######## ps2_scancode_decoder ########
Figure 1. Supply network (ps2_scancode_decoder).
Pins as bars on the die edge.
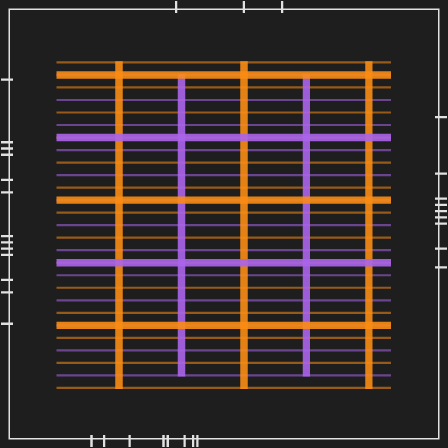

## src/rtl/ps2_scancode_decoder.sv

```systemverilog
// PS/2 Set-2 scan code decoder: folds E0/F0/E1 prefix sequences from the
// PS2_Controller byte stream into single registered key events.
module ps2_scancode_decoder #(
  parameter int TIMEOUT_CYCLES = 100000,
  parameter int CNT_W          = 17
) (
  input  logic       CLOCK_50,
  input  logic       resetn,
  input  logic [7:0] received_data,
  input  logic       received_data_en,
  output logic       key_valid,
  output logic [7:0] key_code,
  output logic       key_extended,
  output logic       key_released,
  output logic       key_repeat,
  output logic [7:0] key_ascii,
  output logic       pause_pulse,
  output logic       seq_error
);

  typedef enum logic [2:0] {
    S_IDLE,
    S_GOT_E0,
    S_GOT_F0,
    S_GOT_E0F0,
    S_PAUSE_SKIP
  } state_t;

  localparam logic [CNT_W-1:0] TO_LAST = CNT_W'(TIMEOUT_CYCLES - 1);

  state_t           r_state;
  state_t           w_state_next;
  logic [CNT_W-1:0] r_tcnt;
  logic [2:0]       r_skip;
  logic [7:0]       r_held_code;
  logic             r_held_ext;
  logic             r_held_valid;

  logic       w_timeout;
  logic       w_is_prefix;
  logic       w_is_ignored;
  logic       w_emit;
  logic       w_ext;
  logic       w_rel;
  logic       w_err;
  logic       w_pause;
  logic       w_match;
  logic [7:0] w_ascii;

  assign w_is_prefix  = (received_data == 8'hE0) || (received_data == 8'hF0) ||
                        (received_data == 8'hE1);
  assign w_is_ignored = (received_data == 8'hFA) || (received_data == 8'hAA) ||
                        (received_data == 8'hEE) || (received_data == 8'hFE) ||
                        (received_data == 8'h00) || (received_data == 8'hFF);
  // A strobe in the same cycle always beats the timeout.
  assign w_timeout    = (r_state != S_IDLE) && !received_data_en && (r_tcnt == TO_LAST);
  assign w_match      = r_held_valid && ({r_held_ext, r_held_code} == {w_ext, received_data});

  // State register
  always_ff @(posedge CLOCK_50) begin
    if (!resetn) begin
      r_state <= S_IDLE;
    end else begin
      r_state <= w_state_next;
    end
  end

  // Next-state logic
  always_comb begin
    w_state_next = r_state;
    if (received_data_en) begin
      case (r_state)
        S_IDLE: begin
          if (received_data == 8'hE0)      w_state_next = S_GOT_E0;
          else if (received_data == 8'hF0) w_state_next = S_GOT_F0;
          else if (received_data == 8'hE1) w_state_next = S_PAUSE_SKIP;
          else                             w_state_next = S_IDLE;
        end
        S_GOT_E0:     w_state_next = (received_data == 8'hF0) ? S_GOT_E0F0 : S_IDLE;
        S_GOT_F0:     w_state_next = S_IDLE;
        S_GOT_E0F0:   w_state_next = S_IDLE;
        S_PAUSE_SKIP: w_state_next = (r_skip == 3'd1) ? S_IDLE : S_PAUSE_SKIP;
        default:      w_state_next = S_IDLE;
      endcase
    end else if (w_timeout) begin
      w_state_next = S_IDLE;
    end
  end

  // Per-cycle actions decoded from state and the incoming byte
  always_comb begin
    w_emit  = 1'b0;
    w_ext   = 1'b0;
    w_rel   = 1'b0;
    w_err   = 1'b0;
    w_pause = 1'b0;
    if (received_data_en) begin
      case (r_state)
        S_IDLE: w_emit = !w_is_prefix && !w_is_ignored;
        S_GOT_E0: begin
          w_ext = 1'b1;
          if ((received_data == 8'hE0) || (received_data == 8'hE1)) w_err = 1'b1;
          else if (received_data != 8'hF0)                           w_emit = 1'b1;
        end
        S_GOT_F0: begin
          w_rel  = 1'b1;
          w_err  = w_is_prefix;
          w_emit = !w_is_prefix;
        end
        S_GOT_E0F0: begin
          w_ext  = 1'b1;
          w_rel  = 1'b1;
          w_err  = w_is_prefix;
          w_emit = !w_is_prefix;
        end
        S_PAUSE_SKIP: w_pause = (r_skip == 3'd1);
        default: w_err = 1'b0;
      endcase
    end else begin
      w_err = w_timeout;
    end
  end

  always_comb begin
    w_ascii = 8'h00;
    case (received_data)
      8'h1C: w_ascii = 8'h41;  8'h32: w_ascii = 8'h42;  8'h21: w_ascii = 8'h43;
      8'h23: w_ascii = 8'h44;  8'h24: w_ascii = 8'h45;  8'h2B: w_ascii = 8'h46;
      8'h34: w_ascii = 8'h47;  8'h33: w_ascii = 8'h48;  8'h43: w_ascii = 8'h49;
      8'h3B: w_ascii = 8'h4A;  8'h42: w_ascii = 8'h4B;  8'h4B: w_ascii = 8'h4C;
      8'h3A: w_ascii = 8'h4D;  8'h31: w_ascii = 8'h4E;  8'h44: w_ascii = 8'h4F;
      8'h4D: w_ascii = 8'h50;  8'h15: w_ascii = 8'h51;  8'h2D: w_ascii = 8'h52;
      8'h1B: w_ascii = 8'h53;  8'h2C: w_ascii = 8'h54;  8'h3C: w_ascii = 8'h55;
      8'h2A: w_ascii = 8'h56;  8'h1D: w_ascii = 8'h57;  8'h22: w_ascii = 8'h58;
      8'h35: w_ascii = 8'h59;  8'h1A: w_ascii = 8'h5A;
      8'h45: w_ascii = 8'h30;  8'h16: w_ascii = 8'h31;  8'h1E: w_ascii = 8'h32;
      8'h26: w_ascii = 8'h33;  8'h25: w_ascii = 8'h34;  8'h2E: w_ascii = 8'h35;
      8'h36: w_ascii = 8'h36;  8'h3D: w_ascii = 8'h37;  8'h3E: w_ascii = 8'h38;
      8'h46: w_ascii = 8'h39;
      8'h29: w_ascii = 8'h20;  8'h5A: w_ascii = 8'h0D;  8'h66: w_ascii = 8'h08;
      default: w_ascii = 8'h00;
    endcase
  end

  always_ff @(posedge CLOCK_50) begin
    if (!resetn) begin
      r_tcnt       <= '0;
      r_skip       <= 3'd0;
      r_held_code  <= 8'h00;
      r_held_ext   <= 1'b0;
      r_held_valid <= 1'b0;
      key_valid    <= 1'b0;
      key_code     <= 8'h00;
      key_extended <= 1'b0;
      key_released <= 1'b0;
      key_repeat   <= 1'b0;
      key_ascii    <= 8'h00;
      pause_pulse  <= 1'b0;
      seq_error    <= 1'b0;
    end else begin
      if ((r_state == S_IDLE) || received_data_en || w_timeout) r_tcnt <= '0;
      else                                                       r_tcnt <= r_tcnt + 1'b1;

      if (received_data_en && (r_state == S_IDLE) && (received_data == 8'hE1))
        r_skip <= 3'd7;
      else if (received_data_en && (r_state == S_PAUSE_SKIP))
        r_skip <= r_skip - 3'd1;

      key_valid   <= w_emit;
      pause_pulse <= w_pause;
      seq_error   <= w_err;

      if (w_emit) begin
        key_code     <= received_data;
        key_extended <= w_ext;
        key_released <= w_rel;
        key_repeat   <= !w_rel && w_match;
        key_ascii    <= w_ext ? 8'h00 : w_ascii;
        if (!w_rel) begin
          r_held_code  <= received_data;
          r_held_ext   <= w_ext;
          r_held_valid <= 1'b1;
        end else if (w_match) begin
          r_held_valid <= 1'b0;
        end
      end
    end
  end

endmodule

```

## config.mk

```make
export PLATFORM = sky130hd
export DESIGN_NAME = ps2_scancode_decoder
export DESIGN_NICKNAME = d
export VERILOG_FILES = /design/src/rtl/ps2_scancode_decoder.sv
export SDC_FILE = /design/constraint.sdc
export NUM_CORES = 1
export LEC_CHECK = 0
export CORE_MARGIN = 10
export CORE_UTILIZATION = 62
export DETAILED_ROUTE_END_ITERATION = 8
export PLACE_DENSITY_LB_ADDON = 0.15
export SLEW_MARGIN = 20
export SYNTH_ARGS = -nofsm -noshare
export SYNTH_HDL_FRONTEND = slang
export SYNTH_SLANG_ARGS = --single-unit
```

## constraint.sdc

```tcl
create_clock -name CLOCK_50 -period 5.05 [get_ports CLOCK_50]
set_input_delay 0.505 -clock CLOCK_50 [delete_from_list [all_inputs] [get_ports CLOCK_50]]
set_output_delay 0.505 -clock CLOCK_50 [all_outputs]
set_load 0.05 [all_outputs]
```

######## bcd_counter_chain_flat ########
**src/rtl/bcd_counter_chain_if.sv**
```systemverilog
// Control/data bundle for one bcd_counter_chain instance.
// The master drives the count controls; the slave returns the count and the status pulses.
interface bcd_counter_chain_if #(
  parameter int DIGITS = 4,
  parameter int DW     = 4
);
  logic                   en;
  logic                   up;
  logic                   clear;
  logic                   load;
  logic [DIGITS*DW-1:0]   load_val;
  logic [DIGITS*DW-1:0]   q;
  logic                   co;
  logic                   wrap;
  logic                   load_err;

  modport master (
    output en, up, clear, load, load_val,
    input  q, co, wrap, load_err
  );

  modport slave (
    input  en, up, clear, load, load_val,
    output q, co, wrap, load_err
  );
endinterface

```
**src/rtl/bcd_counter_chain.sv**
```systemverilog
// Synchronous multi-digit modulo counter with up/down, load, clear, cascade carry and wrap flag.
// Every digit shares one clock; a digit steps when all lower digits sit at their terminal value.
module bcd_counter_chain #(
  parameter int DIGITS  = 4,
  parameter int DW      = 4,
  parameter int MODULUS = 10
) (
  input logic               clk,
  input logic               rst,
  bcd_counter_chain_if.slave bus
);
  localparam logic [DW:0]   MOD_X = (DW+1)'(MODULUS);
  localparam logic [DW-1:0] TOP   = DW'(MODULUS - 1);

  logic [DW-1:0]     dig_p0  [DIGITS];
  logic [DW-1:0]     dig_nxt [DIGITS];
  logic [DW-1:0]     ld_dig  [DIGITS];
  logic [DIGITS-1:0] ld_oor;
  logic              all_term;
  logic              cnt_act;
  logic              wrap_p0;
  logic              load_err_p0;

  function automatic logic [DW-1:0] step_digit(input logic [DW-1:0] d, input logic dir_up);
    if (dir_up) return (d == TOP) ? '0 : d + DW'(1);
    else        return (d == '0)  ? TOP : d - DW'(1);
  endfunction

  function automatic logic out_of_range(input logic [DW-1:0] d);
    return {1'b0, d} >= MOD_X;
  endfunction

  // Stage p0 inputs: carry chain across digits and load sanitising.
  always_comb begin
    logic run;
    run = 1'b1;
    for (int k = 0; k < DIGITS; k++) begin
      dig_nxt[k] = run ? step_digit(dig_p0[k], bus.up) : dig_p0[k];
      run        = run & (dig_p0[k] == (bus.up ? TOP : '0));
      ld_oor[k]  = out_of_range(bus.load_val[k*DW +: DW]);
      ld_dig[k]  = ld_oor[k] ? '0 : bus.load_val[k*DW +: DW];
    end
    all_term = run;
  end

  assign cnt_act = bus.en & ~rst & ~bus.clear & ~bus.load;
  assign bus.co  = cnt_act & all_term;

  // Stage p0 register: digits and the one-cycle status pulses.
  always_ff @(posedge clk) begin
    if (rst) begin
      dig_p0      <= '{default: '0};
      wrap_p0     <= 1'b0;
      load_err_p0 <= 1'b0;
    end else if (bus.clear) begin
      dig_p0      <= '{default: '0};
      wrap_p0     <= 1'b0;
      load_err_p0 <= 1'b0;
    end else if (bus.load) begin
      dig_p0      <= ld_dig;
      wrap_p0     <= 1'b0;
      load_err_p0 <= |ld_oor;
    end else if (bus.en) begin
      dig_p0      <= dig_nxt;
      wrap_p0     <= all_term;
      load_err_p0 <= 1'b0;
    end else begin
      wrap_p0     <= 1'b0;
      load_err_p0 <= 1'b0;
    end
  end

  always_comb begin
    bus.q = '0;
    for (int k = 0; k < DIGITS; k++) begin
      bus.q[k*DW +: DW] = dig_p0[k];
    end
  end

  assign bus.wrap     = wrap_p0;
  assign bus.load_err = load_err_p0;
endmodule
```
**src/flat_wrapper.sv**
```systemverilog
// flat-port wrapper written by rule: the top's interface ports become plain ports
module bcd_counter_chain_flat 
#(
  parameter int DIGITS  = 4,
  parameter int DW      = 4,
  parameter int MODULUS = 10
)
  (clk, rst, bus_en, bus_up, bus_clear, bus_load, bus_load_val, bus_q, bus_co, bus_wrap, bus_load_err);
  bcd_counter_chain_if #(.DIGITS(DIGITS), .DW(DW)) bus_i ();
  input logic clk;
  input logic rst;
  input wire logic [$bits(bus_i.en)-1:0] bus_en;
  input wire logic [$bits(bus_i.up)-1:0] bus_up;
  input wire logic [$bits(bus_i.clear)-1:0] bus_clear;
  input wire logic [$bits(bus_i.load)-1:0] bus_load;
  input wire logic [$bits(bus_i.load_val)-1:0] bus_load_val;
  output wire logic [$bits(bus_i.q)-1:0] bus_q;
  output wire logic [$bits(bus_i.co)-1:0] bus_co;
  output wire logic [$bits(bus_i.wrap)-1:0] bus_wrap;
  output wire logic [$bits(bus_i.load_err)-1:0] bus_load_err;
  assign bus_i.en = bus_en;
  assign bus_i.up = bus_up;
  assign bus_i.clear = bus_clear;
  assign bus_i.load = bus_load;
  assign bus_i.load_val = bus_load_val;
  assign bus_q = bus_i.q;
  assign bus_co = bus_i.co;
  assign bus_wrap = bus_i.wrap;
  assign bus_load_err = bus_i.load_err;
  bcd_counter_chain #(.DIGITS(DIGITS), .DW(DW), .MODULUS(MODULUS)) u_core (.clk(clk), .rst(rst), .bus(bus_i));
endmodule
```
**config.mk**
```make
export PLATFORM = sky130hd
export DESIGN_NAME = bcd_counter_chain_flat
export DESIGN_NICKNAME = d
export VERILOG_FILES = /design/src/rtl/bcd_counter_chain_if.sv /design/src/rtl/bcd_counter_chain.sv /design/src/flat_wrapper.sv
export SDC_FILE = /design/constraint.sdc
export NUM_CORES = 1
export LEC_CHECK = 0
export CAP_MARGIN = 20
export CORE_ASPECT_RATIO = 1.4
export CORE_MARGIN = 10
export CORE_UTILIZATION = 40
export DETAILED_ROUTE_END_ITERATION = 8
export PLACE_DENSITY = 0.69
export SKIP_CTS_REPAIR_TIMING = 1
export SYNTH_ARGS = -nofsm -noshare
export SYNTH_HDL_FRONTEND = slang
export SYNTH_SLANG_ARGS = --single-unit
```
**constraint.sdc**
```tcl
create_clock -name clk -period 2.3 [get_ports clk]
set_input_delay 0.46 -clock clk [delete_from_list [all_inputs] [get_ports clk]]
set_output_delay 0.46 -clock clk [all_outputs]
set_load 0.03 [all_outputs]
```
######## pwm_multichannel ########
**config.mk**
```make
export PLATFORM = sky130hd
export DESIGN_NAME = pwm_multichannel
export DESIGN_NICKNAME = d
export VERILOG_FILES = /design/src/rtl/pwm_multichannel.sv
export SDC_FILE = /design/constraint.sdc
export NUM_CORES = 1
export LEC_CHECK = 0
export CORE_UTILIZATION = 52
export DETAILED_ROUTE_END_ITERATION = 8
export PLACE_DENSITY_LB_ADDON = 0.2
export SETUP_SLACK_MARGIN = 0.05
export SYNTH_ARGS = -nofsm -noshare
export SYNTH_HDL_FRONTEND = slang
export SYNTH_SLANG_ARGS = --single-unit
```
**constraint.sdc**
```tcl
create_clock -name clk -period 4.2 [get_ports clk]
set_clock_uncertainty 0.2 [all_clocks]
set_input_delay 0.63 -clock clk [delete_from_list [all_inputs] [get_ports clk]]
set_output_delay 0.63 -clock clk [all_outputs]
set_load 0.02 [all_outputs]
```
**src/rtl/pwm_multichannel.sv**
```systemverilog
// Multi-channel PWM: one shared edge/center-aligned period counter feeding NUM_CH compare
// channels, with period/mode/duty double-buffered and applied only at period starts.
module pwm_multichannel #(
  parameter int unsigned NUM_CH = 4,
  parameter int unsigned CNT_W  = 16
) (
  input  logic                    clk,
  input  logic                    reset,
  input  logic                    enable,
  input  logic [CNT_W-1:0]        period_in,
  input  logic                    mode_in,
  input  logic                    period_wr,
  input  logic [NUM_CH*CNT_W-1:0] duty_in,
  input  logic [NUM_CH-1:0]       duty_wr,
  input  logic [NUM_CH-1:0]       polarity,
  output logic [NUM_CH-1:0]       pwm_out,
  output logic                    period_start,
  output logic                    update_pending
);

  typedef enum logic {MODE_EDGE = 1'b0, MODE_CENTER = 1'b1} mode_e;
  typedef enum logic {DIR_UP = 1'b0, DIR_DOWN = 1'b1} dir_e;

  localparam logic [CNT_W-1:0] ONE = CNT_W'(1);
  localparam logic [CNT_W-1:0] TWO = CNT_W'(2);

  logic [CNT_W-1:0] cnt_q, cnt_d;
  dir_e             dir_q, dir_d;
  logic [CNT_W-1:0] per_pend_q, per_act_q;
  mode_e            mode_pend_q, mode_act_q;
  logic [CNT_W-1:0] duty_pend_q [NUM_CH];
  logic [CNT_W-1:0] duty_act_q  [NUM_CH];
  logic             per_flag_q;
  logic [NUM_CH-1:0] duty_flag_q;
  logic [NUM_CH-1:0] pwm_d;
  logic             run, last, transfer;

  always_comb begin
    run  = enable && (per_act_q >= TWO);
    last = 1'b0;
    if (mode_act_q == MODE_EDGE) begin
      last = (cnt_q == per_act_q - ONE);
    end else begin
      // With P=2 the up-count peak is also the step back to the trough.
      last = ((dir_q == DIR_DOWN) && (cnt_q == ONE)) ||
             ((dir_q == DIR_UP) && (cnt_q == per_act_q - ONE) && (per_act_q == TWO));
    end
    // Idle or degenerate periods hold the counter at 0 and keep loading pending values.
    transfer = !run || last;

    cnt_d = cnt_q;
    dir_d = dir_q;
    if (transfer) begin
      cnt_d = '0;
      dir_d = DIR_UP;
    end else if (mode_act_q == MODE_EDGE) begin
      cnt_d = cnt_q + ONE;
    end else if (dir_q == DIR_UP) begin
      if (cnt_q == per_act_q - ONE) begin
        cnt_d = cnt_q - ONE;
        dir_d = DIR_DOWN;
      end else begin
        cnt_d = cnt_q + ONE;
      end
    end else begin
      cnt_d = cnt_q - ONE;
    end

    pwm_d = '0;
    for (int unsigned i = 0; i < NUM_CH; i++) begin
      pwm_d[i] = (run && (cnt_q < duty_act_q[i])) ^ polarity[i];
    end
  end

  assign update_pending = per_flag_q | (|duty_flag_q);

  always_ff @(posedge clk) begin
    if (reset) begin
      cnt_q        <= '0;
      dir_q        <= DIR_UP;
      per_pend_q   <= '0;
      per_act_q    <= '0;
      mode_pend_q  <= MODE_EDGE;
      mode_act_q   <= MODE_EDGE;
      per_flag_q   <= 1'b0;
      duty_flag_q  <= '0;
      pwm_out      <= '0;
      period_start <= 1'b0;
      for (int unsigned i = 0; i < NUM_CH; i++) begin
        duty_pend_q[i] <= '0;
        duty_act_q[i]  <= '0;
      end
    end else begin
      cnt_q        <= cnt_d;
      dir_q        <= dir_d;
      pwm_out      <= pwm_d;
      period_start <= run && (cnt_q == '0);

      if (transfer) begin
        per_act_q  <= per_pend_q;
        mode_act_q <= mode_pend_q;
      end
      if (period_wr) begin
        per_pend_q  <= period_in;
        mode_pend_q <= mode_e'(mode_in);
        per_flag_q  <= 1'b1;
      end else if (transfer) begin
        per_flag_q  <= 1'b0;
      end

      for (int unsigned i = 0; i < NUM_CH; i++) begin
        if (transfer) begin
          duty_act_q[i] <= duty_pend_q[i];
        end
        if (duty_wr[i]) begin
          duty_pend_q[i] <= duty_in[i*CNT_W +: CNT_W];
          duty_flag_q[i] <= 1'b1;
        end else if (transfer) begin
          duty_flag_q[i] <= 1'b0;
        end
      end
    end
  end

endmodule

```
Figure 2. Clock wiring as the flow saved it (pwm_multichannel).
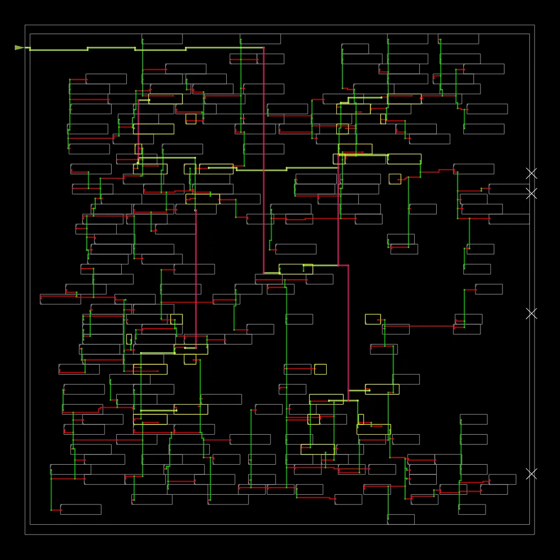
P_clk: 1550 uW
registers: 189

==> summary.txt, pwm_multichannel <==
distinct lib cells = 69
CP max stage delay = 0.54 ns
DRC viols = 8
number of max-cap violations = 0
worst r2r src = per_act_q[0]
WP data required = 4.08 ns
Seq/Total Area, Yosys = 0.523
maximum vdd drop = 0.287 mV
Met1 Wirelength = 8.52 mm
Final Max Tran Viols = 0
Pwr per Cell Area = 389 nW/um^2
Worst-path clk slew = 0.07 ns
Worst Setup SP = per_act_q[0]
GRT Max-Usage Layer = met2
tool warnings = 30
Logic family by area = simple AND/OR/NAND/NOR gates
routed wl met3 = 822 um
IO Pins = 99
outcome = finished with violations
failing checks = design-rule violations
IO Port Bufs = 98
RD Place Congestion = 0.871
GR Util met3 = 0.0322
most frequent cells in the layout = and2_1, edfxtp_1, clkdlybuf4s50_1
top area contributor share = 0.397
DR iter-0 viols = 427
Slew Limit Headroom = 0.258
post-cts sizing count = 0
-- pwm_multichannel: area by class of cell --
class                           count  area (sq um)  share of cell area
Sequential cell                   189          5060               0.441
Multi-Input combinational cell    571          4160               0.362
Tap cell                          229           287              0.0249
Timing Repair Buffer              116          1140              0.0988
Clock inverter                     14           131              0.0114
Clock buffer                       18           429              0.0373
Inverter                           76           287              0.0249
-- pwm_multichannel: where the power goes --
group | internal [uW] | leakage, uW | total, uW | switching, uW
Clock | 831 | 0.000274 | 1550 | 719
Combinational | 326 | 0.00267 | 668 | 342
Sequential | 2180 | 0.00191 | 2250 | 68.8
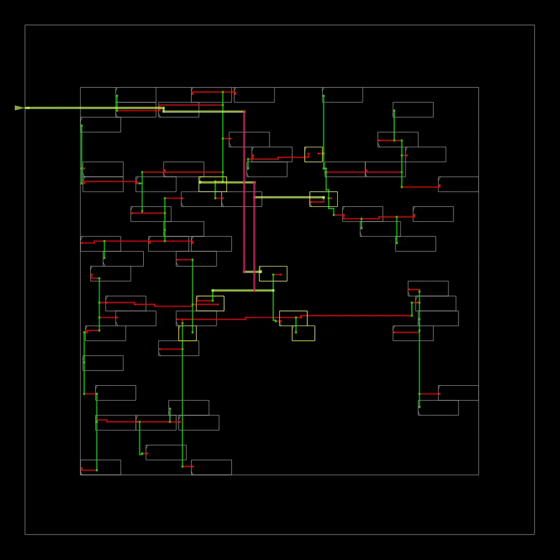
Figure 3: ps2_scancode_decoder, clock wiring as the flow saved it.
clk latency of the worst-skew pair: 0.31 ns
clk_buf instances: 5
post-route clock skew: 0.00752 ns
clk sinks: 54
P_clk: 256 uW

## Picture notes: Figure 1
[VSS] orange
[VDD] purple
signal pins: 33
met5 straps: 5
met1 rails: 27

==> summary.txt, ps2_scancode_decoder <==
outcome = complete, no violations
Initial Util = 0.643
Placed Cells = 465
RD Place Congestion = 0.857
Setup Fix Bufs, Post-CTS = 0
nonclk inv count = 9
worst r2r src = r_state[1]
clock-cell share of area = 0.0262
synthesis-to-finish area growth = 12.6%
top post-synthesis cells by count = dfxtp_1, nor2b_1, nor2_1, nand2_1, mux2i_1
simple share = 0.278
Psw = 261 uW
Worst-path clk slew = 0.10 ns
critical path endpoint category = flop
Placed Area = 3620 sq um
-- ps2_scancode_decoder: metal layers --
| layer | share of wire | global-route usage |
|---|---|---|
| met1 | 0.47 | 0.238 |
| met4 | 0.0084 | 0.0398 |
| met5 | 0 | 0 |
| met2 | 0.45 | 0.270 |
| met3 | 0.071 | 0.0488 |
-- ps2_scancode_decoder: worst max-delay path, stage by stage --
cell and delay (ns):
clkdlybuf4s50_1 0.83, inv_1 0.20, ha_1 0.38, nor2b_1 0.20
o211a_1 0.26, nor4_2 0.55, buf_4 0.37, mux2i_1 0.24
nor2b_1 0.07
Figure 4. M1 wires (bcd_counter_chain_flat).
Supply wires on this layer in gray.
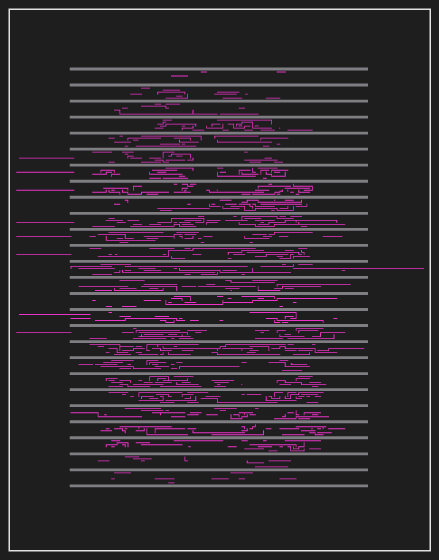
main direction: horizontal
wire length on this layer: 1760 um

==> summary.txt, bcd_counter_chain_flat <==
CTS tree = built
GRT Max-Usage Layer = met2
setup TNS = 0 ns
H-tree depth = 1
non-clk buf share = 0.274
Placeable Area = 3580 sq um
sequential share of power = 0.424
Pwr per Cell Area = 397 nW/um^2
outcome = complete, no violations
asr flop ratio synth = 0
r2r worst-path depth = 7
part of the power in combinational logic = 0.292
Layout Nets = 265
crit-path max FO = 2
dominant synthesized flop cell = dfxtp_1
Chip Area, Yosys = 1470 sq um
top area contributor share = 0.246
hold path cells = 2
Root Driver = clkbuf_8
==> bcd_counter_chain_flat: cell families after synthesis <==
logic type                after synthesis  share of synthesized area
and+or+nand+nor                        75                      0.286
AOI/OAI and AO/OA                      69                      0.306
buffers and inverters                  20                     0.0743
DFF                                    18                      0.246
xor gates and xnor gates                9                     0.0538
muxes                                   5                     0.0342
==> bcd_counter_chain_flat: state kept, by name (all words and copies together) (netlist names) <==
register / cells
u_core.bus.load_err: 1
u_core.bus.wrap: 1
u_core.bus.q: 16

## Gallery

Gate-type map.
picture 1
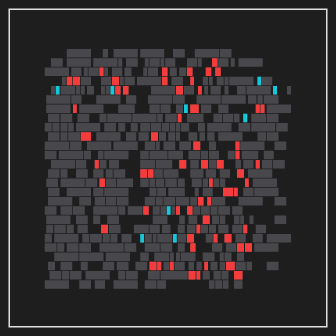
picture 2
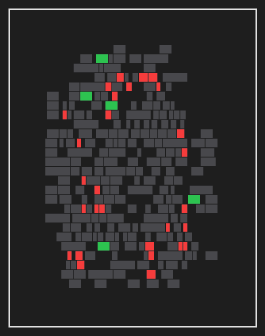
picture 3
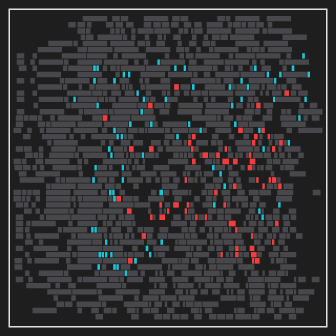
Picture 1 is ps2_scancode_decoder.
Picture 2 is bcd_counter_chain_flat.
Picture 3 is pwm_multichannel.
Of these, most cells: picture 3
Of these, fewest cells: picture 2

Key to picture 1:
[inv cells] cyan | cells: 9 | most used: inv_1
[nand cells] red | cells: 61 | most used: nand2_1


######## alu_decode_stage_flat ########
Figure 5. Clock wiring as the flow saved it (alu_decode_stage_flat).
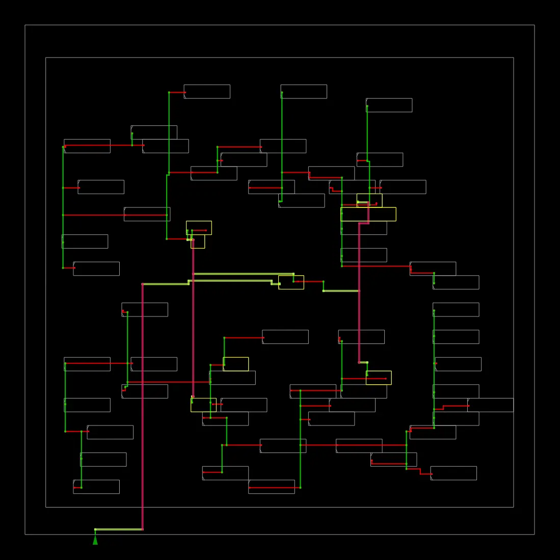

[src/rtl/mips_pkg.sv]
// Shared MIPS decode definitions: opcode/funct encodings, ALU control words,
// branch-type encoding and the ID/EX control bundle.
package mips_pkg;

  localparam int unsigned XLEN    = 32;
  localparam int unsigned OP_W    = 6;
  localparam int unsigned ALU_W   = 4;
  localparam int unsigned IMM16_W = 16;

  // Opcodes (instr[31:26])
  localparam logic [OP_W-1:0] OP_RTYPE = 6'b000000;
  localparam logic [OP_W-1:0] OP_BEQ   = 6'b000100;
  localparam logic [OP_W-1:0] OP_BNE   = 6'b000101;
  localparam logic [OP_W-1:0] OP_ADDI  = 6'b001000;
  localparam logic [OP_W-1:0] OP_ADDIU = 6'b001001;
  localparam logic [OP_W-1:0] OP_SLTI  = 6'b001010;
  localparam logic [OP_W-1:0] OP_ANDI  = 6'b001100;
  localparam logic [OP_W-1:0] OP_ORI   = 6'b001101;
  localparam logic [OP_W-1:0] OP_XORI  = 6'b001110;
  localparam logic [OP_W-1:0] OP_LUI   = 6'b001111;
  localparam logic [OP_W-1:0] OP_LW    = 6'b100011;
  localparam logic [OP_W-1:0] OP_SW    = 6'b101011;

  // R-type funct codes (instr[5:0])
  localparam logic [OP_W-1:0] FN_ADD   = 6'b100000;
  localparam logic [OP_W-1:0] FN_ADDU  = 6'b100001;
  localparam logic [OP_W-1:0] FN_SUB   = 6'b100010;
  localparam logic [OP_W-1:0] FN_SUBU  = 6'b100011;
  localparam logic [OP_W-1:0] FN_AND   = 6'b100100;
  localparam logic [OP_W-1:0] FN_OR    = 6'b100101;
  localparam logic [OP_W-1:0] FN_XOR   = 6'b100110;
  localparam logic [OP_W-1:0] FN_SLT   = 6'b101010;

  // ALU control: {invert B + carry-in, op[2:0]}
  localparam logic [ALU_W-1:0] ALU_AND  = 4'b0000;
  localparam logic [ALU_W-1:0] ALU_OR   = 4'b0001;
  localparam logic [ALU_W-1:0] ALU_ADD  = 4'b0010;
  localparam logic [ALU_W-1:0] ALU_XOR  = 4'b0100;
  localparam logic [ALU_W-1:0] ALU_XNOR = 4'b0101;
  localparam logic [ALU_W-1:0] ALU_SUB  = 4'b1010;
  localparam logic [ALU_W-1:0] ALU_SLT  = 4'b1011;

  typedef enum logic [1:0] {
    BR_NONE = 2'b00,
    BR_EQ   = 2'b01,
    BR_NE   = 2'b10
  } branch_t;

  typedef struct packed {
    logic [ALU_W-1:0] alu_control;
    logic             alu_src;
    logic [XLEN-1:0]  imm;
    logic             reg_write;
    logic             reg_dst;
    logic             mem_read;
    logic             mem_write;
    logic             mem_to_reg;
    branch_t          branch;
  } id_ex_ctrl_t;

  localparam id_ex_ctrl_t CTRL_BUBBLE = '0;

  function automatic logic [XLEN-1:0] sext16(input logic [IMM16_W-1:0] v);
    return {{(XLEN-IMM16_W){v[IMM16_W-1]}}, v};
  endfunction

  function automatic logic [XLEN-1:0] zext16(input logic [IMM16_W-1:0] v);
    return {{(XLEN-IMM16_W){1'b0}}, v};
  endfunction

endpackage

[src/rtl/alu_decode_stage_if.sv]
// IF/ID-to-ID/EX bus: instruction + hazard controls in, EX control bundle out.
// master: drives the ID side (fetch/hazard unit); slave: the decode stage.
interface alu_decode_stage_if #(
  parameter int unsigned CNT_W = 8
) ();
  logic [31:0]      id_instr;
  logic             id_valid;
  logic             stall;
  logic             flush;

  logic [3:0]       ex_alu_control;
  logic             ex_alu_src;
  logic [31:0]      ex_imm;
  logic             ex_reg_write;
  logic             ex_reg_dst;
  logic             ex_mem_read;
  logic             ex_mem_write;
  logic             ex_mem_to_reg;
  logic [1:0]       ex_branch;
  logic             ex_valid;
  logic             ex_illegal;
  logic [CNT_W-1:0] illegal_count;

  modport master (
    output id_instr, id_valid, stall, flush,
    input  ex_alu_control, ex_alu_src, ex_imm, ex_reg_write, ex_reg_dst,
           ex_mem_read, ex_mem_write, ex_mem_to_reg, ex_branch, ex_valid,
           ex_illegal, illegal_count
  );

  modport slave (
    input  id_instr, id_valid, stall, flush,
    output ex_alu_control, ex_alu_src, ex_imm, ex_reg_write, ex_reg_dst,
           ex_mem_read, ex_mem_write, ex_mem_to_reg, ex_branch, ex_valid,
           ex_illegal, illegal_count
  );
endinterface

[src/rtl/alu_ctrl_decode.sv]
// Combinational instruction decoder: instr -> ID/EX control bundle + illegal flag.
// Ports: instr (32b in), ctrl_c (control struct out), illegal_c (undecodable out).
// R-type and illegal encodings carry imm=0; illegal encodings decode to a bubble.
module alu_ctrl_decode
  import mips_pkg::*;
(
  input  logic [XLEN-1:0] instr,
  output id_ex_ctrl_t     ctrl_c,
  output logic            illegal_c
);

  logic [OP_W-1:0]    opcode;
  logic [OP_W-1:0]    funct;
  logic [IMM16_W-1:0] imm16;

  assign opcode = instr[31:26];
  assign funct  = instr[5:0];
  assign imm16  = instr[15:0];

  always_comb begin
    ctrl_c    = CTRL_BUBBLE;
    illegal_c = 1'b0;
    unique case (opcode)
      OP_RTYPE: begin
        ctrl_c.reg_dst   = 1'b1;
        ctrl_c.reg_write = 1'b1;
        unique case (funct)
          FN_ADD, FN_ADDU: ctrl_c.alu_control = ALU_ADD;
          FN_SUB, FN_SUBU: ctrl_c.alu_control = ALU_SUB;
          FN_AND:          ctrl_c.alu_control = ALU_AND;
          FN_OR:           ctrl_c.alu_control = ALU_OR;
          FN_XOR:          ctrl_c.alu_control = ALU_XOR;
          FN_SLT:          ctrl_c.alu_control = ALU_SLT;
          default: begin
            ctrl_c    = CTRL_BUBBLE;
            illegal_c = 1'b1;
          end
        endcase
      end
      OP_ADDI, OP_ADDIU, OP_SLTI, OP_ANDI, OP_ORI, OP_XORI, OP_LUI: begin
        ctrl_c.alu_src   = 1'b1;
        ctrl_c.reg_write = 1'b1;
        unique case (opcode)
          OP_ADDI, OP_ADDIU: begin
            ctrl_c.alu_control = ALU_ADD;
            ctrl_c.imm         = sext16(imm16);
          end
          OP_SLTI: begin
            ctrl_c.alu_control = ALU_SLT;
            ctrl_c.imm         = sext16(imm16);
          end
          OP_ANDI: begin
            ctrl_c.alu_control = ALU_AND;
            ctrl_c.imm         = zext16(imm16);
          end
          OP_XORI: begin
            ctrl_c.alu_control = ALU_XOR;
            ctrl_c.imm         = zext16(imm16);
          end
          OP_ORI: begin
            ctrl_c.alu_control = ALU_OR;
            ctrl_c.imm         = zext16(imm16);
          end
          default: begin
            // lui: rs is $0, so OR-ing the shifted immediate yields it unchanged
            ctrl_c.alu_control = ALU_OR;
            ctrl_c.imm         = {imm16, 16'h0000};
          end
        endcase
      end
      OP_LW: begin
        ctrl_c.alu_control = ALU_ADD;
        ctrl_c.alu_src     = 1'b1;
        ctrl_c.imm         = sext16(imm16);
        ctrl_c.reg_write   = 1'b1;
        ctrl_c.mem_read    = 1'b1;
        ctrl_c.mem_to_reg  = 1'b1;
      end
      OP_SW: begin
        ctrl_c.alu_control = ALU_ADD;
        ctrl_c.alu_src     = 1'b1;
        ctrl_c.imm         = sext16(imm16);
        ctrl_c.mem_write   = 1'b1;
      end
      OP_BEQ, OP_BNE: begin
        // Compare by subtraction; EX resolves the branch from ALU zero
        ctrl_c.alu_control = ALU_SUB;
        ctrl_c.imm         = sext16(imm16);
        ctrl_c.branch      = (opcode == OP_BEQ) ? BR_EQ : BR_NE;
      end
      default: begin
        illegal_c = 1'b1;
      end
    endcase
  end

endmodule

[src/rtl/alu_decode_stage.sv]
// Decode stage + ID/EX control register with flush > stall > load priority,
// and a saturating count of illegal instructions actually loaded into EX.
// Ports: clk, reset_n (async active-low), bus (alu_decode_stage_if.slave):
//   in  id_instr/id_valid/stall/flush; out ex_* control bundle, illegal_count.
module alu_decode_stage
  import mips_pkg::*;
#(
  parameter int unsigned CNT_W = 8
) (
  input logic              clk,
  input logic              reset_n,
  alu_decode_stage_if.slave bus
);

  localparam logic [CNT_W-1:0] CNT_MAX = {CNT_W{1'b1}};

  id_ex_ctrl_t      dec_ctrl_c;
  logic             dec_illegal_c;

  id_ex_ctrl_t      ex_ctrl_q,    ex_ctrl_d;
  logic             ex_valid_q,   ex_valid_d;
  logic             ex_illegal_q, ex_illegal_d;
  logic [CNT_W-1:0] cnt_q,        cnt_d;
  logic             load_c;

  alu_ctrl_decode u_dec (
    .instr     (bus.id_instr),
    .ctrl_c    (dec_ctrl_c),
    .illegal_c (dec_illegal_c)
  );

  assign load_c = !bus.flush && !bus.stall;

  // Next ID/EX contents: flush -> bubble, stall -> hold, else decode or bubble
  always_comb begin
    ex_ctrl_d    = ex_ctrl_q;
    ex_valid_d   = ex_valid_q;
    ex_illegal_d = ex_illegal_q;
    cnt_d        = cnt_q;
    if (bus.flush) begin
      ex_ctrl_d    = CTRL_BUBBLE;
      ex_valid_d   = 1'b0;
      ex_illegal_d = 1'b0;
    end else if (!bus.stall) begin
      if (bus.id_valid) begin
        ex_ctrl_d    = dec_ctrl_c;
        ex_valid_d   = 1'b1;
        ex_illegal_d = dec_illegal_c;
      end else begin
        ex_ctrl_d    = CTRL_BUBBLE;
        ex_valid_d   = 1'b0;
        ex_illegal_d = 1'b0;
      end
    end
    if (load_c && bus.id_valid && dec_illegal_c && (cnt_q != CNT_MAX)) begin
      cnt_d = cnt_q + CNT_W'(1);
    end
  end

  // ID/EX register and illegal counter
  always_ff @(posedge clk or negedge reset_n) begin
    if (!reset_n) begin
      ex_ctrl_q    <= CTRL_BUBBLE;
      ex_valid_q   <= 1'b0;
      ex_illegal_q <= 1'b0;
      cnt_q        <= '0;
    end else begin
      ex_ctrl_q    <= ex_ctrl_d;
      ex_valid_q   <= ex_valid_d;
      ex_illegal_q <= ex_illegal_d;
      cnt_q        <= cnt_d;
    end
  end

  assign bus.ex_alu_control = ex_ctrl_q.alu_control;
  assign bus.ex_alu_src     = ex_ctrl_q.alu_src;
  assign bus.ex_imm         = ex_ctrl_q.imm;
  assign bus.ex_reg_write   = ex_ctrl_q.reg_write;
  assign bus.ex_reg_dst     = ex_ctrl_q.reg_dst;
  assign bus.ex_mem_read    = ex_ctrl_q.mem_read;
  assign bus.ex_mem_write   = ex_ctrl_q.mem_write;
  assign bus.ex_mem_to_reg  = ex_ctrl_q.mem_to_reg;
  assign bus.ex_branch      = ex_ctrl_q.branch;
  assign bus.ex_valid       = ex_valid_q;
  assign bus.ex_illegal     = ex_illegal_q;
  assign bus.illegal_count  = cnt_q;

endmodule
[src/flat_wrapper.sv]
// flat-port wrapper written by rule: the top's interface ports become plain ports
module alu_decode_stage_flat import mips_pkg::*;
#(
  parameter int unsigned CNT_W = 8
)
  (clk, reset_n, bus_id_instr, bus_id_valid, bus_stall, bus_flush, bus_ex_alu_control, bus_ex_alu_src, bus_ex_imm, bus_ex_reg_write, bus_ex_reg_dst, bus_ex_mem_read, bus_ex_mem_write, bus_ex_mem_to_reg, bus_ex_branch, bus_ex_valid, bus_ex_illegal, bus_illegal_count);
  alu_decode_stage_if #(.CNT_W(CNT_W)) bus_i ();
  input logic clk;
  input logic reset_n;
  input wire logic [$bits(bus_i.id_instr)-1:0] bus_id_instr;
  input wire logic [$bits(bus_i.id_valid)-1:0] bus_id_valid;
  input wire logic [$bits(bus_i.stall)-1:0] bus_stall;
  input wire logic [$bits(bus_i.flush)-1:0] bus_flush;
  output wire logic [$bits(bus_i.ex_alu_control)-1:0] bus_ex_alu_control;
  output wire logic [$bits(bus_i.ex_alu_src)-1:0] bus_ex_alu_src;
  output wire logic [$bits(bus_i.ex_imm)-1:0] bus_ex_imm;
  output wire logic [$bits(bus_i.ex_reg_write)-1:0] bus_ex_reg_write;
  output wire logic [$bits(bus_i.ex_reg_dst)-1:0] bus_ex_reg_dst;
  output wire logic [$bits(bus_i.ex_mem_read)-1:0] bus_ex_mem_read;
  output wire logic [$bits(bus_i.ex_mem_write)-1:0] bus_ex_mem_write;
  output wire logic [$bits(bus_i.ex_mem_to_reg)-1:0] bus_ex_mem_to_reg;
  output wire logic [$bits(bus_i.ex_branch)-1:0] bus_ex_branch;
  output wire logic [$bits(bus_i.ex_valid)-1:0] bus_ex_valid;
  output wire logic [$bits(bus_i.ex_illegal)-1:0] bus_ex_illegal;
  output wire logic [$bits(bus_i.illegal_count)-1:0] bus_illegal_count;
  assign bus_i.id_instr = bus_id_instr;
  assign bus_i.id_valid = bus_id_valid;
  assign bus_i.stall = bus_stall;
  assign bus_i.flush = bus_flush;
  assign bus_ex_alu_control = bus_i.ex_alu_control;
  assign bus_ex_alu_src = bus_i.ex_alu_src;
  assign bus_ex_imm = bus_i.ex_imm;
  assign bus_ex_reg_write = bus_i.ex_reg_write;
  assign bus_ex_reg_dst = bus_i.ex_reg_dst;
  assign bus_ex_mem_read = bus_i.ex_mem_read;
  assign bus_ex_mem_write = bus_i.ex_mem_write;
  assign bus_ex_mem_to_reg = bus_i.ex_mem_to_reg;
  assign bus_ex_branch = bus_i.ex_branch;
  assign bus_ex_valid = bus_i.ex_valid;
  assign bus_ex_illegal = bus_i.ex_illegal;
  assign bus_illegal_count = bus_i.illegal_count;
  alu_decode_stage #(.CNT_W(CNT_W)) u_core (.clk(clk), .reset_n(reset_n), .bus(bus_i));
endmodule
[config.mk]
export PLATFORM = sky130hd
export DESIGN_NAME = alu_decode_stage_flat
export DESIGN_NICKNAME = d
export VERILOG_FILES = /design/src/rtl/mips_pkg.sv /design/src/rtl/alu_decode_stage_if.sv /design/src/rtl/alu_ctrl_decode.sv /design/src/rtl/alu_decode_stage.sv /design/src/flat_wrapper.sv
export SDC_FILE = /design/constraint.sdc
export NUM_CORES = 1
export LEC_CHECK = 0
export CAP_MARGIN = 25
export CELL_PAD_IN_SITES_DETAIL_PLACEMENT = 1
export CELL_PAD_IN_SITES_GLOBAL_PLACEMENT = 1
export CORE_MARGIN = 4
export CORE_UTILIZATION = 30
export CTS_CLUSTER_SIZE = 25
export DETAILED_ROUTE_END_ITERATION = 16
export GPL_TIMING_DRIVEN = 1
export PLACE_DENSITY_LB_ADDON = 0.3
export REMOVE_ABC_BUFFERS = 1
export SLEW_MARGIN = 30
export SYNTH_ARGS = -nofsm -noshare
export SYNTH_HDL_FRONTEND = slang
export SYNTH_SLANG_ARGS = --single-unit
[constraint.sdc]
create_clock -name clk -period 1.9 [get_ports clk]
set_input_delay 0.285 -clock clk [delete_from_list [all_inputs] [get_ports clk]]
set_output_delay 0.285 -clock clk [all_outputs]
set_load 0.02 [all_outputs]
######## traffic_lights_sched_flat ########
File: config.mk
export PLATFORM = sky130hd
export DESIGN_NAME = traffic_lights_sched_flat
export DESIGN_NICKNAME = d
export VERILOG_FILES = /design/src/rtl/traffic_lights_sched_if.sv /design/src/rtl/traffic_lights_sched.sv /design/src/flat_wrapper.sv
export SDC_FILE = /design/constraint.sdc
export NUM_CORES = 1
export LEC_CHECK = 0
export ABC_CLOCK_PERIOD_IN_PS = 2000
export CELL_PAD_IN_SITES_DETAIL_PLACEMENT = 1
export CELL_PAD_IN_SITES_GLOBAL_PLACEMENT = 1
export CORE_MARGIN = 2
export CORE_UTILIZATION = 38
export DETAILED_ROUTE_END_ITERATION = 8
export GPL_TIMING_DRIVEN = 0
export MAX_ROUTING_LAYER = met4
export PLACE_DENSITY = 0.82
export SLEW_MARGIN = 20
export SYNTH_ARGS = -nofsm -noshare
export SYNTH_HDL_FRONTEND = slang
export SYNTH_SLANG_ARGS = --single-unit
File: constraint.sdc
create_clock -name clk_0m002 -period 2 [get_ports clk_0m002]
set_input_delay 0.3 -clock clk_0m002 [delete_from_list [all_inputs] [get_ports clk_0m002]]
set_output_delay 0.3 -clock clk_0m002 [all_outputs]
set_load 0.03 [all_outputs]
File: src/rtl/traffic_lights_sched_if.sv
// rtl/traffic_lights_sched_if.sv - host command port and traffic_lights command port bundle
//
// Purpose: carries the host requester handshake, the command stream towards
//          traffic_lights and the phase indication of traffic_lights_sched.
// Signals:
//   host_cmd_type_i  [2:0]   host command type
//   host_cmd_data_i  [15:0]  host command data (ms, types 3-5)
//   host_cmd_val_i           host command valid
//   host_cmd_ready_o         host command accepted when val & ready
//   cmd_type_o       [2:0]   command type to traffic_lights
//   cmd_val_o                single-cycle command strobe to traffic_lights
//   cmd_data_o       [15:0]  command data to traffic_lights
//   phase_o          [1:0]   0 INIT, 1 DAY, 2 NIGHT, 3 HOLD
// Modports: slave = scheduler side, master = host/environment side.
interface traffic_lights_sched_if;
    logic [2:0]  host_cmd_type_i;
    logic [15:0] host_cmd_data_i;
    logic        host_cmd_val_i;
    logic        host_cmd_ready_o;
    logic [2:0]  cmd_type_o;
    logic        cmd_val_o;
    logic [15:0] cmd_data_o;
    logic [1:0]  phase_o;

    modport slave (
        input  host_cmd_type_i,
        input  host_cmd_data_i,
        input  host_cmd_val_i,
        output host_cmd_ready_o,
        output cmd_type_o,
        output cmd_val_o,
        output cmd_data_o,
        output phase_o
    );

    modport master (
        output host_cmd_type_i,
        output host_cmd_data_i,
        output host_cmd_val_i,
        input  host_cmd_ready_o,
        input  cmd_type_o,
        input  cmd_val_o,
        input  cmd_data_o,
        input  phase_o
    );
endinterface

File: src/rtl/traffic_lights_sched.sv
// rtl/traffic_lights_sched.sv - command scheduler and host arbiter in front of traffic_lights
//
// Purpose: after reset programs green/red/yellow times and switches the
//          controller ON, then alternates DAY (normal) and NIGHT (yellow
//          blink) autonomously. A host requester shares the command port,
//          has priority over scheduled events and can park the schedule in HOLD.
// Ports:
//   clk_0m002  2 kHz system clock
//   srst_i     asynchronous active-high reset
//   bus        traffic_lights_sched_if.slave (host handshake, command
//              stream to traffic_lights, phase_o)
module traffic_lights_sched #(
    parameter logic [15:0] GREEN_MS     = 16'd20,
    parameter logic [15:0] RED_MS       = 16'd30,
    parameter logic [15:0] YELLOW_MS    = 16'd10,
    parameter int          DAY_CYCLES   = 400,
    parameter int          NIGHT_CYCLES = 200
) (
    input  logic                   clk_0m002,
    input  logic                   srst_i,
    traffic_lights_sched_if.slave  bus
);

    localparam int MAX_CYCLES = (DAY_CYCLES > NIGHT_CYCLES) ? DAY_CYCLES : NIGHT_CYCLES;
    localparam int TW         = $clog2(MAX_CYCLES);
    localparam logic [TW-1:0] DAY_TERM   = TW'(DAY_CYCLES - 1);
    localparam logic [TW-1:0] NIGHT_TERM = TW'(NIGHT_CYCLES - 1);
    localparam logic [TW-1:0] TIMER_ONE  = TW'(1);

    typedef enum logic [2:0] {
        CFG_G, CFG_R, CFG_Y, START, DAY, NIGHT, HOLD
    } state_t;

    state_t        state_q, state_d;
    logic [TW-1:0] timer_q, timer_d;
    logic          pending_q, pending_d;
    logic          cmd_val_q, cmd_val_d;
    logic [2:0]    cmd_type_q, cmd_type_d;
    logic [15:0]   cmd_data_q, cmd_data_d;
    logic          ready_q, ready_d;
    logic [1:0]    phase_q, phase_d;

    logic          host_acc;
    logic          evt;

    // Only the accepted handshake counts; ready_q is already low during INIT.
    assign host_acc = bus.host_cmd_val_i & ready_q;

    always_comb begin
        state_d    = state_q;
        timer_d    = timer_q;
        pending_d  = pending_q;
        cmd_val_d  = 1'b0;
        cmd_type_d = cmd_type_q;
        cmd_data_d = cmd_data_q;
        evt        = 1'b0;

        case (state_q)
            CFG_G: begin
                cmd_val_d  = 1'b1;
                cmd_type_d = 3'd3;
                cmd_data_d = GREEN_MS;
                state_d    = CFG_R;
            end
            CFG_R: begin
                cmd_val_d  = 1'b1;
                cmd_type_d = 3'd4;
                cmd_data_d = RED_MS;
                state_d    = CFG_Y;
            end
            CFG_Y: begin
                cmd_val_d  = 1'b1;
                cmd_type_d = 3'd5;
                cmd_data_d = YELLOW_MS;
                state_d    = START;
            end
            START: begin
                cmd_val_d  = 1'b1;
                cmd_type_d = 3'd0;
                cmd_data_d = 16'd0;
                state_d    = DAY;
                timer_d    = '0;
            end
            DAY: begin
                // Saturate at terminal so a deferred event never wraps the count.
                evt = pending_q | (timer_q == DAY_TERM);
                if (timer_q != DAY_TERM) begin
                    timer_d = timer_q + TIMER_ONE;
                end
            end
            NIGHT: begin
                evt = pending_q | (timer_q == NIGHT_TERM);
                if (timer_q != NIGHT_TERM) begin
                    timer_d = timer_q + TIMER_ONE;
                end
            end
            HOLD: begin
                timer_d   = '0;
                pending_d = 1'b0;
            end
            default: begin
                state_d = CFG_G;
                timer_d = '0;
            end
        endcase

        if (state_q == DAY || state_q == NIGHT || state_q == HOLD) begin
            if (host_acc) begin
                case (bus.host_cmd_type_i)
                    3'd0: begin
                        cmd_val_d  = 1'b1;
                        cmd_type_d = 3'd0;
                        cmd_data_d = 16'd0;
                        state_d    = DAY;
                        timer_d    = '0;
                        pending_d  = 1'b0;
                    end
                    3'd1, 3'd2: begin
                        cmd_val_d  = 1'b1;
                        cmd_type_d = bus.host_cmd_type_i;
                        cmd_data_d = 16'd0;
                        state_d    = HOLD;
                        timer_d    = '0;
                        pending_d  = 1'b0;
                    end
                    3'd3, 3'd4, 3'd5: begin
                        cmd_val_d  = 1'b1;
                        cmd_type_d = bus.host_cmd_type_i;
                        cmd_data_d = bus.host_cmd_data_i;
                        pending_d  = evt;
                    end
                    default: begin
                        // Reserved types are swallowed but still win the port.
                        pending_d = evt;
                    end
                endcase
            end else if (evt) begin
                cmd_val_d  = 1'b1;
                cmd_data_d = 16'd0;
                timer_d    = '0;
                pending_d  = 1'b0;
                if (state_q == DAY) begin
                    cmd_type_d = 3'd2;
                    state_d    = NIGHT;
                end else begin
                    cmd_type_d = 3'd0;
                    state_d    = DAY;
                end
            end
        end

        case (state_d)
            DAY:     phase_d = 2'd1;
            NIGHT:   phase_d = 2'd2;
            HOLD:    phase_d = 2'd3;
            default: phase_d = 2'd0;
        endcase
        ready_d = (state_d == DAY) || (state_d == NIGHT) || (state_d == HOLD);
    end

    always_ff @(posedge clk_0m002 or posedge srst_i) begin
        if (srst_i) begin
            state_q    <= CFG_G;
            timer_q    <= '0;
            pending_q  <= 1'b0;
            cmd_val_q  <= 1'b0;
            cmd_type_q <= 3'd0;
            cmd_data_q <= 16'd0;
            ready_q    <= 1'b0;
            phase_q    <= 2'd0;
        end else begin
            state_q    <= state_d;
            timer_q    <= timer_d;
            pending_q  <= pending_d;
            cmd_val_q  <= cmd_val_d;
            cmd_type_q <= cmd_type_d;
            cmd_data_q <= cmd_data_d;
            ready_q    <= ready_d;
            phase_q    <= phase_d;
        end
    end

    assign bus.cmd_val_o        = cmd_val_q;
    assign bus.cmd_type_o       = cmd_type_q;
    assign bus.cmd_data_o       = cmd_data_q;
    assign bus.host_cmd_ready_o = ready_q;
    assign bus.phase_o          = phase_q;

endmodule

File: src/flat_wrapper.sv
// flat-port wrapper written by rule: the top's interface ports become plain ports
module traffic_lights_sched_flat 
#(
    parameter logic [15:0] GREEN_MS     = 16'd20,
    parameter logic [15:0] RED_MS       = 16'd30,
    parameter logic [15:0] YELLOW_MS    = 16'd10,
    parameter int          DAY_CYCLES   = 400,
    parameter int          NIGHT_CYCLES = 200
)
  (clk_0m002, srst_i, bus_host_cmd_type_i, bus_host_cmd_data_i, bus_host_cmd_val_i, bus_host_cmd_ready_o, bus_cmd_type_o, bus_cmd_val_o, bus_cmd_data_o, bus_phase_o);
  traffic_lights_sched_if bus_i ();
  input  logic clk_0m002;
  input  logic srst_i;
  input wire logic [$bits(bus_i.host_cmd_type_i)-1:0] bus_host_cmd_type_i;
  input wire logic [$bits(bus_i.host_cmd_data_i)-1:0] bus_host_cmd_data_i;
  input wire logic [$bits(bus_i.host_cmd_val_i)-1:0] bus_host_cmd_val_i;
  output wire logic [$bits(bus_i.host_cmd_ready_o)-1:0] bus_host_cmd_ready_o;
  output wire logic [$bits(bus_i.cmd_type_o)-1:0] bus_cmd_type_o;
  output wire logic [$bits(bus_i.cmd_val_o)-1:0] bus_cmd_val_o;
  output wire logic [$bits(bus_i.cmd_data_o)-1:0] bus_cmd_data_o;
  output wire logic [$bits(bus_i.phase_o)-1:0] bus_phase_o;
  assign bus_i.host_cmd_type_i = bus_host_cmd_type_i;
  assign bus_i.host_cmd_data_i = bus_host_cmd_data_i;
  assign bus_i.host_cmd_val_i = bus_host_cmd_val_i;
  assign bus_host_cmd_ready_o = bus_i.host_cmd_ready_o;
  assign bus_cmd_type_o = bus_i.cmd_type_o;
  assign bus_cmd_val_o = bus_i.cmd_val_o;
  assign bus_cmd_data_o = bus_i.cmd_data_o;
  assign bus_phase_o = bus_i.phase_o;
  traffic_lights_sched #(.GREEN_MS(GREEN_MS), .RED_MS(RED_MS), .YELLOW_MS(YELLOW_MS), .DAY_CYCLES(DAY_CYCLES), .NIGHT_CYCLES(NIGHT_CYCLES)) u_core (.clk_0m002(clk_0m002), .srst_i(srst_i), .bus(bus_i));
endmodule
######## arb_requester_flat ########
<file path="config.mk">
export PLATFORM = sky130hd
export DESIGN_NAME = arb_requester_flat
export DESIGN_NICKNAME = d
export VERILOG_FILES = /design/src/rtl/arb_pkg.sv /design/src/rtl/arb_requester_if.sv /design/src/rtl/arb_wait_timer.sv /design/src/rtl/arb_requester.sv /design/src/flat_wrapper.sv
export SDC_FILE = /design/constraint.sdc
export NUM_CORES = 1
export LEC_CHECK = 0
export ABC_AREA = 1
export CORE_MARGIN = 2
export CORE_UTILIZATION = 25
export DETAILED_ROUTE_END_ITERATION = 8
export PLACE_DENSITY = 0.5
export SLEW_MARGIN = 10
export SYNTH_ARGS = -nofsm -noshare
export SYNTH_HDL_FRONTEND = slang
export SYNTH_SLANG_ARGS = --single-unit
</file>
<file path="constraint.sdc">
create_clock -name clk -period 1.75 [get_ports clk]
set_input_delay 0.2625 -clock clk [delete_from_list [all_inputs] [get_ports clk]]
set_output_delay 0.2625 -clock clk [all_outputs]
set_load 0.02 [all_outputs]
</file>
<file path="src/rtl/arb_pkg.sv">
// Shared definitions for the fixed-priority arbiter and its requester clients.
package arb_pkg;

    typedef enum logic [1:0] {
        ST_IDLE = 2'b00,
        ST_REQ  = 2'b01,
        ST_XFER = 2'b10,
        ST_HOLD = 2'b11
    } arb_state_e;

    // Bits needed for a counter that must reach n-1 (at least 1 bit).
    function automatic int unsigned cnt_width(input int unsigned n);
        return (n > 1) ? $clog2(n) : 1;
    endfunction

endpackage

</file>
<file path="src/rtl/arb_requester_if.sv">
// Job/handshake bundle between one requester and its environment (job source, arbiter, sink).
interface arb_requester_if #(
    parameter int unsigned LEN_W = 8
);
    logic             start;
    logic [LEN_W-1:0] len;
    logic             grant;
    logic             stall;
    logic             req;
    logic             busy;
    logic             beat;
    logic [LEN_W-1:0] beat_idx;
    logic             done;
    logic             timeout;

    // master: the requester itself; slave: whatever drives jobs and grants.
    modport master (
        input  start, len, grant, stall,
        output req, busy, beat, beat_idx, done, timeout
    );

    modport slave (
        output start, len, grant, stall,
        input  req, busy, beat, beat_idx, done, timeout
    );
endinterface

</file>
<file path="src/rtl/arb_wait_timer.sv">
// Clearable up-counter with a terminal-count flag.
module arb_wait_timer #(
    parameter int unsigned W = 8
) (
    input  logic         clk,
    input  logic         rst_n,
    input  logic         i_clr,
    input  logic         i_en,
    input  logic [W-1:0] i_term,
    output logic         o_term
);

    logic [W-1:0] r_count;

    always_ff @(posedge clk or negedge rst_n) begin
        if (!rst_n) begin
            r_count <= '0;
        end else if (i_clr) begin
            r_count <= '0;
        end else if (i_en) begin
            r_count <= r_count + W'(1);
        end
    end

    assign o_term = (r_count == i_term);

endmodule

</file>
<file path="src/rtl/arb_requester.sv">
// Requester client for the 3-way fixed-priority arbiter: requests, streams N beats while
// granted, then backs off for HOLDOFF cycles; aborts if the grant never comes.
module arb_requester
    import arb_pkg::*;
#(
    parameter int unsigned LEN_W   = 8,
    parameter int unsigned TO_W    = 8,
    parameter int unsigned TIMEOUT = 200,
    parameter int unsigned HOLDOFF = 2
) (
    input  logic      clk,
    input  logic      reset,
    arb_requester_if.master bus
);

    localparam int unsigned      HO_W    = cnt_width(HOLDOFF);
    localparam logic [TO_W-1:0]  TO_TERM = (TIMEOUT == 0) ? '0 : TO_W'(TIMEOUT - 1);
    localparam logic [HO_W-1:0]  HO_TERM = HO_W'(HOLDOFF - 1);

    arb_state_e       r_state;
    logic [LEN_W-1:0] r_len;
    logic [LEN_W-1:0] r_beat_idx;
    logic             r_req;
    logic             r_busy;
    logic             r_done;
    logic             r_timeout;

    logic w_beat;
    logic w_last;
    logic w_to_clr;
    logic w_to_en;
    logic w_to_term;
    logic w_to_fire;
    logic w_ho_clr;
    logic w_ho_term;

    assign w_beat    = (r_state == ST_XFER) && bus.grant && !bus.stall;
    assign w_last    = w_beat && (r_beat_idx == r_len - LEN_W'(1));

    // Both timers sit at zero outside their state, so each entry starts a fresh count.
    assign w_to_clr  = (r_state != ST_REQ);
    assign w_to_en   = (r_state == ST_REQ) && !bus.grant;
    assign w_to_fire = (TIMEOUT != 0) && w_to_term;
    assign w_ho_clr  = (r_state != ST_HOLD);

    arb_wait_timer #(.W(TO_W)) u_grant_timer (
        .clk    (clk),
        .rst_n  (reset),
        .i_clr  (w_to_clr),
        .i_en   (w_to_en),
        .i_term (TO_TERM),
        .o_term (w_to_term)
    );

    arb_wait_timer #(.W(HO_W)) u_hold_timer (
        .clk    (clk),
        .rst_n  (reset),
        .i_clr  (w_ho_clr),
        .i_en   (1'b1),
        .i_term (HO_TERM),
        .o_term (w_ho_term)
    );

    always_ff @(posedge clk or negedge reset) begin
        if (!reset) begin
            r_state    <= ST_IDLE;
            r_len      <= '0;
            r_beat_idx <= '0;
            r_req      <= 1'b0;
            r_busy     <= 1'b0;
            r_done     <= 1'b0;
            r_timeout  <= 1'b0;
        end else begin
            r_done    <= 1'b0;
            r_timeout <= 1'b0;
            case (r_state)
                ST_IDLE: begin
                    if (bus.start && (bus.len != '0)) begin
                        r_len      <= bus.len;
                        r_beat_idx <= '0;
                        r_req      <= 1'b1;
                        r_busy     <= 1'b1;
                        r_state    <= ST_REQ;
                    end
                end
                ST_REQ: begin
                    if (bus.grant) begin
                        r_state <= ST_XFER;
                    end else if (w_to_fire) begin
                        r_req     <= 1'b0;
                        r_timeout <= 1'b1;
                        r_state   <= ST_HOLD;
                    end
                end
                ST_XFER: begin
                    // Losing grant mid-job keeps beat_idx so the job resumes on regrant.
                    if (!bus.grant) begin
                        r_state <= ST_REQ;
                    end else if (w_last) begin
                        r_req      <= 1'b0;
                        r_done     <= 1'b1;
                        r_beat_idx <= '0;
                        r_state    <= ST_HOLD;
                    end else if (w_beat) begin
                        r_beat_idx <= r_beat_idx + LEN_W'(1);
                    end
                end
                ST_HOLD: begin
                    if (w_ho_term) begin
                        r_busy  <= 1'b0;
                        r_state <= ST_IDLE;
                    end
                end
                default: r_state <= ST_IDLE;
            endcase
        end
    end

    assign bus.req      = r_req;
    assign bus.busy     = r_busy;
    assign bus.beat     = w_beat;
    assign bus.beat_idx = r_beat_idx;
    assign bus.done     = r_done;
    assign bus.timeout  = r_timeout;

endmodule
</file>
<file path="src/flat_wrapper.sv">
// flat-port wrapper written by rule: the top's interface ports become plain ports
module arb_requester_flat import arb_pkg::*;
#(
    parameter int unsigned LEN_W   = 8,
    parameter int unsigned TO_W    = 8,
    parameter int unsigned TIMEOUT = 200,
    parameter int unsigned HOLDOFF = 2
)
  (clk, reset, bus_start, bus_len, bus_grant, bus_stall, bus_req, bus_busy, bus_beat, bus_beat_idx, bus_done, bus_timeout);
  arb_requester_if #(.LEN_W(LEN_W)) bus_i ();
  input  logic clk;
  input  logic reset;
  input wire logic [$bits(bus_i.start)-1:0] bus_start;
  input wire logic [$bits(bus_i.len)-1:0] bus_len;
  input wire logic [$bits(bus_i.grant)-1:0] bus_grant;
  input wire logic [$bits(bus_i.stall)-1:0] bus_stall;
  output wire logic [$bits(bus_i.req)-1:0] bus_req;
  output wire logic [$bits(bus_i.busy)-1:0] bus_busy;
  output wire logic [$bits(bus_i.beat)-1:0] bus_beat;
  output wire logic [$bits(bus_i.beat_idx)-1:0] bus_beat_idx;
  output wire logic [$bits(bus_i.done)-1:0] bus_done;
  output wire logic [$bits(bus_i.timeout)-1:0] bus_timeout;
  assign bus_i.start = bus_start;
  assign bus_i.len = bus_len;
  assign bus_i.grant = bus_grant;
  assign bus_i.stall = bus_stall;
  assign bus_req = bus_i.req;
  assign bus_busy = bus_i.busy;
  assign bus_beat = bus_i.beat;
  assign bus_beat_idx = bus_i.beat_idx;
  assign bus_done = bus_i.done;
  assign bus_timeout = bus_i.timeout;
  arb_requester #(.LEN_W(LEN_W), .TO_W(TO_W), .TIMEOUT(TIMEOUT), .HOLDOFF(HOLDOFF)) u_core (.clk(clk), .reset(reset), .bus(bus_i));
endmodule
</file>
Figure 6. Gate-type map (arb_requester_flat).
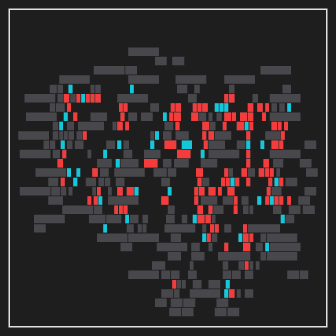
[nand cells] red | cells: 106 | most used: nand2_1
[inv cells] cyan | cells: 40 | most used: inv_1

==> summary.txt, arb_requester_flat <==
clk sinks = 31
Worst Setup SP = u_core.bus.beat_idx[5]
worst setup path endpoint = bus_beat_idx[5]
critical path endpoint category = primary output
DRC viols = 0
clk latency of the worst-skew pair = 0.28 ns
Chip Area, Yosys = 1960 sq um
Rows = 32
Gate Area = 1060 sq um
Crit-path slowest cell = clkdlybuf4s50_1
count of library flops with an enable pin = 0
Cell Chain, Critical Path = clkdlybuf4s50_1
Initial Util = 0.256
Worst path depth = 1
count of final hold-check violations = 0
H-tree depth = 2
Top Metal Used = met4
initial antenna violation count = 0
top area contributor share = 0.397
dominant synthesized flop cell = dfrtp_1
outcome = complete, no violations
Ant. Diodes = 0
arb_requester_flat: cells by family (layout without fill, tap and decap cells):
| kind of cell | Yosys count | count (layout) | share of synthesized area |
|---|---|---|---|
| compound gates | 31 | 31 | 0.0876 |
| xor+xnor | 4 | 4 | 0.0179 |
| fa+ha+maj | 7 | 7 | 0.0448 |
| buf+inv | 44 | 106 | 0.0940 |
| flops | 31 | 31 | 0.397 |
| mux | 3 | 3 | 0.0173 |
| simple gates | 148 | 148 | 0.342 |
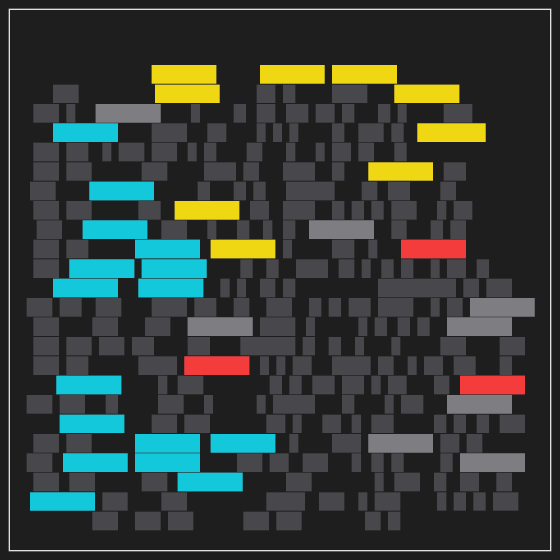
Figure 7: traffic_lights_sched_flat, sequential cells colored by netlist name.
Other sequential cells in the stronger gray, the rest of the logic in the fainter gray.
[u_core.state_q] red | flops: 3
[u_core.bus.cmd_data_o] cyan | flops: 16
[u_core.timer_q] yellow | flops: 9

Figure 8. Clock wiring as the flow saved it (traffic_lights_sched_flat).
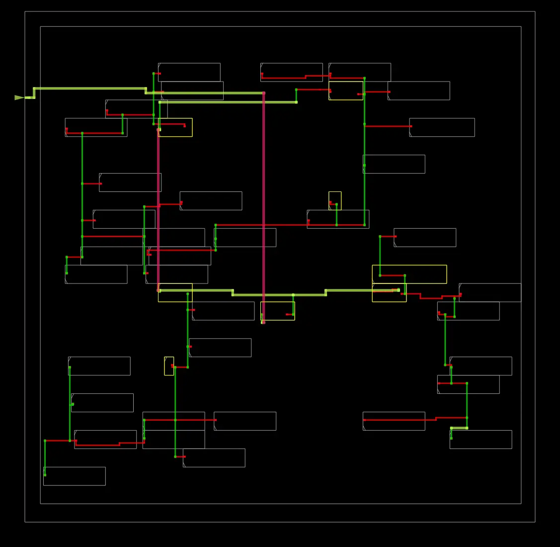
clk latency of the worst-skew pair: 0.29 ns
P_clk: 637 uW
registers: 36

==> summary.txt, traffic_lights_sched_flat <==
clock-cell share of area = 0.0415
Buf/Inv on CP = 1
Synth Area per Inst = 9.96 sq um
worst setup path endpoint = u_core.bus.cmd_data_o[6]
Final Setup Violations = 0
flop share of the area = 0.348
Pwr per Cell Area = 871 nW/um^2
worst r2r src = u_core.timer_q[4]
GRT Max-Usage Layer = met2
Clock power frac = 0.282
Post-CTS Hold Buffers = 0
DR iter-0 viols = 93
post-cts sizing count = 2
overall power = 2260 uW
Ant. Diodes = 0
post-route ant nets = 0
maximum clock insertion buffer count = 2
CP Launch Type = flop
Gate Count Post-Synth = 196
DR vias = 1773
crit-path max FO = 10
Final Max Tran Viols = 0
met1 Track Usage GR = 0.284
synthesis-to-finish area growth = 32.9%
initial antenna violation count = 0
Top Metal Used = met4
Pre-antenna DRT Iters = 4
Switching Fraction = 0.338
count of library flops with an enable pin = 0
first-pass GRT wire length = 9.30 mm
sequential share of power = 0.381
WL/cell = 17.5 um
dominant synthesized flop cell = dfrtp_1
vias per cell = 5.59
count of final hold-check violations = 0
area leader, netlist = dfrtp_1
flops & latches, synth = 36
outcome = complete, no violations
max FFs per register = 16
[traffic_lights_sched_flat: power by group through the flow]
stage	registers, uW	logic [uW]	clock network, uW
2_1_floorplan	1010	327	0
3_3_place_gp	870	744	0
3_5_place_dp	872	761	0
4_1_cts	862	763	649
5_1_grt	872	816	687
6_report	862	760	637
[traffic_lights_sched_flat: kinds of logic after synthesis]
kind of cell | Yosys count | synth area share
simple gates | 73 | 0.206
compound gates | 66 | 0.262
flops | 36 | 0.462
buf+inv | 15 | 0.0410
xor+xnor | 4 | 0.0180
mux | 1 | 0.00577
fa+ha+maj | 1 | 0.00641
Figure 9. Gate-type map (alu_decode_stage_flat).
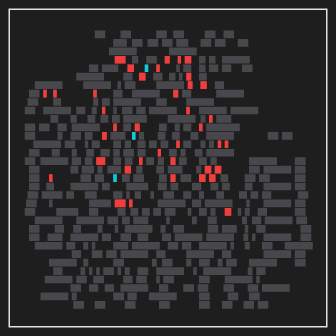
[nand cells] red | cells: 38 | most used: nand2_1
[inv cells] cyan | cells: 3 | most used: inv_1

## Picture notes: Figure 5
clk sinks: 53
clk latency of the worst-skew pair: 0.31 ns
P_clk: 821 uW
clk_buf instances: 6

==> summary.txt, alu_decode_stage_flat <==
clock-cell share of area = 0.0302
DRC viols = 0
outcome = complete, no violations
Setup Fix Bufs, Post-CTS = 0
most instantiated library cell after synthesis = dfrtp_1
post-route ant nets = 0
share of layout cells above drive strength 1 = 0.221
Top pwr grp = registers
Worst-path clk slew = 0.10 ns
Well Taps = 105
Placeable Area = 8380 sq um
DP HPWL = 6.04 mm
Root Driver = clkbuf_8
Hold Slack = 0.432 ns
most numerous logic cell after layout = clkdlybuf4s50_1
Logic family by area = AND-OR/OR-AND gates
distinct lib cells = 50
Cell Chain, Critical Path = clkdlybuf4s50_1 > buf_4 > nand4b_1 > o21ai_2 > a31oi_4 > nand3_1 > mux2_2
flops & latches, synth = 53
Met2 Wirelength = 3.86 mm
Switching Fraction = 0.278
unrepaired setup endpoints after global routing = no
Ant. Diodes = 0
routed wl met3 = 289 um
met2 Usage GRT = 0.267
H-tree depth = 2
synthesis-to-finish area growth = 51.2%
tool warnings = 35
crit-path max FO = 5
top area contributor share = 0.504
RD Place Congestion = 0.845
fraction of standard cell area in multi-input logic = 0.299
non-clk buf share = 0.302
IO Pins = 91
## alu_decode_stage_flat: metrics by stage
| step | instances | util | instance area [sq um] | total power, uW | setup TNS (ns) |
|---|---|---|---|---|---|
| global placement | 463 | 0.459 | 3850 | 1810 | -6.14 |
| floorplan | 230 | - | 2510 | 1480 | -11.71 |
| detailed placement | 463 | 0.459 | 3850 | 1830 | -7.71 |
| global route | 472 | 0.475 | 3980 | 2750 | 0 |
| CTS | 472 | 0.475 | 3980 | 2660 | 0 |
| finish | 472 | 0.475 | 3980 | 2630 | 0 |

==> gallery <==
Supply network.
Pins as bars on the die edge.
(a)
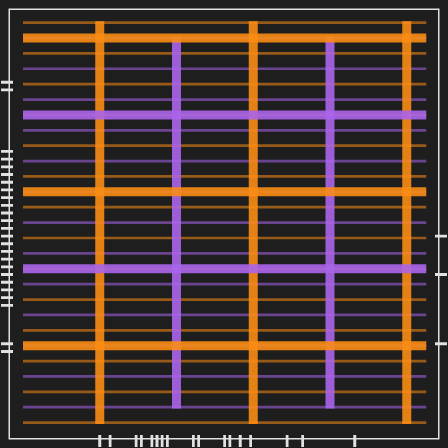
(b)
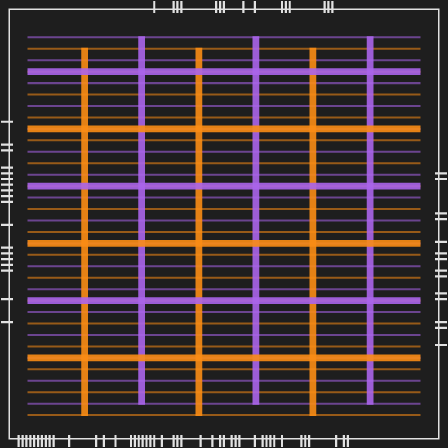
(c)
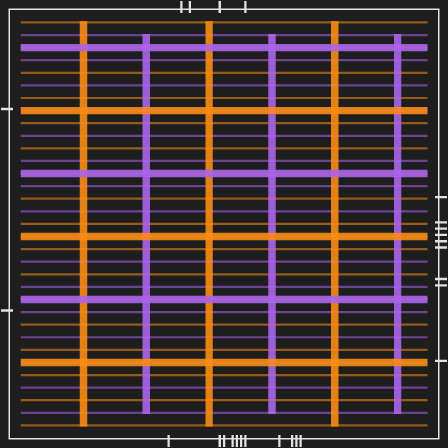
| from | picture |
|---|---|
| traffic_lights_sched_flat | (a) |
| alu_decode_stage_flat | (b) |
| arb_requester_flat | (c) |
The one with the most pins is (b).
The one with the largest die is (b).

Key to (b):
[VSS] orange
[VDD] purple
met4 straps: 6
rows: 33
signal pins: 91
met5 straps: 6
met1 rails: 34


######## apb_master_arbiter ########
Figure 10. M1 wires (apb_master_arbiter).
Supply wires on this layer in gray.
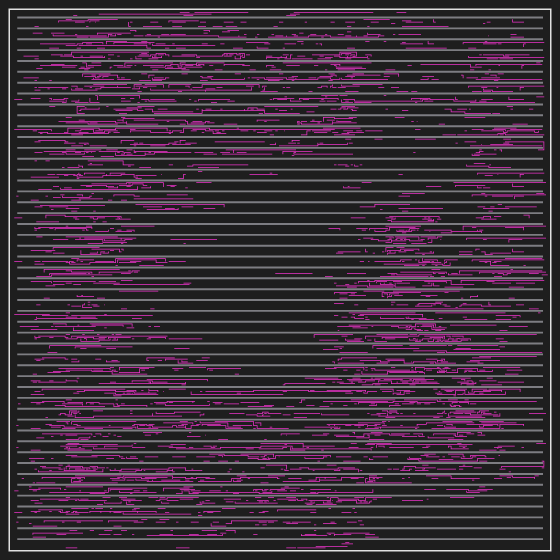

### config.mk
export PLATFORM = sky130hd
export DESIGN_NAME = apb_master_arbiter
export DESIGN_NICKNAME = d
export VERILOG_FILES = /design/src/rtl/apb_master_arbiter.sv
export SDC_FILE = /design/constraint.sdc
export NUM_CORES = 1
export LEC_CHECK = 0
export CAP_MARGIN = 20
export CORE_MARGIN = 1.5
export CORE_UTILIZATION = 36
export DETAILED_ROUTE_END_ITERATION = 12
export HOLD_SLACK_MARGIN = 0.03
export PLACE_DENSITY = 0.79
export REMOVE_ABC_BUFFERS = 1
export SYNTH_ARGS = -nofsm -noshare
export SYNTH_HDL_FRONTEND = slang
export SYNTH_SLANG_ARGS = --single-unit
export TNS_END_PERCENT = 1
### constraint.sdc
create_clock -name Hclk -period 2.94 [get_ports Hclk]
set_input_delay 0.441 -clock Hclk [delete_from_list [all_inputs] [get_ports Hclk]]
set_output_delay 0.441 -clock Hclk [all_outputs]
set_load 0.005 [all_outputs]
### src/rtl/apb_master_arbiter.sv
// apb_master_arbiter: three requesters share one APB master port.
// Round-robin arbitration happens only in IDLE. The winner's address bits
// [9:8] select one of three slaves, and an address that selects no slave is
// rejected with an error without starting an APB transfer. Every output is
// registered.
module apb_master_arbiter #(
  parameter int TIMEOUT = 16
) (
  input  logic        Hclk,
  input  logic        Hreset,
  input  logic [2:0]  req,
  input  logic [2:0]  m_write,
  input  logic [31:0] m0_addr,
  input  logic [31:0] m1_addr,
  input  logic [31:0] m2_addr,
  input  logic [31:0] m0_wdata,
  input  logic [31:0] m1_wdata,
  input  logic [31:0] m2_wdata,
  output logic [2:0]  gnt,
  output logic [2:0]  done,
  output logic [31:0] rdata,
  output logic        err,
  output logic [31:0] Paddr,
  output logic [31:0] Pwdata,
  output logic        Pwrite,
  output logic        Penable,
  output logic [2:0]  Pselx,
  input  logic [31:0] Prdata,
  input  logic        Pready,
  input  logic        Pslverr
);

  // The counter only needs to reach TIMEOUT-1; the abort fires on that cycle.
  localparam int CW = (TIMEOUT < 2) ? 1 : $clog2(TIMEOUT);

  typedef enum logic [1:0] {IDLE, SETUP, ACCESS} state_t;

  state_t           state;
  logic [CW-1:0]    wait_cnt;
  logic [1:0]       last_grant;

  logic [2:0][31:0] addr_a, wdata_a;
  logic [2:0]       cand;
  logic [1:0]       win;
  logic             win_vld;
  logic [2:0]       win_oh;
  logic [31:0]      win_addr;
  logic [2:0]       win_sel;
  logic             timed_out;

  assign addr_a  = {m2_addr, m1_addr, m0_addr};
  assign wdata_a = {m2_wdata, m1_wdata, m0_wdata};

  // A requester whose done pulse is high right now is still dropping its
  // request, so it must not win again in the same cycle.
  assign cand = req & ~done;

  // Requester index at round-robin distance off (1..3) from base.
  function automatic logic [1:0] rr_idx(input logic [1:0] base, input int off);
    int s;
    s = int'(base) + off;
    return (s >= 3) ? 2'(s - 3) : 2'(s);
  endfunction

  // Round-robin pick: the first candidate after last_grant wins.
  always_comb begin
    win     = 2'd0;
    win_vld = 1'b0;
    for (int off = 1; off <= 3; off++) begin
      if (!win_vld && cand[rr_idx(last_grant, off)]) begin
        win_vld = 1'b1;
        win     = rr_idx(last_grant, off);
      end
    end
  end

  assign win_oh   = 3'b001 << win;
  assign win_addr = addr_a[win];

  // Slave decode from the winner's address; 2'b11 selects nothing.
  always_comb begin
    win_sel = 3'b000;
    case (win_addr[9:8])
      2'b00:   win_sel = 3'b001;
      2'b01:   win_sel = 3'b010;
      2'b10:   win_sel = 3'b100;
      default: win_sel = 3'b000;
    endcase
  end

  assign timed_out = (wait_cnt == CW'(TIMEOUT - 1));

  // Transfer FSM. done, err and rdata default to 0, so each one is high for a
  // single cycle only.
  always_ff @(posedge Hclk) begin
    if (Hreset) begin
      state      <= IDLE;
      gnt        <= 3'b000;
      done       <= 3'b000;
      rdata      <= '0;
      err        <= 1'b0;
      Paddr      <= '0;
      Pwdata     <= '0;
      Pwrite     <= 1'b0;
      Penable    <= 1'b0;
      Pselx      <= 3'b000;
      wait_cnt   <= '0;
      last_grant <= 2'd2;
    end else begin
      done  <= 3'b000;
      err   <= 1'b0;
      rdata <= '0;
      case (state)
        IDLE: begin
          if (win_vld) begin
            last_grant <= win;
            if (win_sel != 3'b000) begin
              state   <= SETUP;
              gnt     <= win_oh;
              Pselx   <= win_sel;
              Penable <= 1'b0;
              Paddr   <= win_addr;
              Pwrite  <= m_write[win];
              Pwdata  <= wdata_a[win];
            end else begin
              // An unmapped address gets an immediate error and no APB cycle.
              done <= win_oh;
              err  <= 1'b1;
            end
          end
        end
        SETUP: begin
          state    <= ACCESS;
          Penable  <= 1'b1;
          wait_cnt <= '0;
        end
        ACCESS: begin
          // If Pready is high in the same cycle the timeout hits, the
          // transfer completes normally.
          if (Pready || timed_out) begin
            state   <= IDLE;
            Pselx   <= 3'b000;
            Penable <= 1'b0;
            gnt     <= 3'b000;
            done    <= gnt;
            err     <= Pready ? Pslverr : 1'b1;
            rdata   <= (Pready && !Pwrite) ? Prdata : '0;
          end else begin
            wait_cnt <= wait_cnt + 1'b1;
          end
        end
        default: state <= IDLE;
      endcase
    end
  end

endmodule

######## multi_track_counter ########
`src/rtl/track_counter_pkg.sv`:
```
// Shared types and next-count arithmetic for the multi-channel step counters.
// Pure definitions: no latency, no flow control.
package track_counter_pkg;

    localparam int CNT_MAX_W = 64;

    typedef enum logic {
        LOAD_IDLE = 1'b0,
        LOAD_COOL = 1'b1
    } load_state_t;

    // Counter widths up to CNT_MAX_W-1 are carried zero-extended; bits at and above
    // `width` in the result are always zero.
    function automatic logic [CNT_MAX_W-1:0] next_count(
        input logic [CNT_MAX_W-1:0] cur,
        input logic [CNT_MAX_W-1:0] step,
        input int                   width,
        input logic                 saturate
    );
        logic [CNT_MAX_W:0]   sum;
        logic [CNT_MAX_W-1:0] ones;
        ones = (CNT_MAX_W'(1) << width) - CNT_MAX_W'(1);
        sum  = {1'b0, cur} + {1'b0, step};
        if (sum > {1'b0, ones}) begin
            return saturate ? ones : (sum[CNT_MAX_W-1:0] & ones);
        end
        return sum[CNT_MAX_W-1:0];
    endfunction

endpackage

```
`src/rtl/track_counter_channel.sv`:
```
// One channel: step counter, combinational scaled copy, filtered held register.
// Latency: 1 cycle for count/held/wrap/sat, 0 for scaled; no backpressure (load is pre-arbitrated).
module track_counter_channel
    import track_counter_pkg::*;
#(
    parameter int          WIDTH       = 32,
    parameter int unsigned STEP        = 1,
    parameter int          SHIFT       = 1,
    parameter int          FILTER_BITS = 1,
    parameter bit          SATURATE    = 1'b0
) (
    input  logic             clk,
    input  logic             rst_n,
    input  logic             en,
    input  logic             clr,
    input  logic             load,
    input  logic [WIDTH-1:0] load_data,
    output logic [WIDTH-1:0] count,
    output logic [WIDTH-1:0] scaled,
    output logic [WIDTH-1:0] held,
    output logic             held_valid,
    output logic             wrap,
    output logic             sat
);

    localparam logic [WIDTH:0] STEP_EXT = (WIDTH+1)'(STEP);

    logic [WIDTH-1:0]     count_q;
    logic [WIDTH-1:0]     held_q;
    logic                 held_vld_q;
    logic                 wrap_q;
    logic                 sat_q;
    logic                 ovf;
    logic [CNT_MAX_W-1:0] nxt_wide;
    logic [WIDTH-1:0]     nxt;
    logic                 unused_nxt_hi;

    assign ovf           = ({1'b0, count_q} + STEP_EXT) > {1'b0, {WIDTH{1'b1}}};
    assign nxt_wide      = next_count(CNT_MAX_W'(count_q), CNT_MAX_W'(STEP), WIDTH, SATURATE);
    assign nxt           = nxt_wide[WIDTH-1:0];
    assign unused_nxt_hi = ^nxt_wide[CNT_MAX_W-1:WIDTH];

    always_ff @(posedge clk) begin
        if (!rst_n) begin
            count_q    <= '0;
            held_q     <= '0;
            held_vld_q <= 1'b0;
            wrap_q     <= 1'b0;
            sat_q      <= 1'b0;
        end else if (clr) begin
            count_q    <= '0;
            held_q     <= '0;
            held_vld_q <= 1'b0;
            wrap_q     <= 1'b0;
            sat_q      <= 1'b0;
        end else begin
            // Capture looks at the pre-edge count, so a same-edge load is not seen.
            if (count_q[FILTER_BITS-1:0] == '0) begin
                held_q     <= count_q;
                held_vld_q <= 1'b1;
            end
            wrap_q <= 1'b0;
            if (load) begin
                // A loaded value is no longer pinned at all-ones, so the flag drops.
                count_q <= load_data;
                sat_q   <= 1'b0;
            end else if (en) begin
                count_q <= nxt;
                if (ovf && !sat_q) wrap_q <= 1'b1;
                if (ovf && SATURATE) sat_q <= 1'b1;
            end
        end
    end

    assign count      = count_q;
    assign scaled     = count_q << SHIFT;
    assign held       = held_q;
    assign held_valid = held_vld_q;
    assign wrap       = wrap_q;
    assign sat        = sat_q;

endmodule

```
`src/rtl/multi_track_counter.sv`:
```
// Array of independent step counters sharing one load port with a one-cycle cooldown.
// Latency: 1 cycle for all registered outputs; load_ready drops for one cycle after each accept.
module multi_track_counter
    import track_counter_pkg::*;
#(
    parameter int          WIDTH       = 32,
    parameter int          CHANNELS    = 4,
    parameter int unsigned STEP        = 1,
    parameter int          SHIFT       = 1,
    parameter int          FILTER_BITS = 1,
    parameter bit          SATURATE    = 1'b0,
    localparam int         CH_W        = (CHANNELS > 1) ? $clog2(CHANNELS) : 1
) (
    input  logic                      clk,
    input  logic                      rst_n,
    input  logic [CHANNELS-1:0]       en,
    input  logic [CHANNELS-1:0]       clr,
    input  logic                      load_valid,
    output logic                      load_ready,
    input  logic [CH_W-1:0]           load_ch,
    input  logic [WIDTH-1:0]          load_data,
    output logic [CHANNELS*WIDTH-1:0] count,
    output logic [CHANNELS*WIDTH-1:0] scaled,
    output logic [CHANNELS*WIDTH-1:0] held,
    output logic [CHANNELS-1:0]       held_valid,
    output logic [CHANNELS-1:0]       wrap,
    output logic [CHANNELS-1:0]       sat
);

    load_state_t state_q;
    load_state_t state_d;
    logic        accept;

    always_ff @(posedge clk) begin
        if (!rst_n) state_q <= LOAD_IDLE;
        else        state_q <= state_d;
    end

    always_comb begin
        state_d    = state_q;
        load_ready = 1'b0;
        accept     = 1'b0;
        case (state_q)
            LOAD_IDLE: begin
                load_ready = 1'b1;
                if (load_valid) begin
                    accept  = 1'b1;
                    state_d = LOAD_COOL;
                end
            end
            LOAD_COOL: state_d = LOAD_IDLE;
            default:   state_d = LOAD_IDLE;
        endcase
    end

    // Out-of-range load_ch matches no channel: the request is consumed and dropped.
    for (genvar i = 0; i < CHANNELS; i++) begin : g_ch
        logic load_hit;
        assign load_hit = accept && (load_ch == CH_W'(i));

        track_counter_channel #(
            .WIDTH      (WIDTH),
            .STEP       (STEP),
            .SHIFT      (SHIFT),
            .FILTER_BITS(FILTER_BITS),
            .SATURATE   (SATURATE)
        ) u_channel (
            .clk       (clk),
            .rst_n     (rst_n),
            .en        (en[i]),
            .clr       (clr[i]),
            .load      (load_hit),
            .load_data (load_data),
            .count     (count[i*WIDTH +: WIDTH]),
            .scaled    (scaled[i*WIDTH +: WIDTH]),
            .held      (held[i*WIDTH +: WIDTH]),
            .held_valid(held_valid[i]),
            .wrap      (wrap[i]),
            .sat       (sat[i])
        );
    end

endmodule

```
`config.mk`:
```
export PLATFORM = sky130hd
export DESIGN_NAME = multi_track_counter
export DESIGN_NICKNAME = d
export VERILOG_FILES = /design/src/rtl/track_counter_pkg.sv /design/src/rtl/track_counter_channel.sv /design/src/rtl/multi_track_counter.sv
export SDC_FILE = /design/constraint.sdc
export NUM_CORES = 1
export LEC_CHECK = 0
export CORE_UTILIZATION = 45
export DETAILED_ROUTE_END_ITERATION = 10
export PLACE_DENSITY_LB_ADDON = 0.25
export SYNTH_ARGS = -nofsm -noshare
export SYNTH_HDL_FRONTEND = slang
export SYNTH_SLANG_ARGS = --single-unit
export TNS_END_PERCENT = 10
```
`constraint.sdc`:
```
create_clock -name clk -period 3.1 [get_ports clk]
set_input_delay 0.775 -clock clk [delete_from_list [all_inputs] [get_ports clk]]
set_output_delay 0.775 -clock clk [all_outputs]
set_load 0.1 [all_outputs]
```
######## layer_sched_ctrl ########
<file path="src/rtl/sched_pkg.sv">
// Shared types, error codes and field helper for the layer schedule controller.
package sched_pkg;

  // Run sequencer states.
  typedef enum logic [3:0] {
    IDLE,
    RD_ST,
    RD_WT,
    GRP_CHK,
    CV_ST,
    CV_WT,
    PL_ST,
    PL_WT,
    WR_ST,
    WR_WT,
    DONE
  } sched_state_t;

  // err_code encodings.
  localparam logic [1:0] ERR_NONE    = 2'd0;
  localparam logic [1:0] ERR_UART_TO = 2'd1;
  localparam logic [1:0] ERR_CONV_TO = 2'd2;
  localparam logic [1:0] ERR_POOL_TO = 2'd3;

  // Widest packed per-group vector and widest single field the helper handles.
  localparam int VEC_MAX_W   = 64;
  localparam int FIELD_MAX_W = 16;

  // Extract field idx of width w from a packed per-group vector. Indices past
  // the populated part of the vector read as zero, so an index equal to the
  // group count is harmless.
  function automatic logic [FIELD_MAX_W-1:0] grp_field(
    input logic [VEC_MAX_W-1:0] vec,
    input int unsigned          idx,
    input int unsigned          w
  );
    logic [VEC_MAX_W-1:0] shifted;
    logic [VEC_MAX_W-1:0] mask;
    shifted = vec >> (idx * w);
    mask    = (VEC_MAX_W'(1) << w) - VEC_MAX_W'(1);
    shifted = shifted & mask;
    return shifted[FIELD_MAX_W-1:0];
  endfunction

endpackage

</file>
<file path="src/rtl/sched_wdog.sv">
// Wait-state watchdog: counts cycles while enabled, flags the cycle on which
// the count steps onto all-ones.
module sched_wdog
  import sched_pkg::*;
#(
  parameter int WDOG_W = 20
) (
  input  logic clk,
  input  logic rst_n,
  input  logic clr,
  input  logic en,
  output logic expire
);

  // Count value from which the next increment lands on all-ones.
  localparam logic [WDOG_W-1:0] LAST_BEFORE_FULL = ~WDOG_W'(1);

  logic [WDOG_W-1:0] cnt_reg;

  // Cycle counter; cleared whenever the controller is outside a wait state.
  always_ff @(posedge clk or negedge rst_n) begin
    if (!rst_n) begin
      cnt_reg <= '0;
    end else if (clr) begin
      cnt_reg <= '0;
    end else if (en) begin
      cnt_reg <= cnt_reg + WDOG_W'(1);
    end
  end

  // Depends only on the register so the controller can use it combinationally.
  assign expire = (cnt_reg == LAST_BEFORE_FULL);

endmodule

</file>
<file path="src/rtl/layer_sched_ctrl.sv">
// Top-level run sequencer: UART input load, programmable conv/pool group
// schedule with filter address generation, UART write-back, watchdog and abort.
module layer_sched_ctrl
  import sched_pkg::*;
#(
  parameter int MAX_GROUPS = 4,
  parameter int CNT_W      = 4,
  parameter int ADDR_W     = 28,
  parameter int WDOG_W     = 20,
  parameter int GRP_W      = $clog2(MAX_GROUPS + 1)
) (
  input  logic                        clk,
  input  logic                        rst_n,
  input  logic                        start,
  input  logic                        abort,
  input  logic [GRP_W-1:0]            cfg_groups,
  input  logic [MAX_GROUPS*CNT_W-1:0] cfg_conv_cnt,
  input  logic [MAX_GROUPS-1:0]       cfg_pool_en,
  input  logic [ADDR_W-1:0]           cfg_flt_base,
  input  logic [ADDR_W-1:0]           cfg_flt_stride,
  output logic                        uart_start,
  output logic                        uart_wr_sel,
  input  logic                        uart_done,
  output logic                        conv_start,
  output logic [ADDR_W-1:0]           conv_flt_addr,
  input  logic                        conv_done,
  output logic                        pool_start,
  input  logic                        pool_done,
  output logic                        busy,
  output logic                        sys_done,
  output logic                        err,
  output logic [1:0]                  err_code
);

  localparam logic [GRP_W-1:0] MAX_GRP = GRP_W'(MAX_GROUPS);

  sched_state_t state_reg, state_next;

  // Run configuration captured at start.
  logic [GRP_W-1:0]            groups_reg, groups_next;
  logic [MAX_GROUPS*CNT_W-1:0] conv_cnt_reg, conv_cnt_next;
  logic [MAX_GROUPS-1:0]       pool_en_reg, pool_en_next;
  logic [ADDR_W-1:0]           stride_reg, stride_next;

  // Progress counters and address accumulator.
  logic [GRP_W-1:0]            grp_idx_reg, grp_idx_next;
  logic [CNT_W-1:0]            conv_idx_reg, conv_idx_next;
  logic [ADDR_W-1:0]           addr_reg, addr_next;

  logic                        err_reg, err_next;
  logic [1:0]                  err_code_reg, err_code_next;

  logic                        wdog_en;
  logic                        wdog_expire;

  logic [GRP_W-1:0]            groups_clamped;
  logic [CNT_W-1:0]            cur_conv_cnt;
  logic                        cur_pool_en;
  logic                        more_convs;

  assign groups_clamped = (cfg_groups > MAX_GRP) ? MAX_GRP : cfg_groups;

  assign cur_conv_cnt = CNT_W'(grp_field(VEC_MAX_W'(conv_cnt_reg), 32'(grp_idx_reg), CNT_W));
  assign cur_pool_en  = 1'(grp_field(VEC_MAX_W'(pool_en_reg), 32'(grp_idx_reg), 1));

  // Another conv remains in this group after the one just completed.
  assign more_convs = ((CNT_W+1)'(conv_idx_reg) + (CNT_W+1)'(1)) < (CNT_W+1)'(cur_conv_cnt);

  sched_wdog #(
    .WDOG_W (WDOG_W)
  ) u_wdog (
    .clk    (clk),
    .rst_n  (rst_n),
    .clr    (~wdog_en),
    .en     (wdog_en),
    .expire (wdog_expire)
  );

  // State, configuration, counters and error flags.
  always_ff @(posedge clk or negedge rst_n) begin
    if (!rst_n) begin
      state_reg    <= IDLE;
      groups_reg   <= '0;
      conv_cnt_reg <= '0;
      pool_en_reg  <= '0;
      stride_reg   <= '0;
      grp_idx_reg  <= '0;
      conv_idx_reg <= '0;
      addr_reg     <= '0;
      err_reg      <= 1'b0;
      err_code_reg <= ERR_NONE;
    end else begin
      state_reg    <= state_next;
      groups_reg   <= groups_next;
      conv_cnt_reg <= conv_cnt_next;
      pool_en_reg  <= pool_en_next;
      stride_reg   <= stride_next;
      grp_idx_reg  <= grp_idx_next;
      conv_idx_reg <= conv_idx_next;
      addr_reg     <= addr_next;
      err_reg      <= err_next;
      err_code_reg <= err_code_next;
    end
  end

  // Next-state, datapath updates and Moore outputs; abort overrides everything.
  always_comb begin
    state_next    = state_reg;
    groups_next   = groups_reg;
    conv_cnt_next = conv_cnt_reg;
    pool_en_next  = pool_en_reg;
    stride_next   = stride_reg;
    grp_idx_next  = grp_idx_reg;
    conv_idx_next = conv_idx_reg;
    addr_next     = addr_reg;
    err_next      = err_reg;
    err_code_next = err_code_reg;
    uart_start    = 1'b0;
    uart_wr_sel   = 1'b1;
    conv_start    = 1'b0;
    pool_start    = 1'b0;
    sys_done      = 1'b0;
    wdog_en       = 1'b0;

    if (abort) begin
      state_next    = IDLE;
      grp_idx_next  = '0;
      conv_idx_next = '0;
    end else begin
      unique case (state_reg)
        IDLE: begin
          if (start) begin
            groups_next   = groups_clamped;
            conv_cnt_next = cfg_conv_cnt;
            pool_en_next  = cfg_pool_en;
            stride_next   = cfg_flt_stride;
            addr_next     = cfg_flt_base;
            grp_idx_next  = '0;
            conv_idx_next = '0;
            err_next      = 1'b0;
            err_code_next = ERR_NONE;
            state_next    = RD_ST;
          end
        end
        RD_ST: begin
          uart_start = 1'b1;
          state_next = RD_WT;
        end
        RD_WT: begin
          wdog_en = 1'b1;
          if (uart_done) begin
            state_next = GRP_CHK;
          end else if (wdog_expire) begin
            err_next      = 1'b1;
            err_code_next = ERR_UART_TO;
            state_next    = IDLE;
          end
        end
        GRP_CHK: begin
          if (grp_idx_reg == groups_reg) begin
            state_next = WR_ST;
          end else if (cur_conv_cnt != '0) begin
            state_next = CV_ST;
          end else if (cur_pool_en) begin
            state_next = PL_ST;
          end else begin
            grp_idx_next = grp_idx_reg + GRP_W'(1);
          end
        end
        CV_ST: begin
          conv_start = 1'b1;
          state_next = CV_WT;
        end
        CV_WT: begin
          wdog_en = 1'b1;
          if (conv_done) begin
            addr_next = addr_reg + stride_reg;
            if (more_convs) begin
              conv_idx_next = conv_idx_reg + CNT_W'(1);
              state_next    = CV_ST;
            end else begin
              conv_idx_next = '0;
              if (cur_pool_en) begin
                state_next = PL_ST;
              end else begin
                grp_idx_next = grp_idx_reg + GRP_W'(1);
                state_next   = GRP_CHK;
              end
            end
          end else if (wdog_expire) begin
            err_next      = 1'b1;
            err_code_next = ERR_CONV_TO;
            state_next    = IDLE;
          end
        end
        PL_ST: begin
          pool_start = 1'b1;
          state_next = PL_WT;
        end
        PL_WT: begin
          wdog_en = 1'b1;
          if (pool_done) begin
            grp_idx_next = grp_idx_reg + GRP_W'(1);
            state_next   = GRP_CHK;
          end else if (wdog_expire) begin
            err_next      = 1'b1;
            err_code_next = ERR_POOL_TO;
            state_next    = IDLE;
          end
        end
        WR_ST: begin
          uart_start  = 1'b1;
          uart_wr_sel = 1'b0;
          state_next  = WR_WT;
        end
        WR_WT: begin
          uart_wr_sel = 1'b0;
          wdog_en     = 1'b1;
          if (uart_done) begin
            state_next = DONE;
          end else if (wdog_expire) begin
            err_next      = 1'b1;
            err_code_next = ERR_UART_TO;
            state_next    = IDLE;
          end
        end
        DONE: begin
          sys_done   = 1'b1;
          state_next = IDLE;
        end
        default: begin
          state_next = IDLE;
        end
      endcase
    end
  end

  assign busy          = (state_reg != IDLE);
  assign conv_flt_addr = addr_reg;
  assign err           = err_reg;
  assign err_code      = err_code_reg;

endmodule

</file>
<file path="config.mk">
export PLATFORM = sky130hd
export DESIGN_NAME = layer_sched_ctrl
export DESIGN_NICKNAME = d
export VERILOG_FILES = /design/src/rtl/sched_pkg.sv /design/src/rtl/sched_wdog.sv /design/src/rtl/layer_sched_ctrl.sv
export SDC_FILE = /design/constraint.sdc
export NUM_CORES = 1
export LEC_CHECK = 0
export CAP_MARGIN = 20
export CORE_MARGIN = 2
export CORE_UTILIZATION = 45
export DETAILED_ROUTE_END_ITERATION = 8
export MAX_ROUTING_LAYER = met4
export PLACE_DENSITY_LB_ADDON = 0.15
export RECOVER_POWER = 50
export SYNTH_ARGS = -nofsm -noshare
export SYNTH_HDL_FRONTEND = slang
export SYNTH_SLANG_ARGS = --single-unit
</file>
<file path="constraint.sdc">
create_clock -name clk -period 2.4 [get_ports clk]
set_input_delay 0.36 -clock clk [delete_from_list [all_inputs] [get_ports clk]]
set_output_delay 0.36 -clock clk [all_outputs]
set_load 0.005 [all_outputs]
</file>
######## dec_scan_seq ########
==> src/rtl/dec_scan_seq.sv <==
`default_nettype none
// ============================================================================
//  Module   : dec_scan_seq
//  Brief    : Channel select sequencer that drives DEC inputs A/B/C. It scans
//             the channels enabled in a mask and holds each one for DWELL cycles.
//  Revision : 1.0 - initial release
// ============================================================================
module dec_scan_seq #(
    parameter int DWELL = 4,
    parameter int CW    = 8
) (
    input  logic       clk,
    input  logic       rst_n,
    input  logic       start,
    input  logic       stop,
    input  logic       mode,
    input  logic [7:0] mask,
    output logic       A,
    output logic       B,
    output logic       C,
    output logic       sel_valid,
    output logic       busy,
    output logic       wrap,
    output logic       err
);

    typedef enum logic [0:0] {
        S_IDLE  = 1'b0,
        S_DWELL = 1'b1
    } state_t;

    localparam logic [CW-1:0] c_reload = CW'(DWELL - 1);

    state_t        state_q, state_d;
    logic [2:0]    idx_q,   idx_d;
    logic [CW-1:0] cnt_q,   cnt_d;
    logic          mode_q,  mode_d;
    logic          wrap_q,  wrap_d;
    logic          err_q,   err_d;

    logic [2:0]    w_first;
    logic [2:0]    w_next;
    logic          w_wraps;

    function automatic logic [2:0] lowest_set(input logic [7:0] m);
        lowest_set = 3'd0;
        for (int i = 7; i >= 0; i--) begin
            if (m[i]) lowest_set = 3'(i);
        end
    endfunction

    // Cyclic search after cur; offset 8 lands back on cur itself, which
    // covers the single-enabled-channel case.
    function automatic logic [2:0] next_set(input logic [7:0] m, input logic [2:0] cur);
        logic [2:0] cand;
        logic       found;
        next_set = cur;
        found    = 1'b0;
        for (int k = 1; k <= 8; k++) begin
            cand = cur + 3'(k);
            if (!found && m[cand]) begin
                next_set = cand;
                found    = 1'b1;
            end
        end
    endfunction

    always_comb begin
        w_first = lowest_set(mask);
        w_next  = next_set(mask, idx_q);
        w_wraps = (w_next <= idx_q);
    end

    always_comb begin
        state_d = state_q;
        idx_d   = idx_q;
        cnt_d   = cnt_q;
        mode_d  = mode_q;
        wrap_d  = 1'b0;
        err_d   = 1'b0;
        case (state_q)
            S_IDLE: begin
                if (start && !stop) begin
                    if (mask == 8'h00) begin
                        err_d = 1'b1;
                    end else begin
                        state_d = S_DWELL;
                        idx_d   = w_first;
                        cnt_d   = c_reload;
                        mode_d  = mode;
                    end
                end
            end
            S_DWELL: begin
                if (stop) begin
                    state_d = S_IDLE;
                    idx_d   = 3'd0;
                    cnt_d   = '0;
                end else if (cnt_q != '0) begin
                    cnt_d = cnt_q - CW'(1);
                end else if (mask == 8'h00) begin
                    err_d   = 1'b1;
                    state_d = S_IDLE;
                    idx_d   = 3'd0;
                    cnt_d   = '0;
                end else begin
                    wrap_d = w_wraps;
                    if (w_wraps && mode_q) begin
                        state_d = S_IDLE;
                        idx_d   = 3'd0;
                        cnt_d   = '0;
                    end else begin
                        idx_d = w_next;
                        cnt_d = c_reload;
                    end
                end
            end
            default: begin
                state_d = S_IDLE;
                idx_d   = 3'd0;
                cnt_d   = '0;
            end
        endcase
    end

    always_ff @(posedge clk or negedge rst_n) begin
        if (!rst_n) begin
            state_q <= S_IDLE;
            idx_q   <= 3'd0;
            cnt_q   <= '0;
            mode_q  <= 1'b0;
            wrap_q  <= 1'b0;
            err_q   <= 1'b0;
        end else begin
            state_q <= state_d;
            idx_q   <= idx_d;
            cnt_q   <= cnt_d;
            mode_q  <= mode_d;
            wrap_q  <= wrap_d;
            err_q   <= err_d;
        end
    end

    assign A         = idx_q[2];
    assign B         = idx_q[1];
    assign C         = idx_q[0];
    assign sel_valid = (state_q == S_DWELL);
    assign busy      = (state_q == S_DWELL);
    assign wrap      = wrap_q;
    assign err       = err_q;

endmodule
`default_nettype wire

==> config.mk <==
export PLATFORM = sky130hd
export DESIGN_NAME = dec_scan_seq
export DESIGN_NICKNAME = d
export VERILOG_FILES = /design/src/rtl/dec_scan_seq.sv
export SDC_FILE = /design/constraint.sdc
export NUM_CORES = 1
export LEC_CHECK = 0
export CAP_MARGIN = 10
export CORE_MARGIN = 3
export CORE_UTILIZATION = 60
export CTS_BUF_LIST = sky130_fd_sc_hd__clkbuf_8 sky130_fd_sc_hd__clkbuf_16
export DETAILED_ROUTE_END_ITERATION = 12
export PLACE_DENSITY = 0.85
export SYNTH_ARGS = -nofsm -noshare
export SYNTH_HDL_FRONTEND = slang
export SYNTH_SLANG_ARGS = --single-unit
==> constraint.sdc <==
create_clock -name clk -period 11.55 [get_ports clk]
set_input_delay 2.31 -clock clk [delete_from_list [all_inputs] [get_ports clk]]
set_output_delay 2.31 -clock clk [all_outputs]
set_load 0.005 [all_outputs]

==> layout pictures side by side <==
Sequential cells colored by netlist name.
Other sequential cells in the stronger gray, the rest of the logic in the fainter gray.
image #1
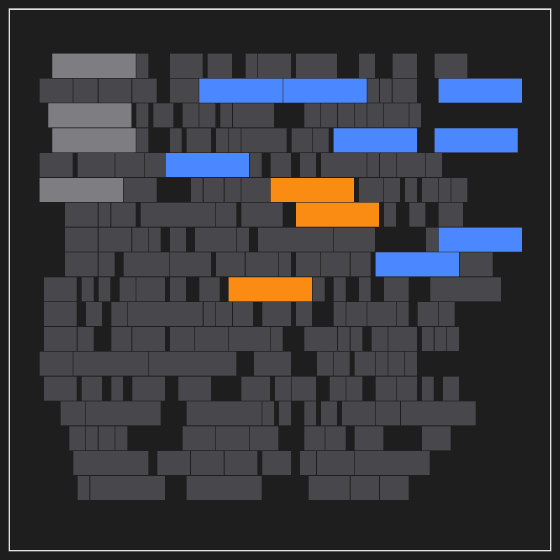
image #2
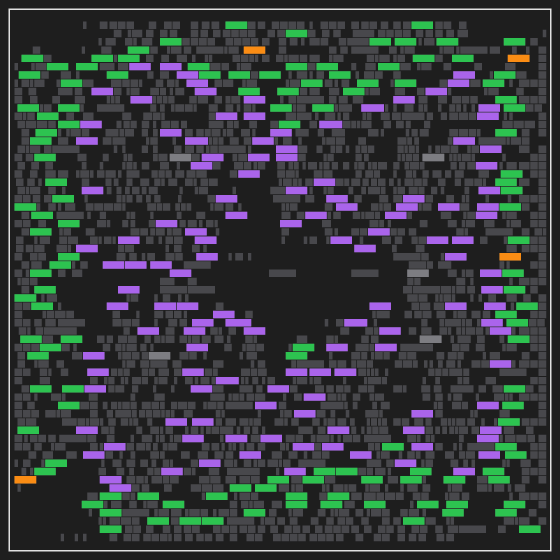
image #3
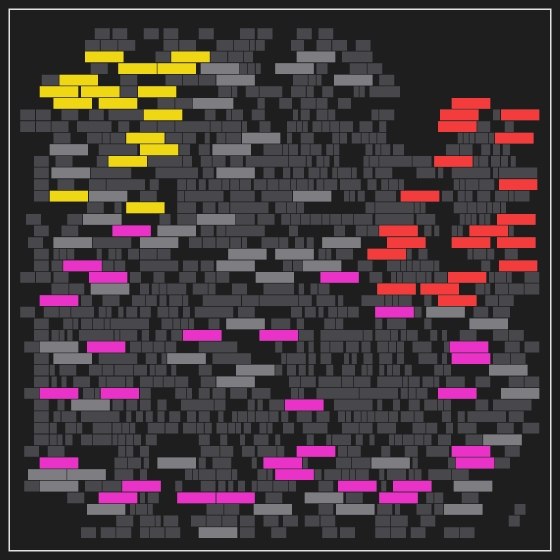
image #4
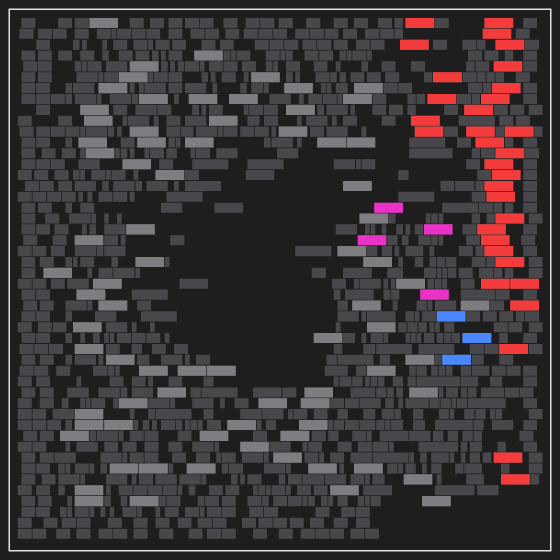
Of these, most cells: image #2
Of these, most sequential cells: image #2
Image #1 is dec_scan_seq.
Image #3 is layer_sched_ctrl.
Image #2 is multi_track_counter.
Image #4 is apb_master_arbiter.

Key to image #3:
[conv_flt_addr] magenta | flops: 28
[conv_cnt_reg] yellow | flops: 16 | where: upper left
[u_wdog.cnt_reg] red | flops: 20

Figure 11. Supply network (apb_master_arbiter).
Pins as bars on the die edge.
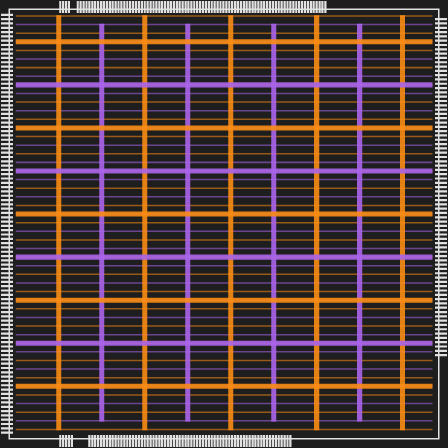
[VSS] orange
[VDD] purple
rows: 48
met4 straps: 9
met1 rails: 49

Notes on Figure 10 above:
nets with wire on the layer: 1052
share of all routed wire: 39%
main direction: horizontal
wire length on this layer: 7690 um
longest straight run: 31.3 um

==> summary.txt, apb_master_arbiter <==
unrepaired setup endpoints after global routing = no
final period utilization = 0.945
Setup Fix Bufs, Post-CTS = 0
worst-margin pin slew = 0.493 ns
Hold Slack = 0.455 ns
vias per cell = 4.84
CP max stage delay = 0.36 ns
Layout Nets = 1234
setup TNS = 0 ns
Placed Cells = 1201
clock-cell share of area = 0.0559
share of layout cells above drive strength 1 = 0.151
non-clk buf share = 0.354
Post-CTS Hold Buffers = 0
outcome = complete, no violations
[apb_master_arbiter: power groups by stage]
stage          sequential (uW)  clock, uW  combinational [uW]
6_report                  2070       2050                5550
4_1_cts                   2070       2090                5560
2_1_floorplan             2110          0                3410
3_5_place_dp              2100          0                5540
5_1_grt                   2110       2160                5980
3_3_place_gp              2100          0                5450
[apb_master_arbiter: logic make-up after synthesis]
kind of cell | count (synthesis)
DFF | 116
AOI/OAI and AO/OA | 181
adders and majority gates | 5
and+or+nand+nor | 223
buffers and inverters | 62
muxes | 65
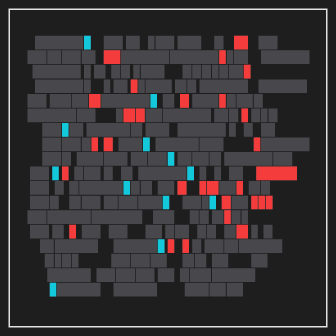
Figure 12: dec_scan_seq, gate-type map.
[nand cells] red | cells: 29 | most used: nand2_1
[inv cells] cyan | cells: 12 | most used: inv_1

==> summary.txt, dec_scan_seq <==
DRC viols = 0
Hold Slack = 0.481 ns
synth top area cells = dfrtp_1, mux4_2, ha_1
Pwr per Cell Area = 303 nW/um^2
worst hold-check path type = reg -> reg
Met2 Wirelength = 2.11 mm
Final Worst Setup Slack = 5.17 ns
outcome = complete, no violations
Layout Nets = 229
Register Area = 375 sq um
DR iter-0 viols = 117
Worst Hold End = cnt_q[4]
Worst path depth = 17
most frequent cells in the layout = clkdlybuf4s50_1, nand2_1, nor2_1
worst setup path endpoint = idx_q[1]
synthesis-to-finish area growth = 13.7%
-- dec_scan_seq: cell type report --
cell class	instances	area share
Inverter	12	0.0234
Clock inverter	1	0.00195
Sequential cell	15	0.195
Multi-Input combinational cell	158	0.640
Clock buffer	3	0.0214
Tap cell	30	0.0195
Timing Repair Buffer	19	0.0987
-- dec_scan_seq: registers in the layout, indices dropped and copies added, names as in the netlist --
register and cells:
busy 1, idx_q 3, wrap 1, cnt_q 8
mode_q 1, err 1
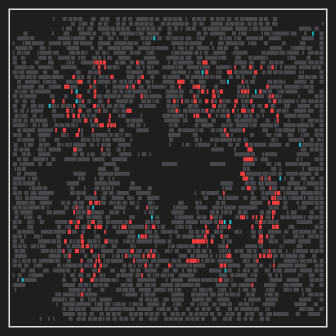
Figure 13: multi_track_counter, gate-type map.
[nand cells] red | cells: 220 | most used: nand2_1
[inv cells] cyan | cells: 17 | most used: inv_1 | where: widely spread

Figure 14. M1 wires (multi_track_counter).
Supply wires on this layer in gray.
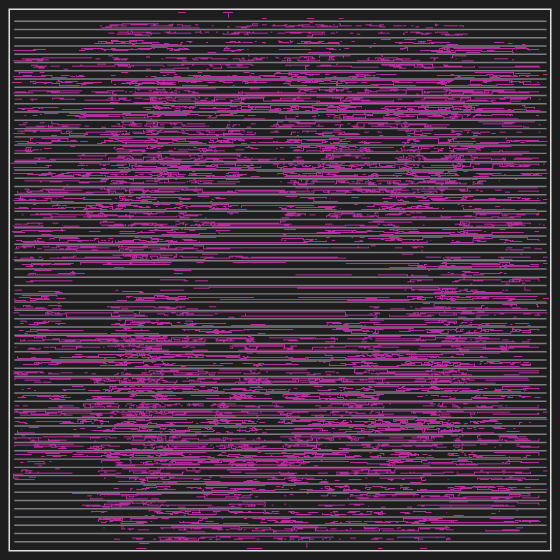
share of all routed wire: 43%
nets with wire on the layer: 1668
wire length on this layer: 19800 um

==> summary.txt, multi_track_counter <==
outcome = complete, no violations
dominant synthesized flop cell = dfxtp_1
Seq/Total Area, Yosys = 0.376
CTS tree = built
Initial Util = 0.463
P_clk = 3590 uW
Switching Fraction = 0.303
Die ar. = 31600 sq um
chip width = 178 um
Register Area = 5240 sq um
Post-CTS Hold Buffers = 0
Chip Area, Yosys = 13900 sq um
Pre-antenna DRT Iters = 6
yosys cell count = 1619
post-cts sizing count = 0
clock-cell share of area = 0.0563
Crit-path slowest cell = or4_1
Well Taps = 390
sequential share of power = 0.412
adder-cell share of the synthesized area = 0.00720
Slew Limit Headroom = 0.523
Setup CP Type = reg -> reg
non-clock buffer count in the final layout = 504
first-pass GRT wire length = 68.6 mm
IO Port Bufs = 429
vias in the first global route = 11.8k
flop share of the area = 0.294
Leading cell kind = logic gates
Buf/Inv on CP = 1
overall power = 8480 uW
gr usage total = 0.282
Pwr per Cell Area = 476 nW/um^2
Worst-path clk slew = 0.06 ns
combinational power = 1390 uW
DR iter-0 viols = 1055
reg-to-reg slack, setup = 0.22 ns
multi_track_counter: metal layers:
layer,global-route usage,vias to the layer above,part of all wire
met2,0.476,514,0.48
met4,0.0962,0,0.033
met5,0,-,0
met1,0.365,6080,0.43
li1,-,6039,-
met3,0.0413,81,0.062
multi_track_counter: registers in the layout (all words and copies together) (netlist names):
| signal | cells |
|---|---|
| g_ch.u_channel.count | 128 |
| state_q | 1 |
| g_ch.u_channel.wrap | 4 |
| g_ch.u_channel.held_valid | 4 |
| g_ch.u_channel.held | 124 |
Figure 15. M1 wires (layer_sched_ctrl).
Supply wires on this layer in gray.
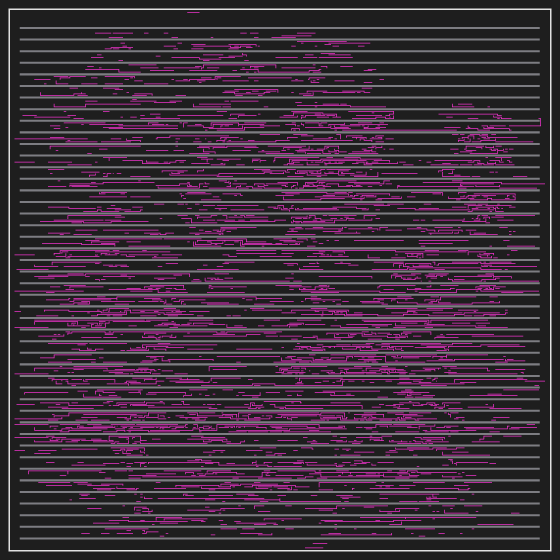
main direction: horizontal
longest straight run: 32.7 um
wire length on this layer: 8090 um

Figure 16. Clock wiring as the flow saved it (layer_sched_ctrl).
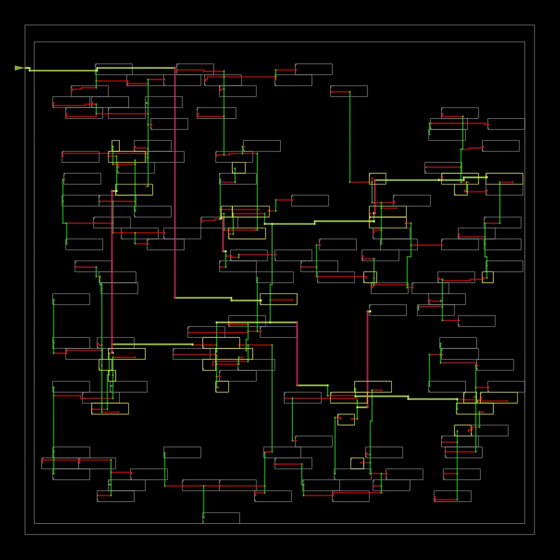
clk sinks: 113
Num CTS Buffers: 17

==> summary.txt, layer_sched_ctrl <==
Cell Chain, Critical Path = ha_2 > inv_2 > fa_2 > nor2b_2 > o211ai_1 > a31o_2 > o211a_1 > o31a_1 > o221ai_2 > mux2i_1 > nand3_1
leakage power = 0.00407 uW
flops & latches, synth = 113
critical path endpoint category = flop
Register Area = 2830 sq um
number of max-cap violations = 1
Slew Limit Headroom = -0.0410
vias per cell = 5.60
Ant. Diodes = 1
IO Port Bufs = 122
kind of cell adding the most delay to the critical path = AND-OR/OR-AND gates
synth top area cells = dfrtp_1, mux2_2, ha_1
crit-path max FO = 3
reg-to-reg slack, setup = -0.18 ns
area leader, netlist = dfrtp_1
worst hold-check path type = in -> async
vias in the first global route = 6098
Power Internal = 5520 uW
Finished Core Util = 0.653
Top pwr grp = combinational cells
Switching Fraction = 0.352
CTS tree = built
Pre-antenna DRT Iters = 4
die height = 127 um
Top Metal Used = met4
maximum clock insertion buffer count = 2
Final Worst Setup Slack = -0.184 ns
Synth Area per Inst = 9.65 sq um
post-cts sizing count = 27
Placed Area = 8590 sq um
outcome = finished with violations
Psw = 3000 uW
part of the power in combinational logic = 0.424
Final Max Tran Viols = 114
WL/cell = 16.9 um
Final Setup Violations = 14
Die ar. = 16000 sq um
failing checks = max-capacitance violations, max-slew violations, negative setup slack
layer_sched_ctrl: cells in the mapped netlist (all sizes together) (11+ instances only):
library cell  count
nor3             15
o21ai            39
nor2             62
nand3            23
clkbuf           25
nand2            70
xnor2            19
ha               34
a31oi            13
xor2             21
nand2b           11
dfrtp           113
mux2             50
inv              17
a21oi            58
layer_sched_ctrl: logic make-up (layout without fill, tap and decap cells):
family,count (synthesis),after routing,synth area share
fa+ha+maj,35,35,0.0658
other cells,0,1,0
xor+xnor,40,40,0.0518
buf+inv,51,243,0.0344
flops,113,113,0.418
compound gates,170,170,0.161
mux,59,59,0.107
simple gates,233,233,0.163


==> screenshots <==
Gate-type map.
shot_01.png
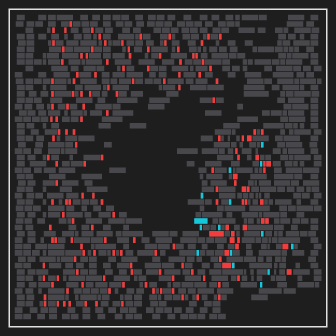
shot_02.png
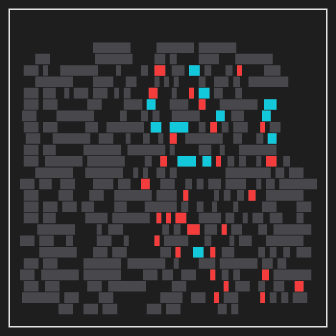
shot_03.png
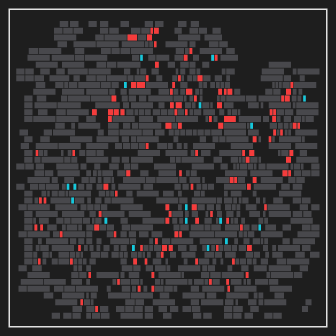
apb_master_arbiter: shot_01.png
traffic_lights_sched_flat: shot_02.png
layer_sched_ctrl: shot_03.png


==> notes/layouts.md <==
Pictures saved along the way, in no particular order.

Clock wiring as the flow saved it.
Plate I
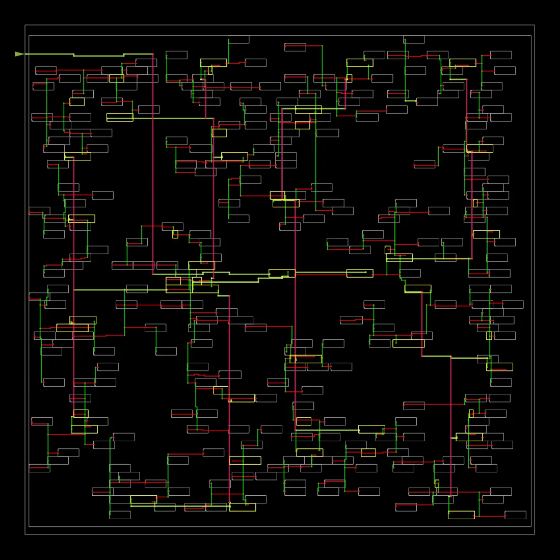
Plate II
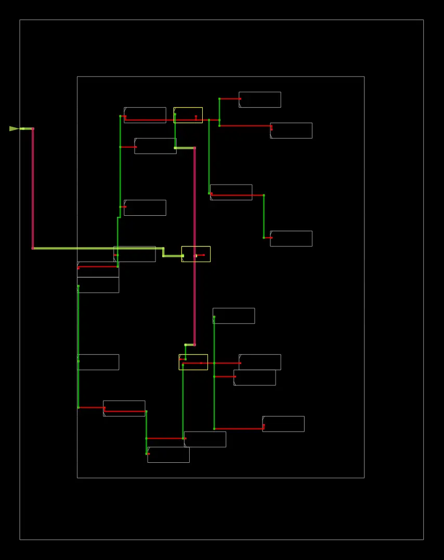
Plate III
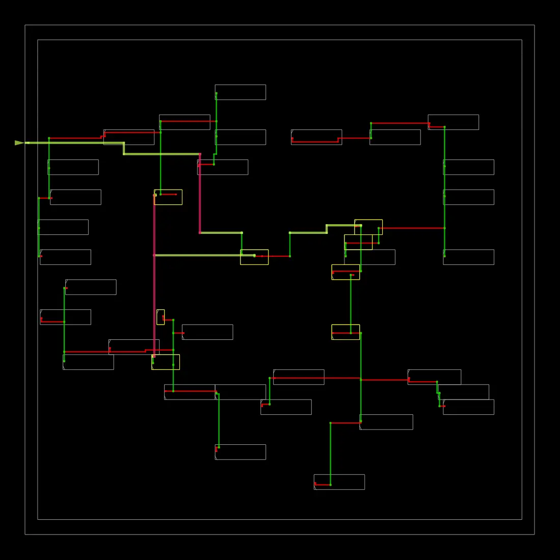
Plate IV
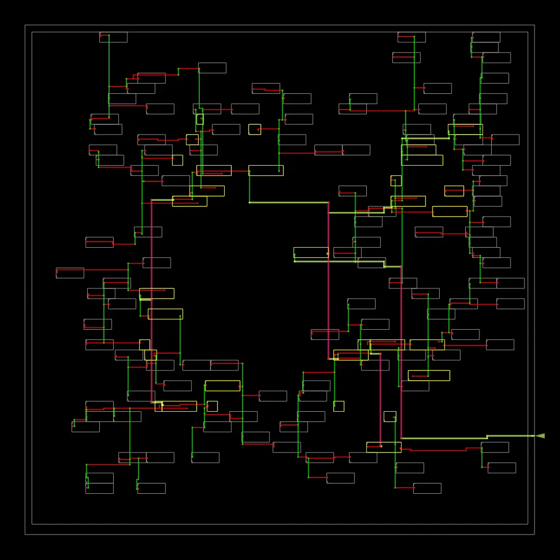
Plate V
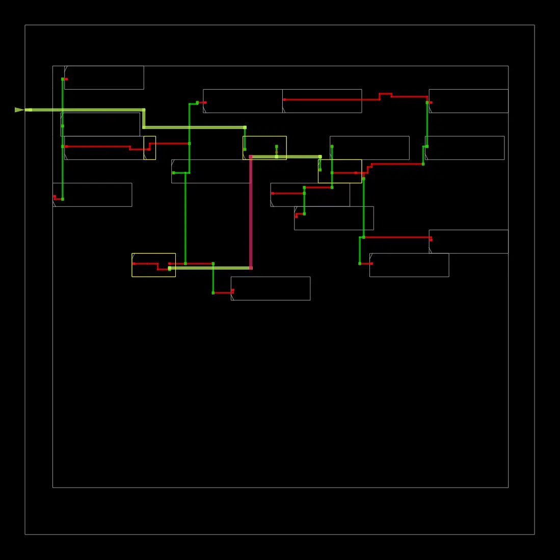
- dec_scan_seq = Plate V
- arb_requester_flat = Plate III
- multi_track_counter = Plate I
- apb_master_arbiter = Plate IV
- bcd_counter_chain_flat = Plate II
The one with the most sequential cells is Plate I.
The one with the most clock buffers is Plate I.

No activity file was given, so power comes from the tool's default toggle rates.
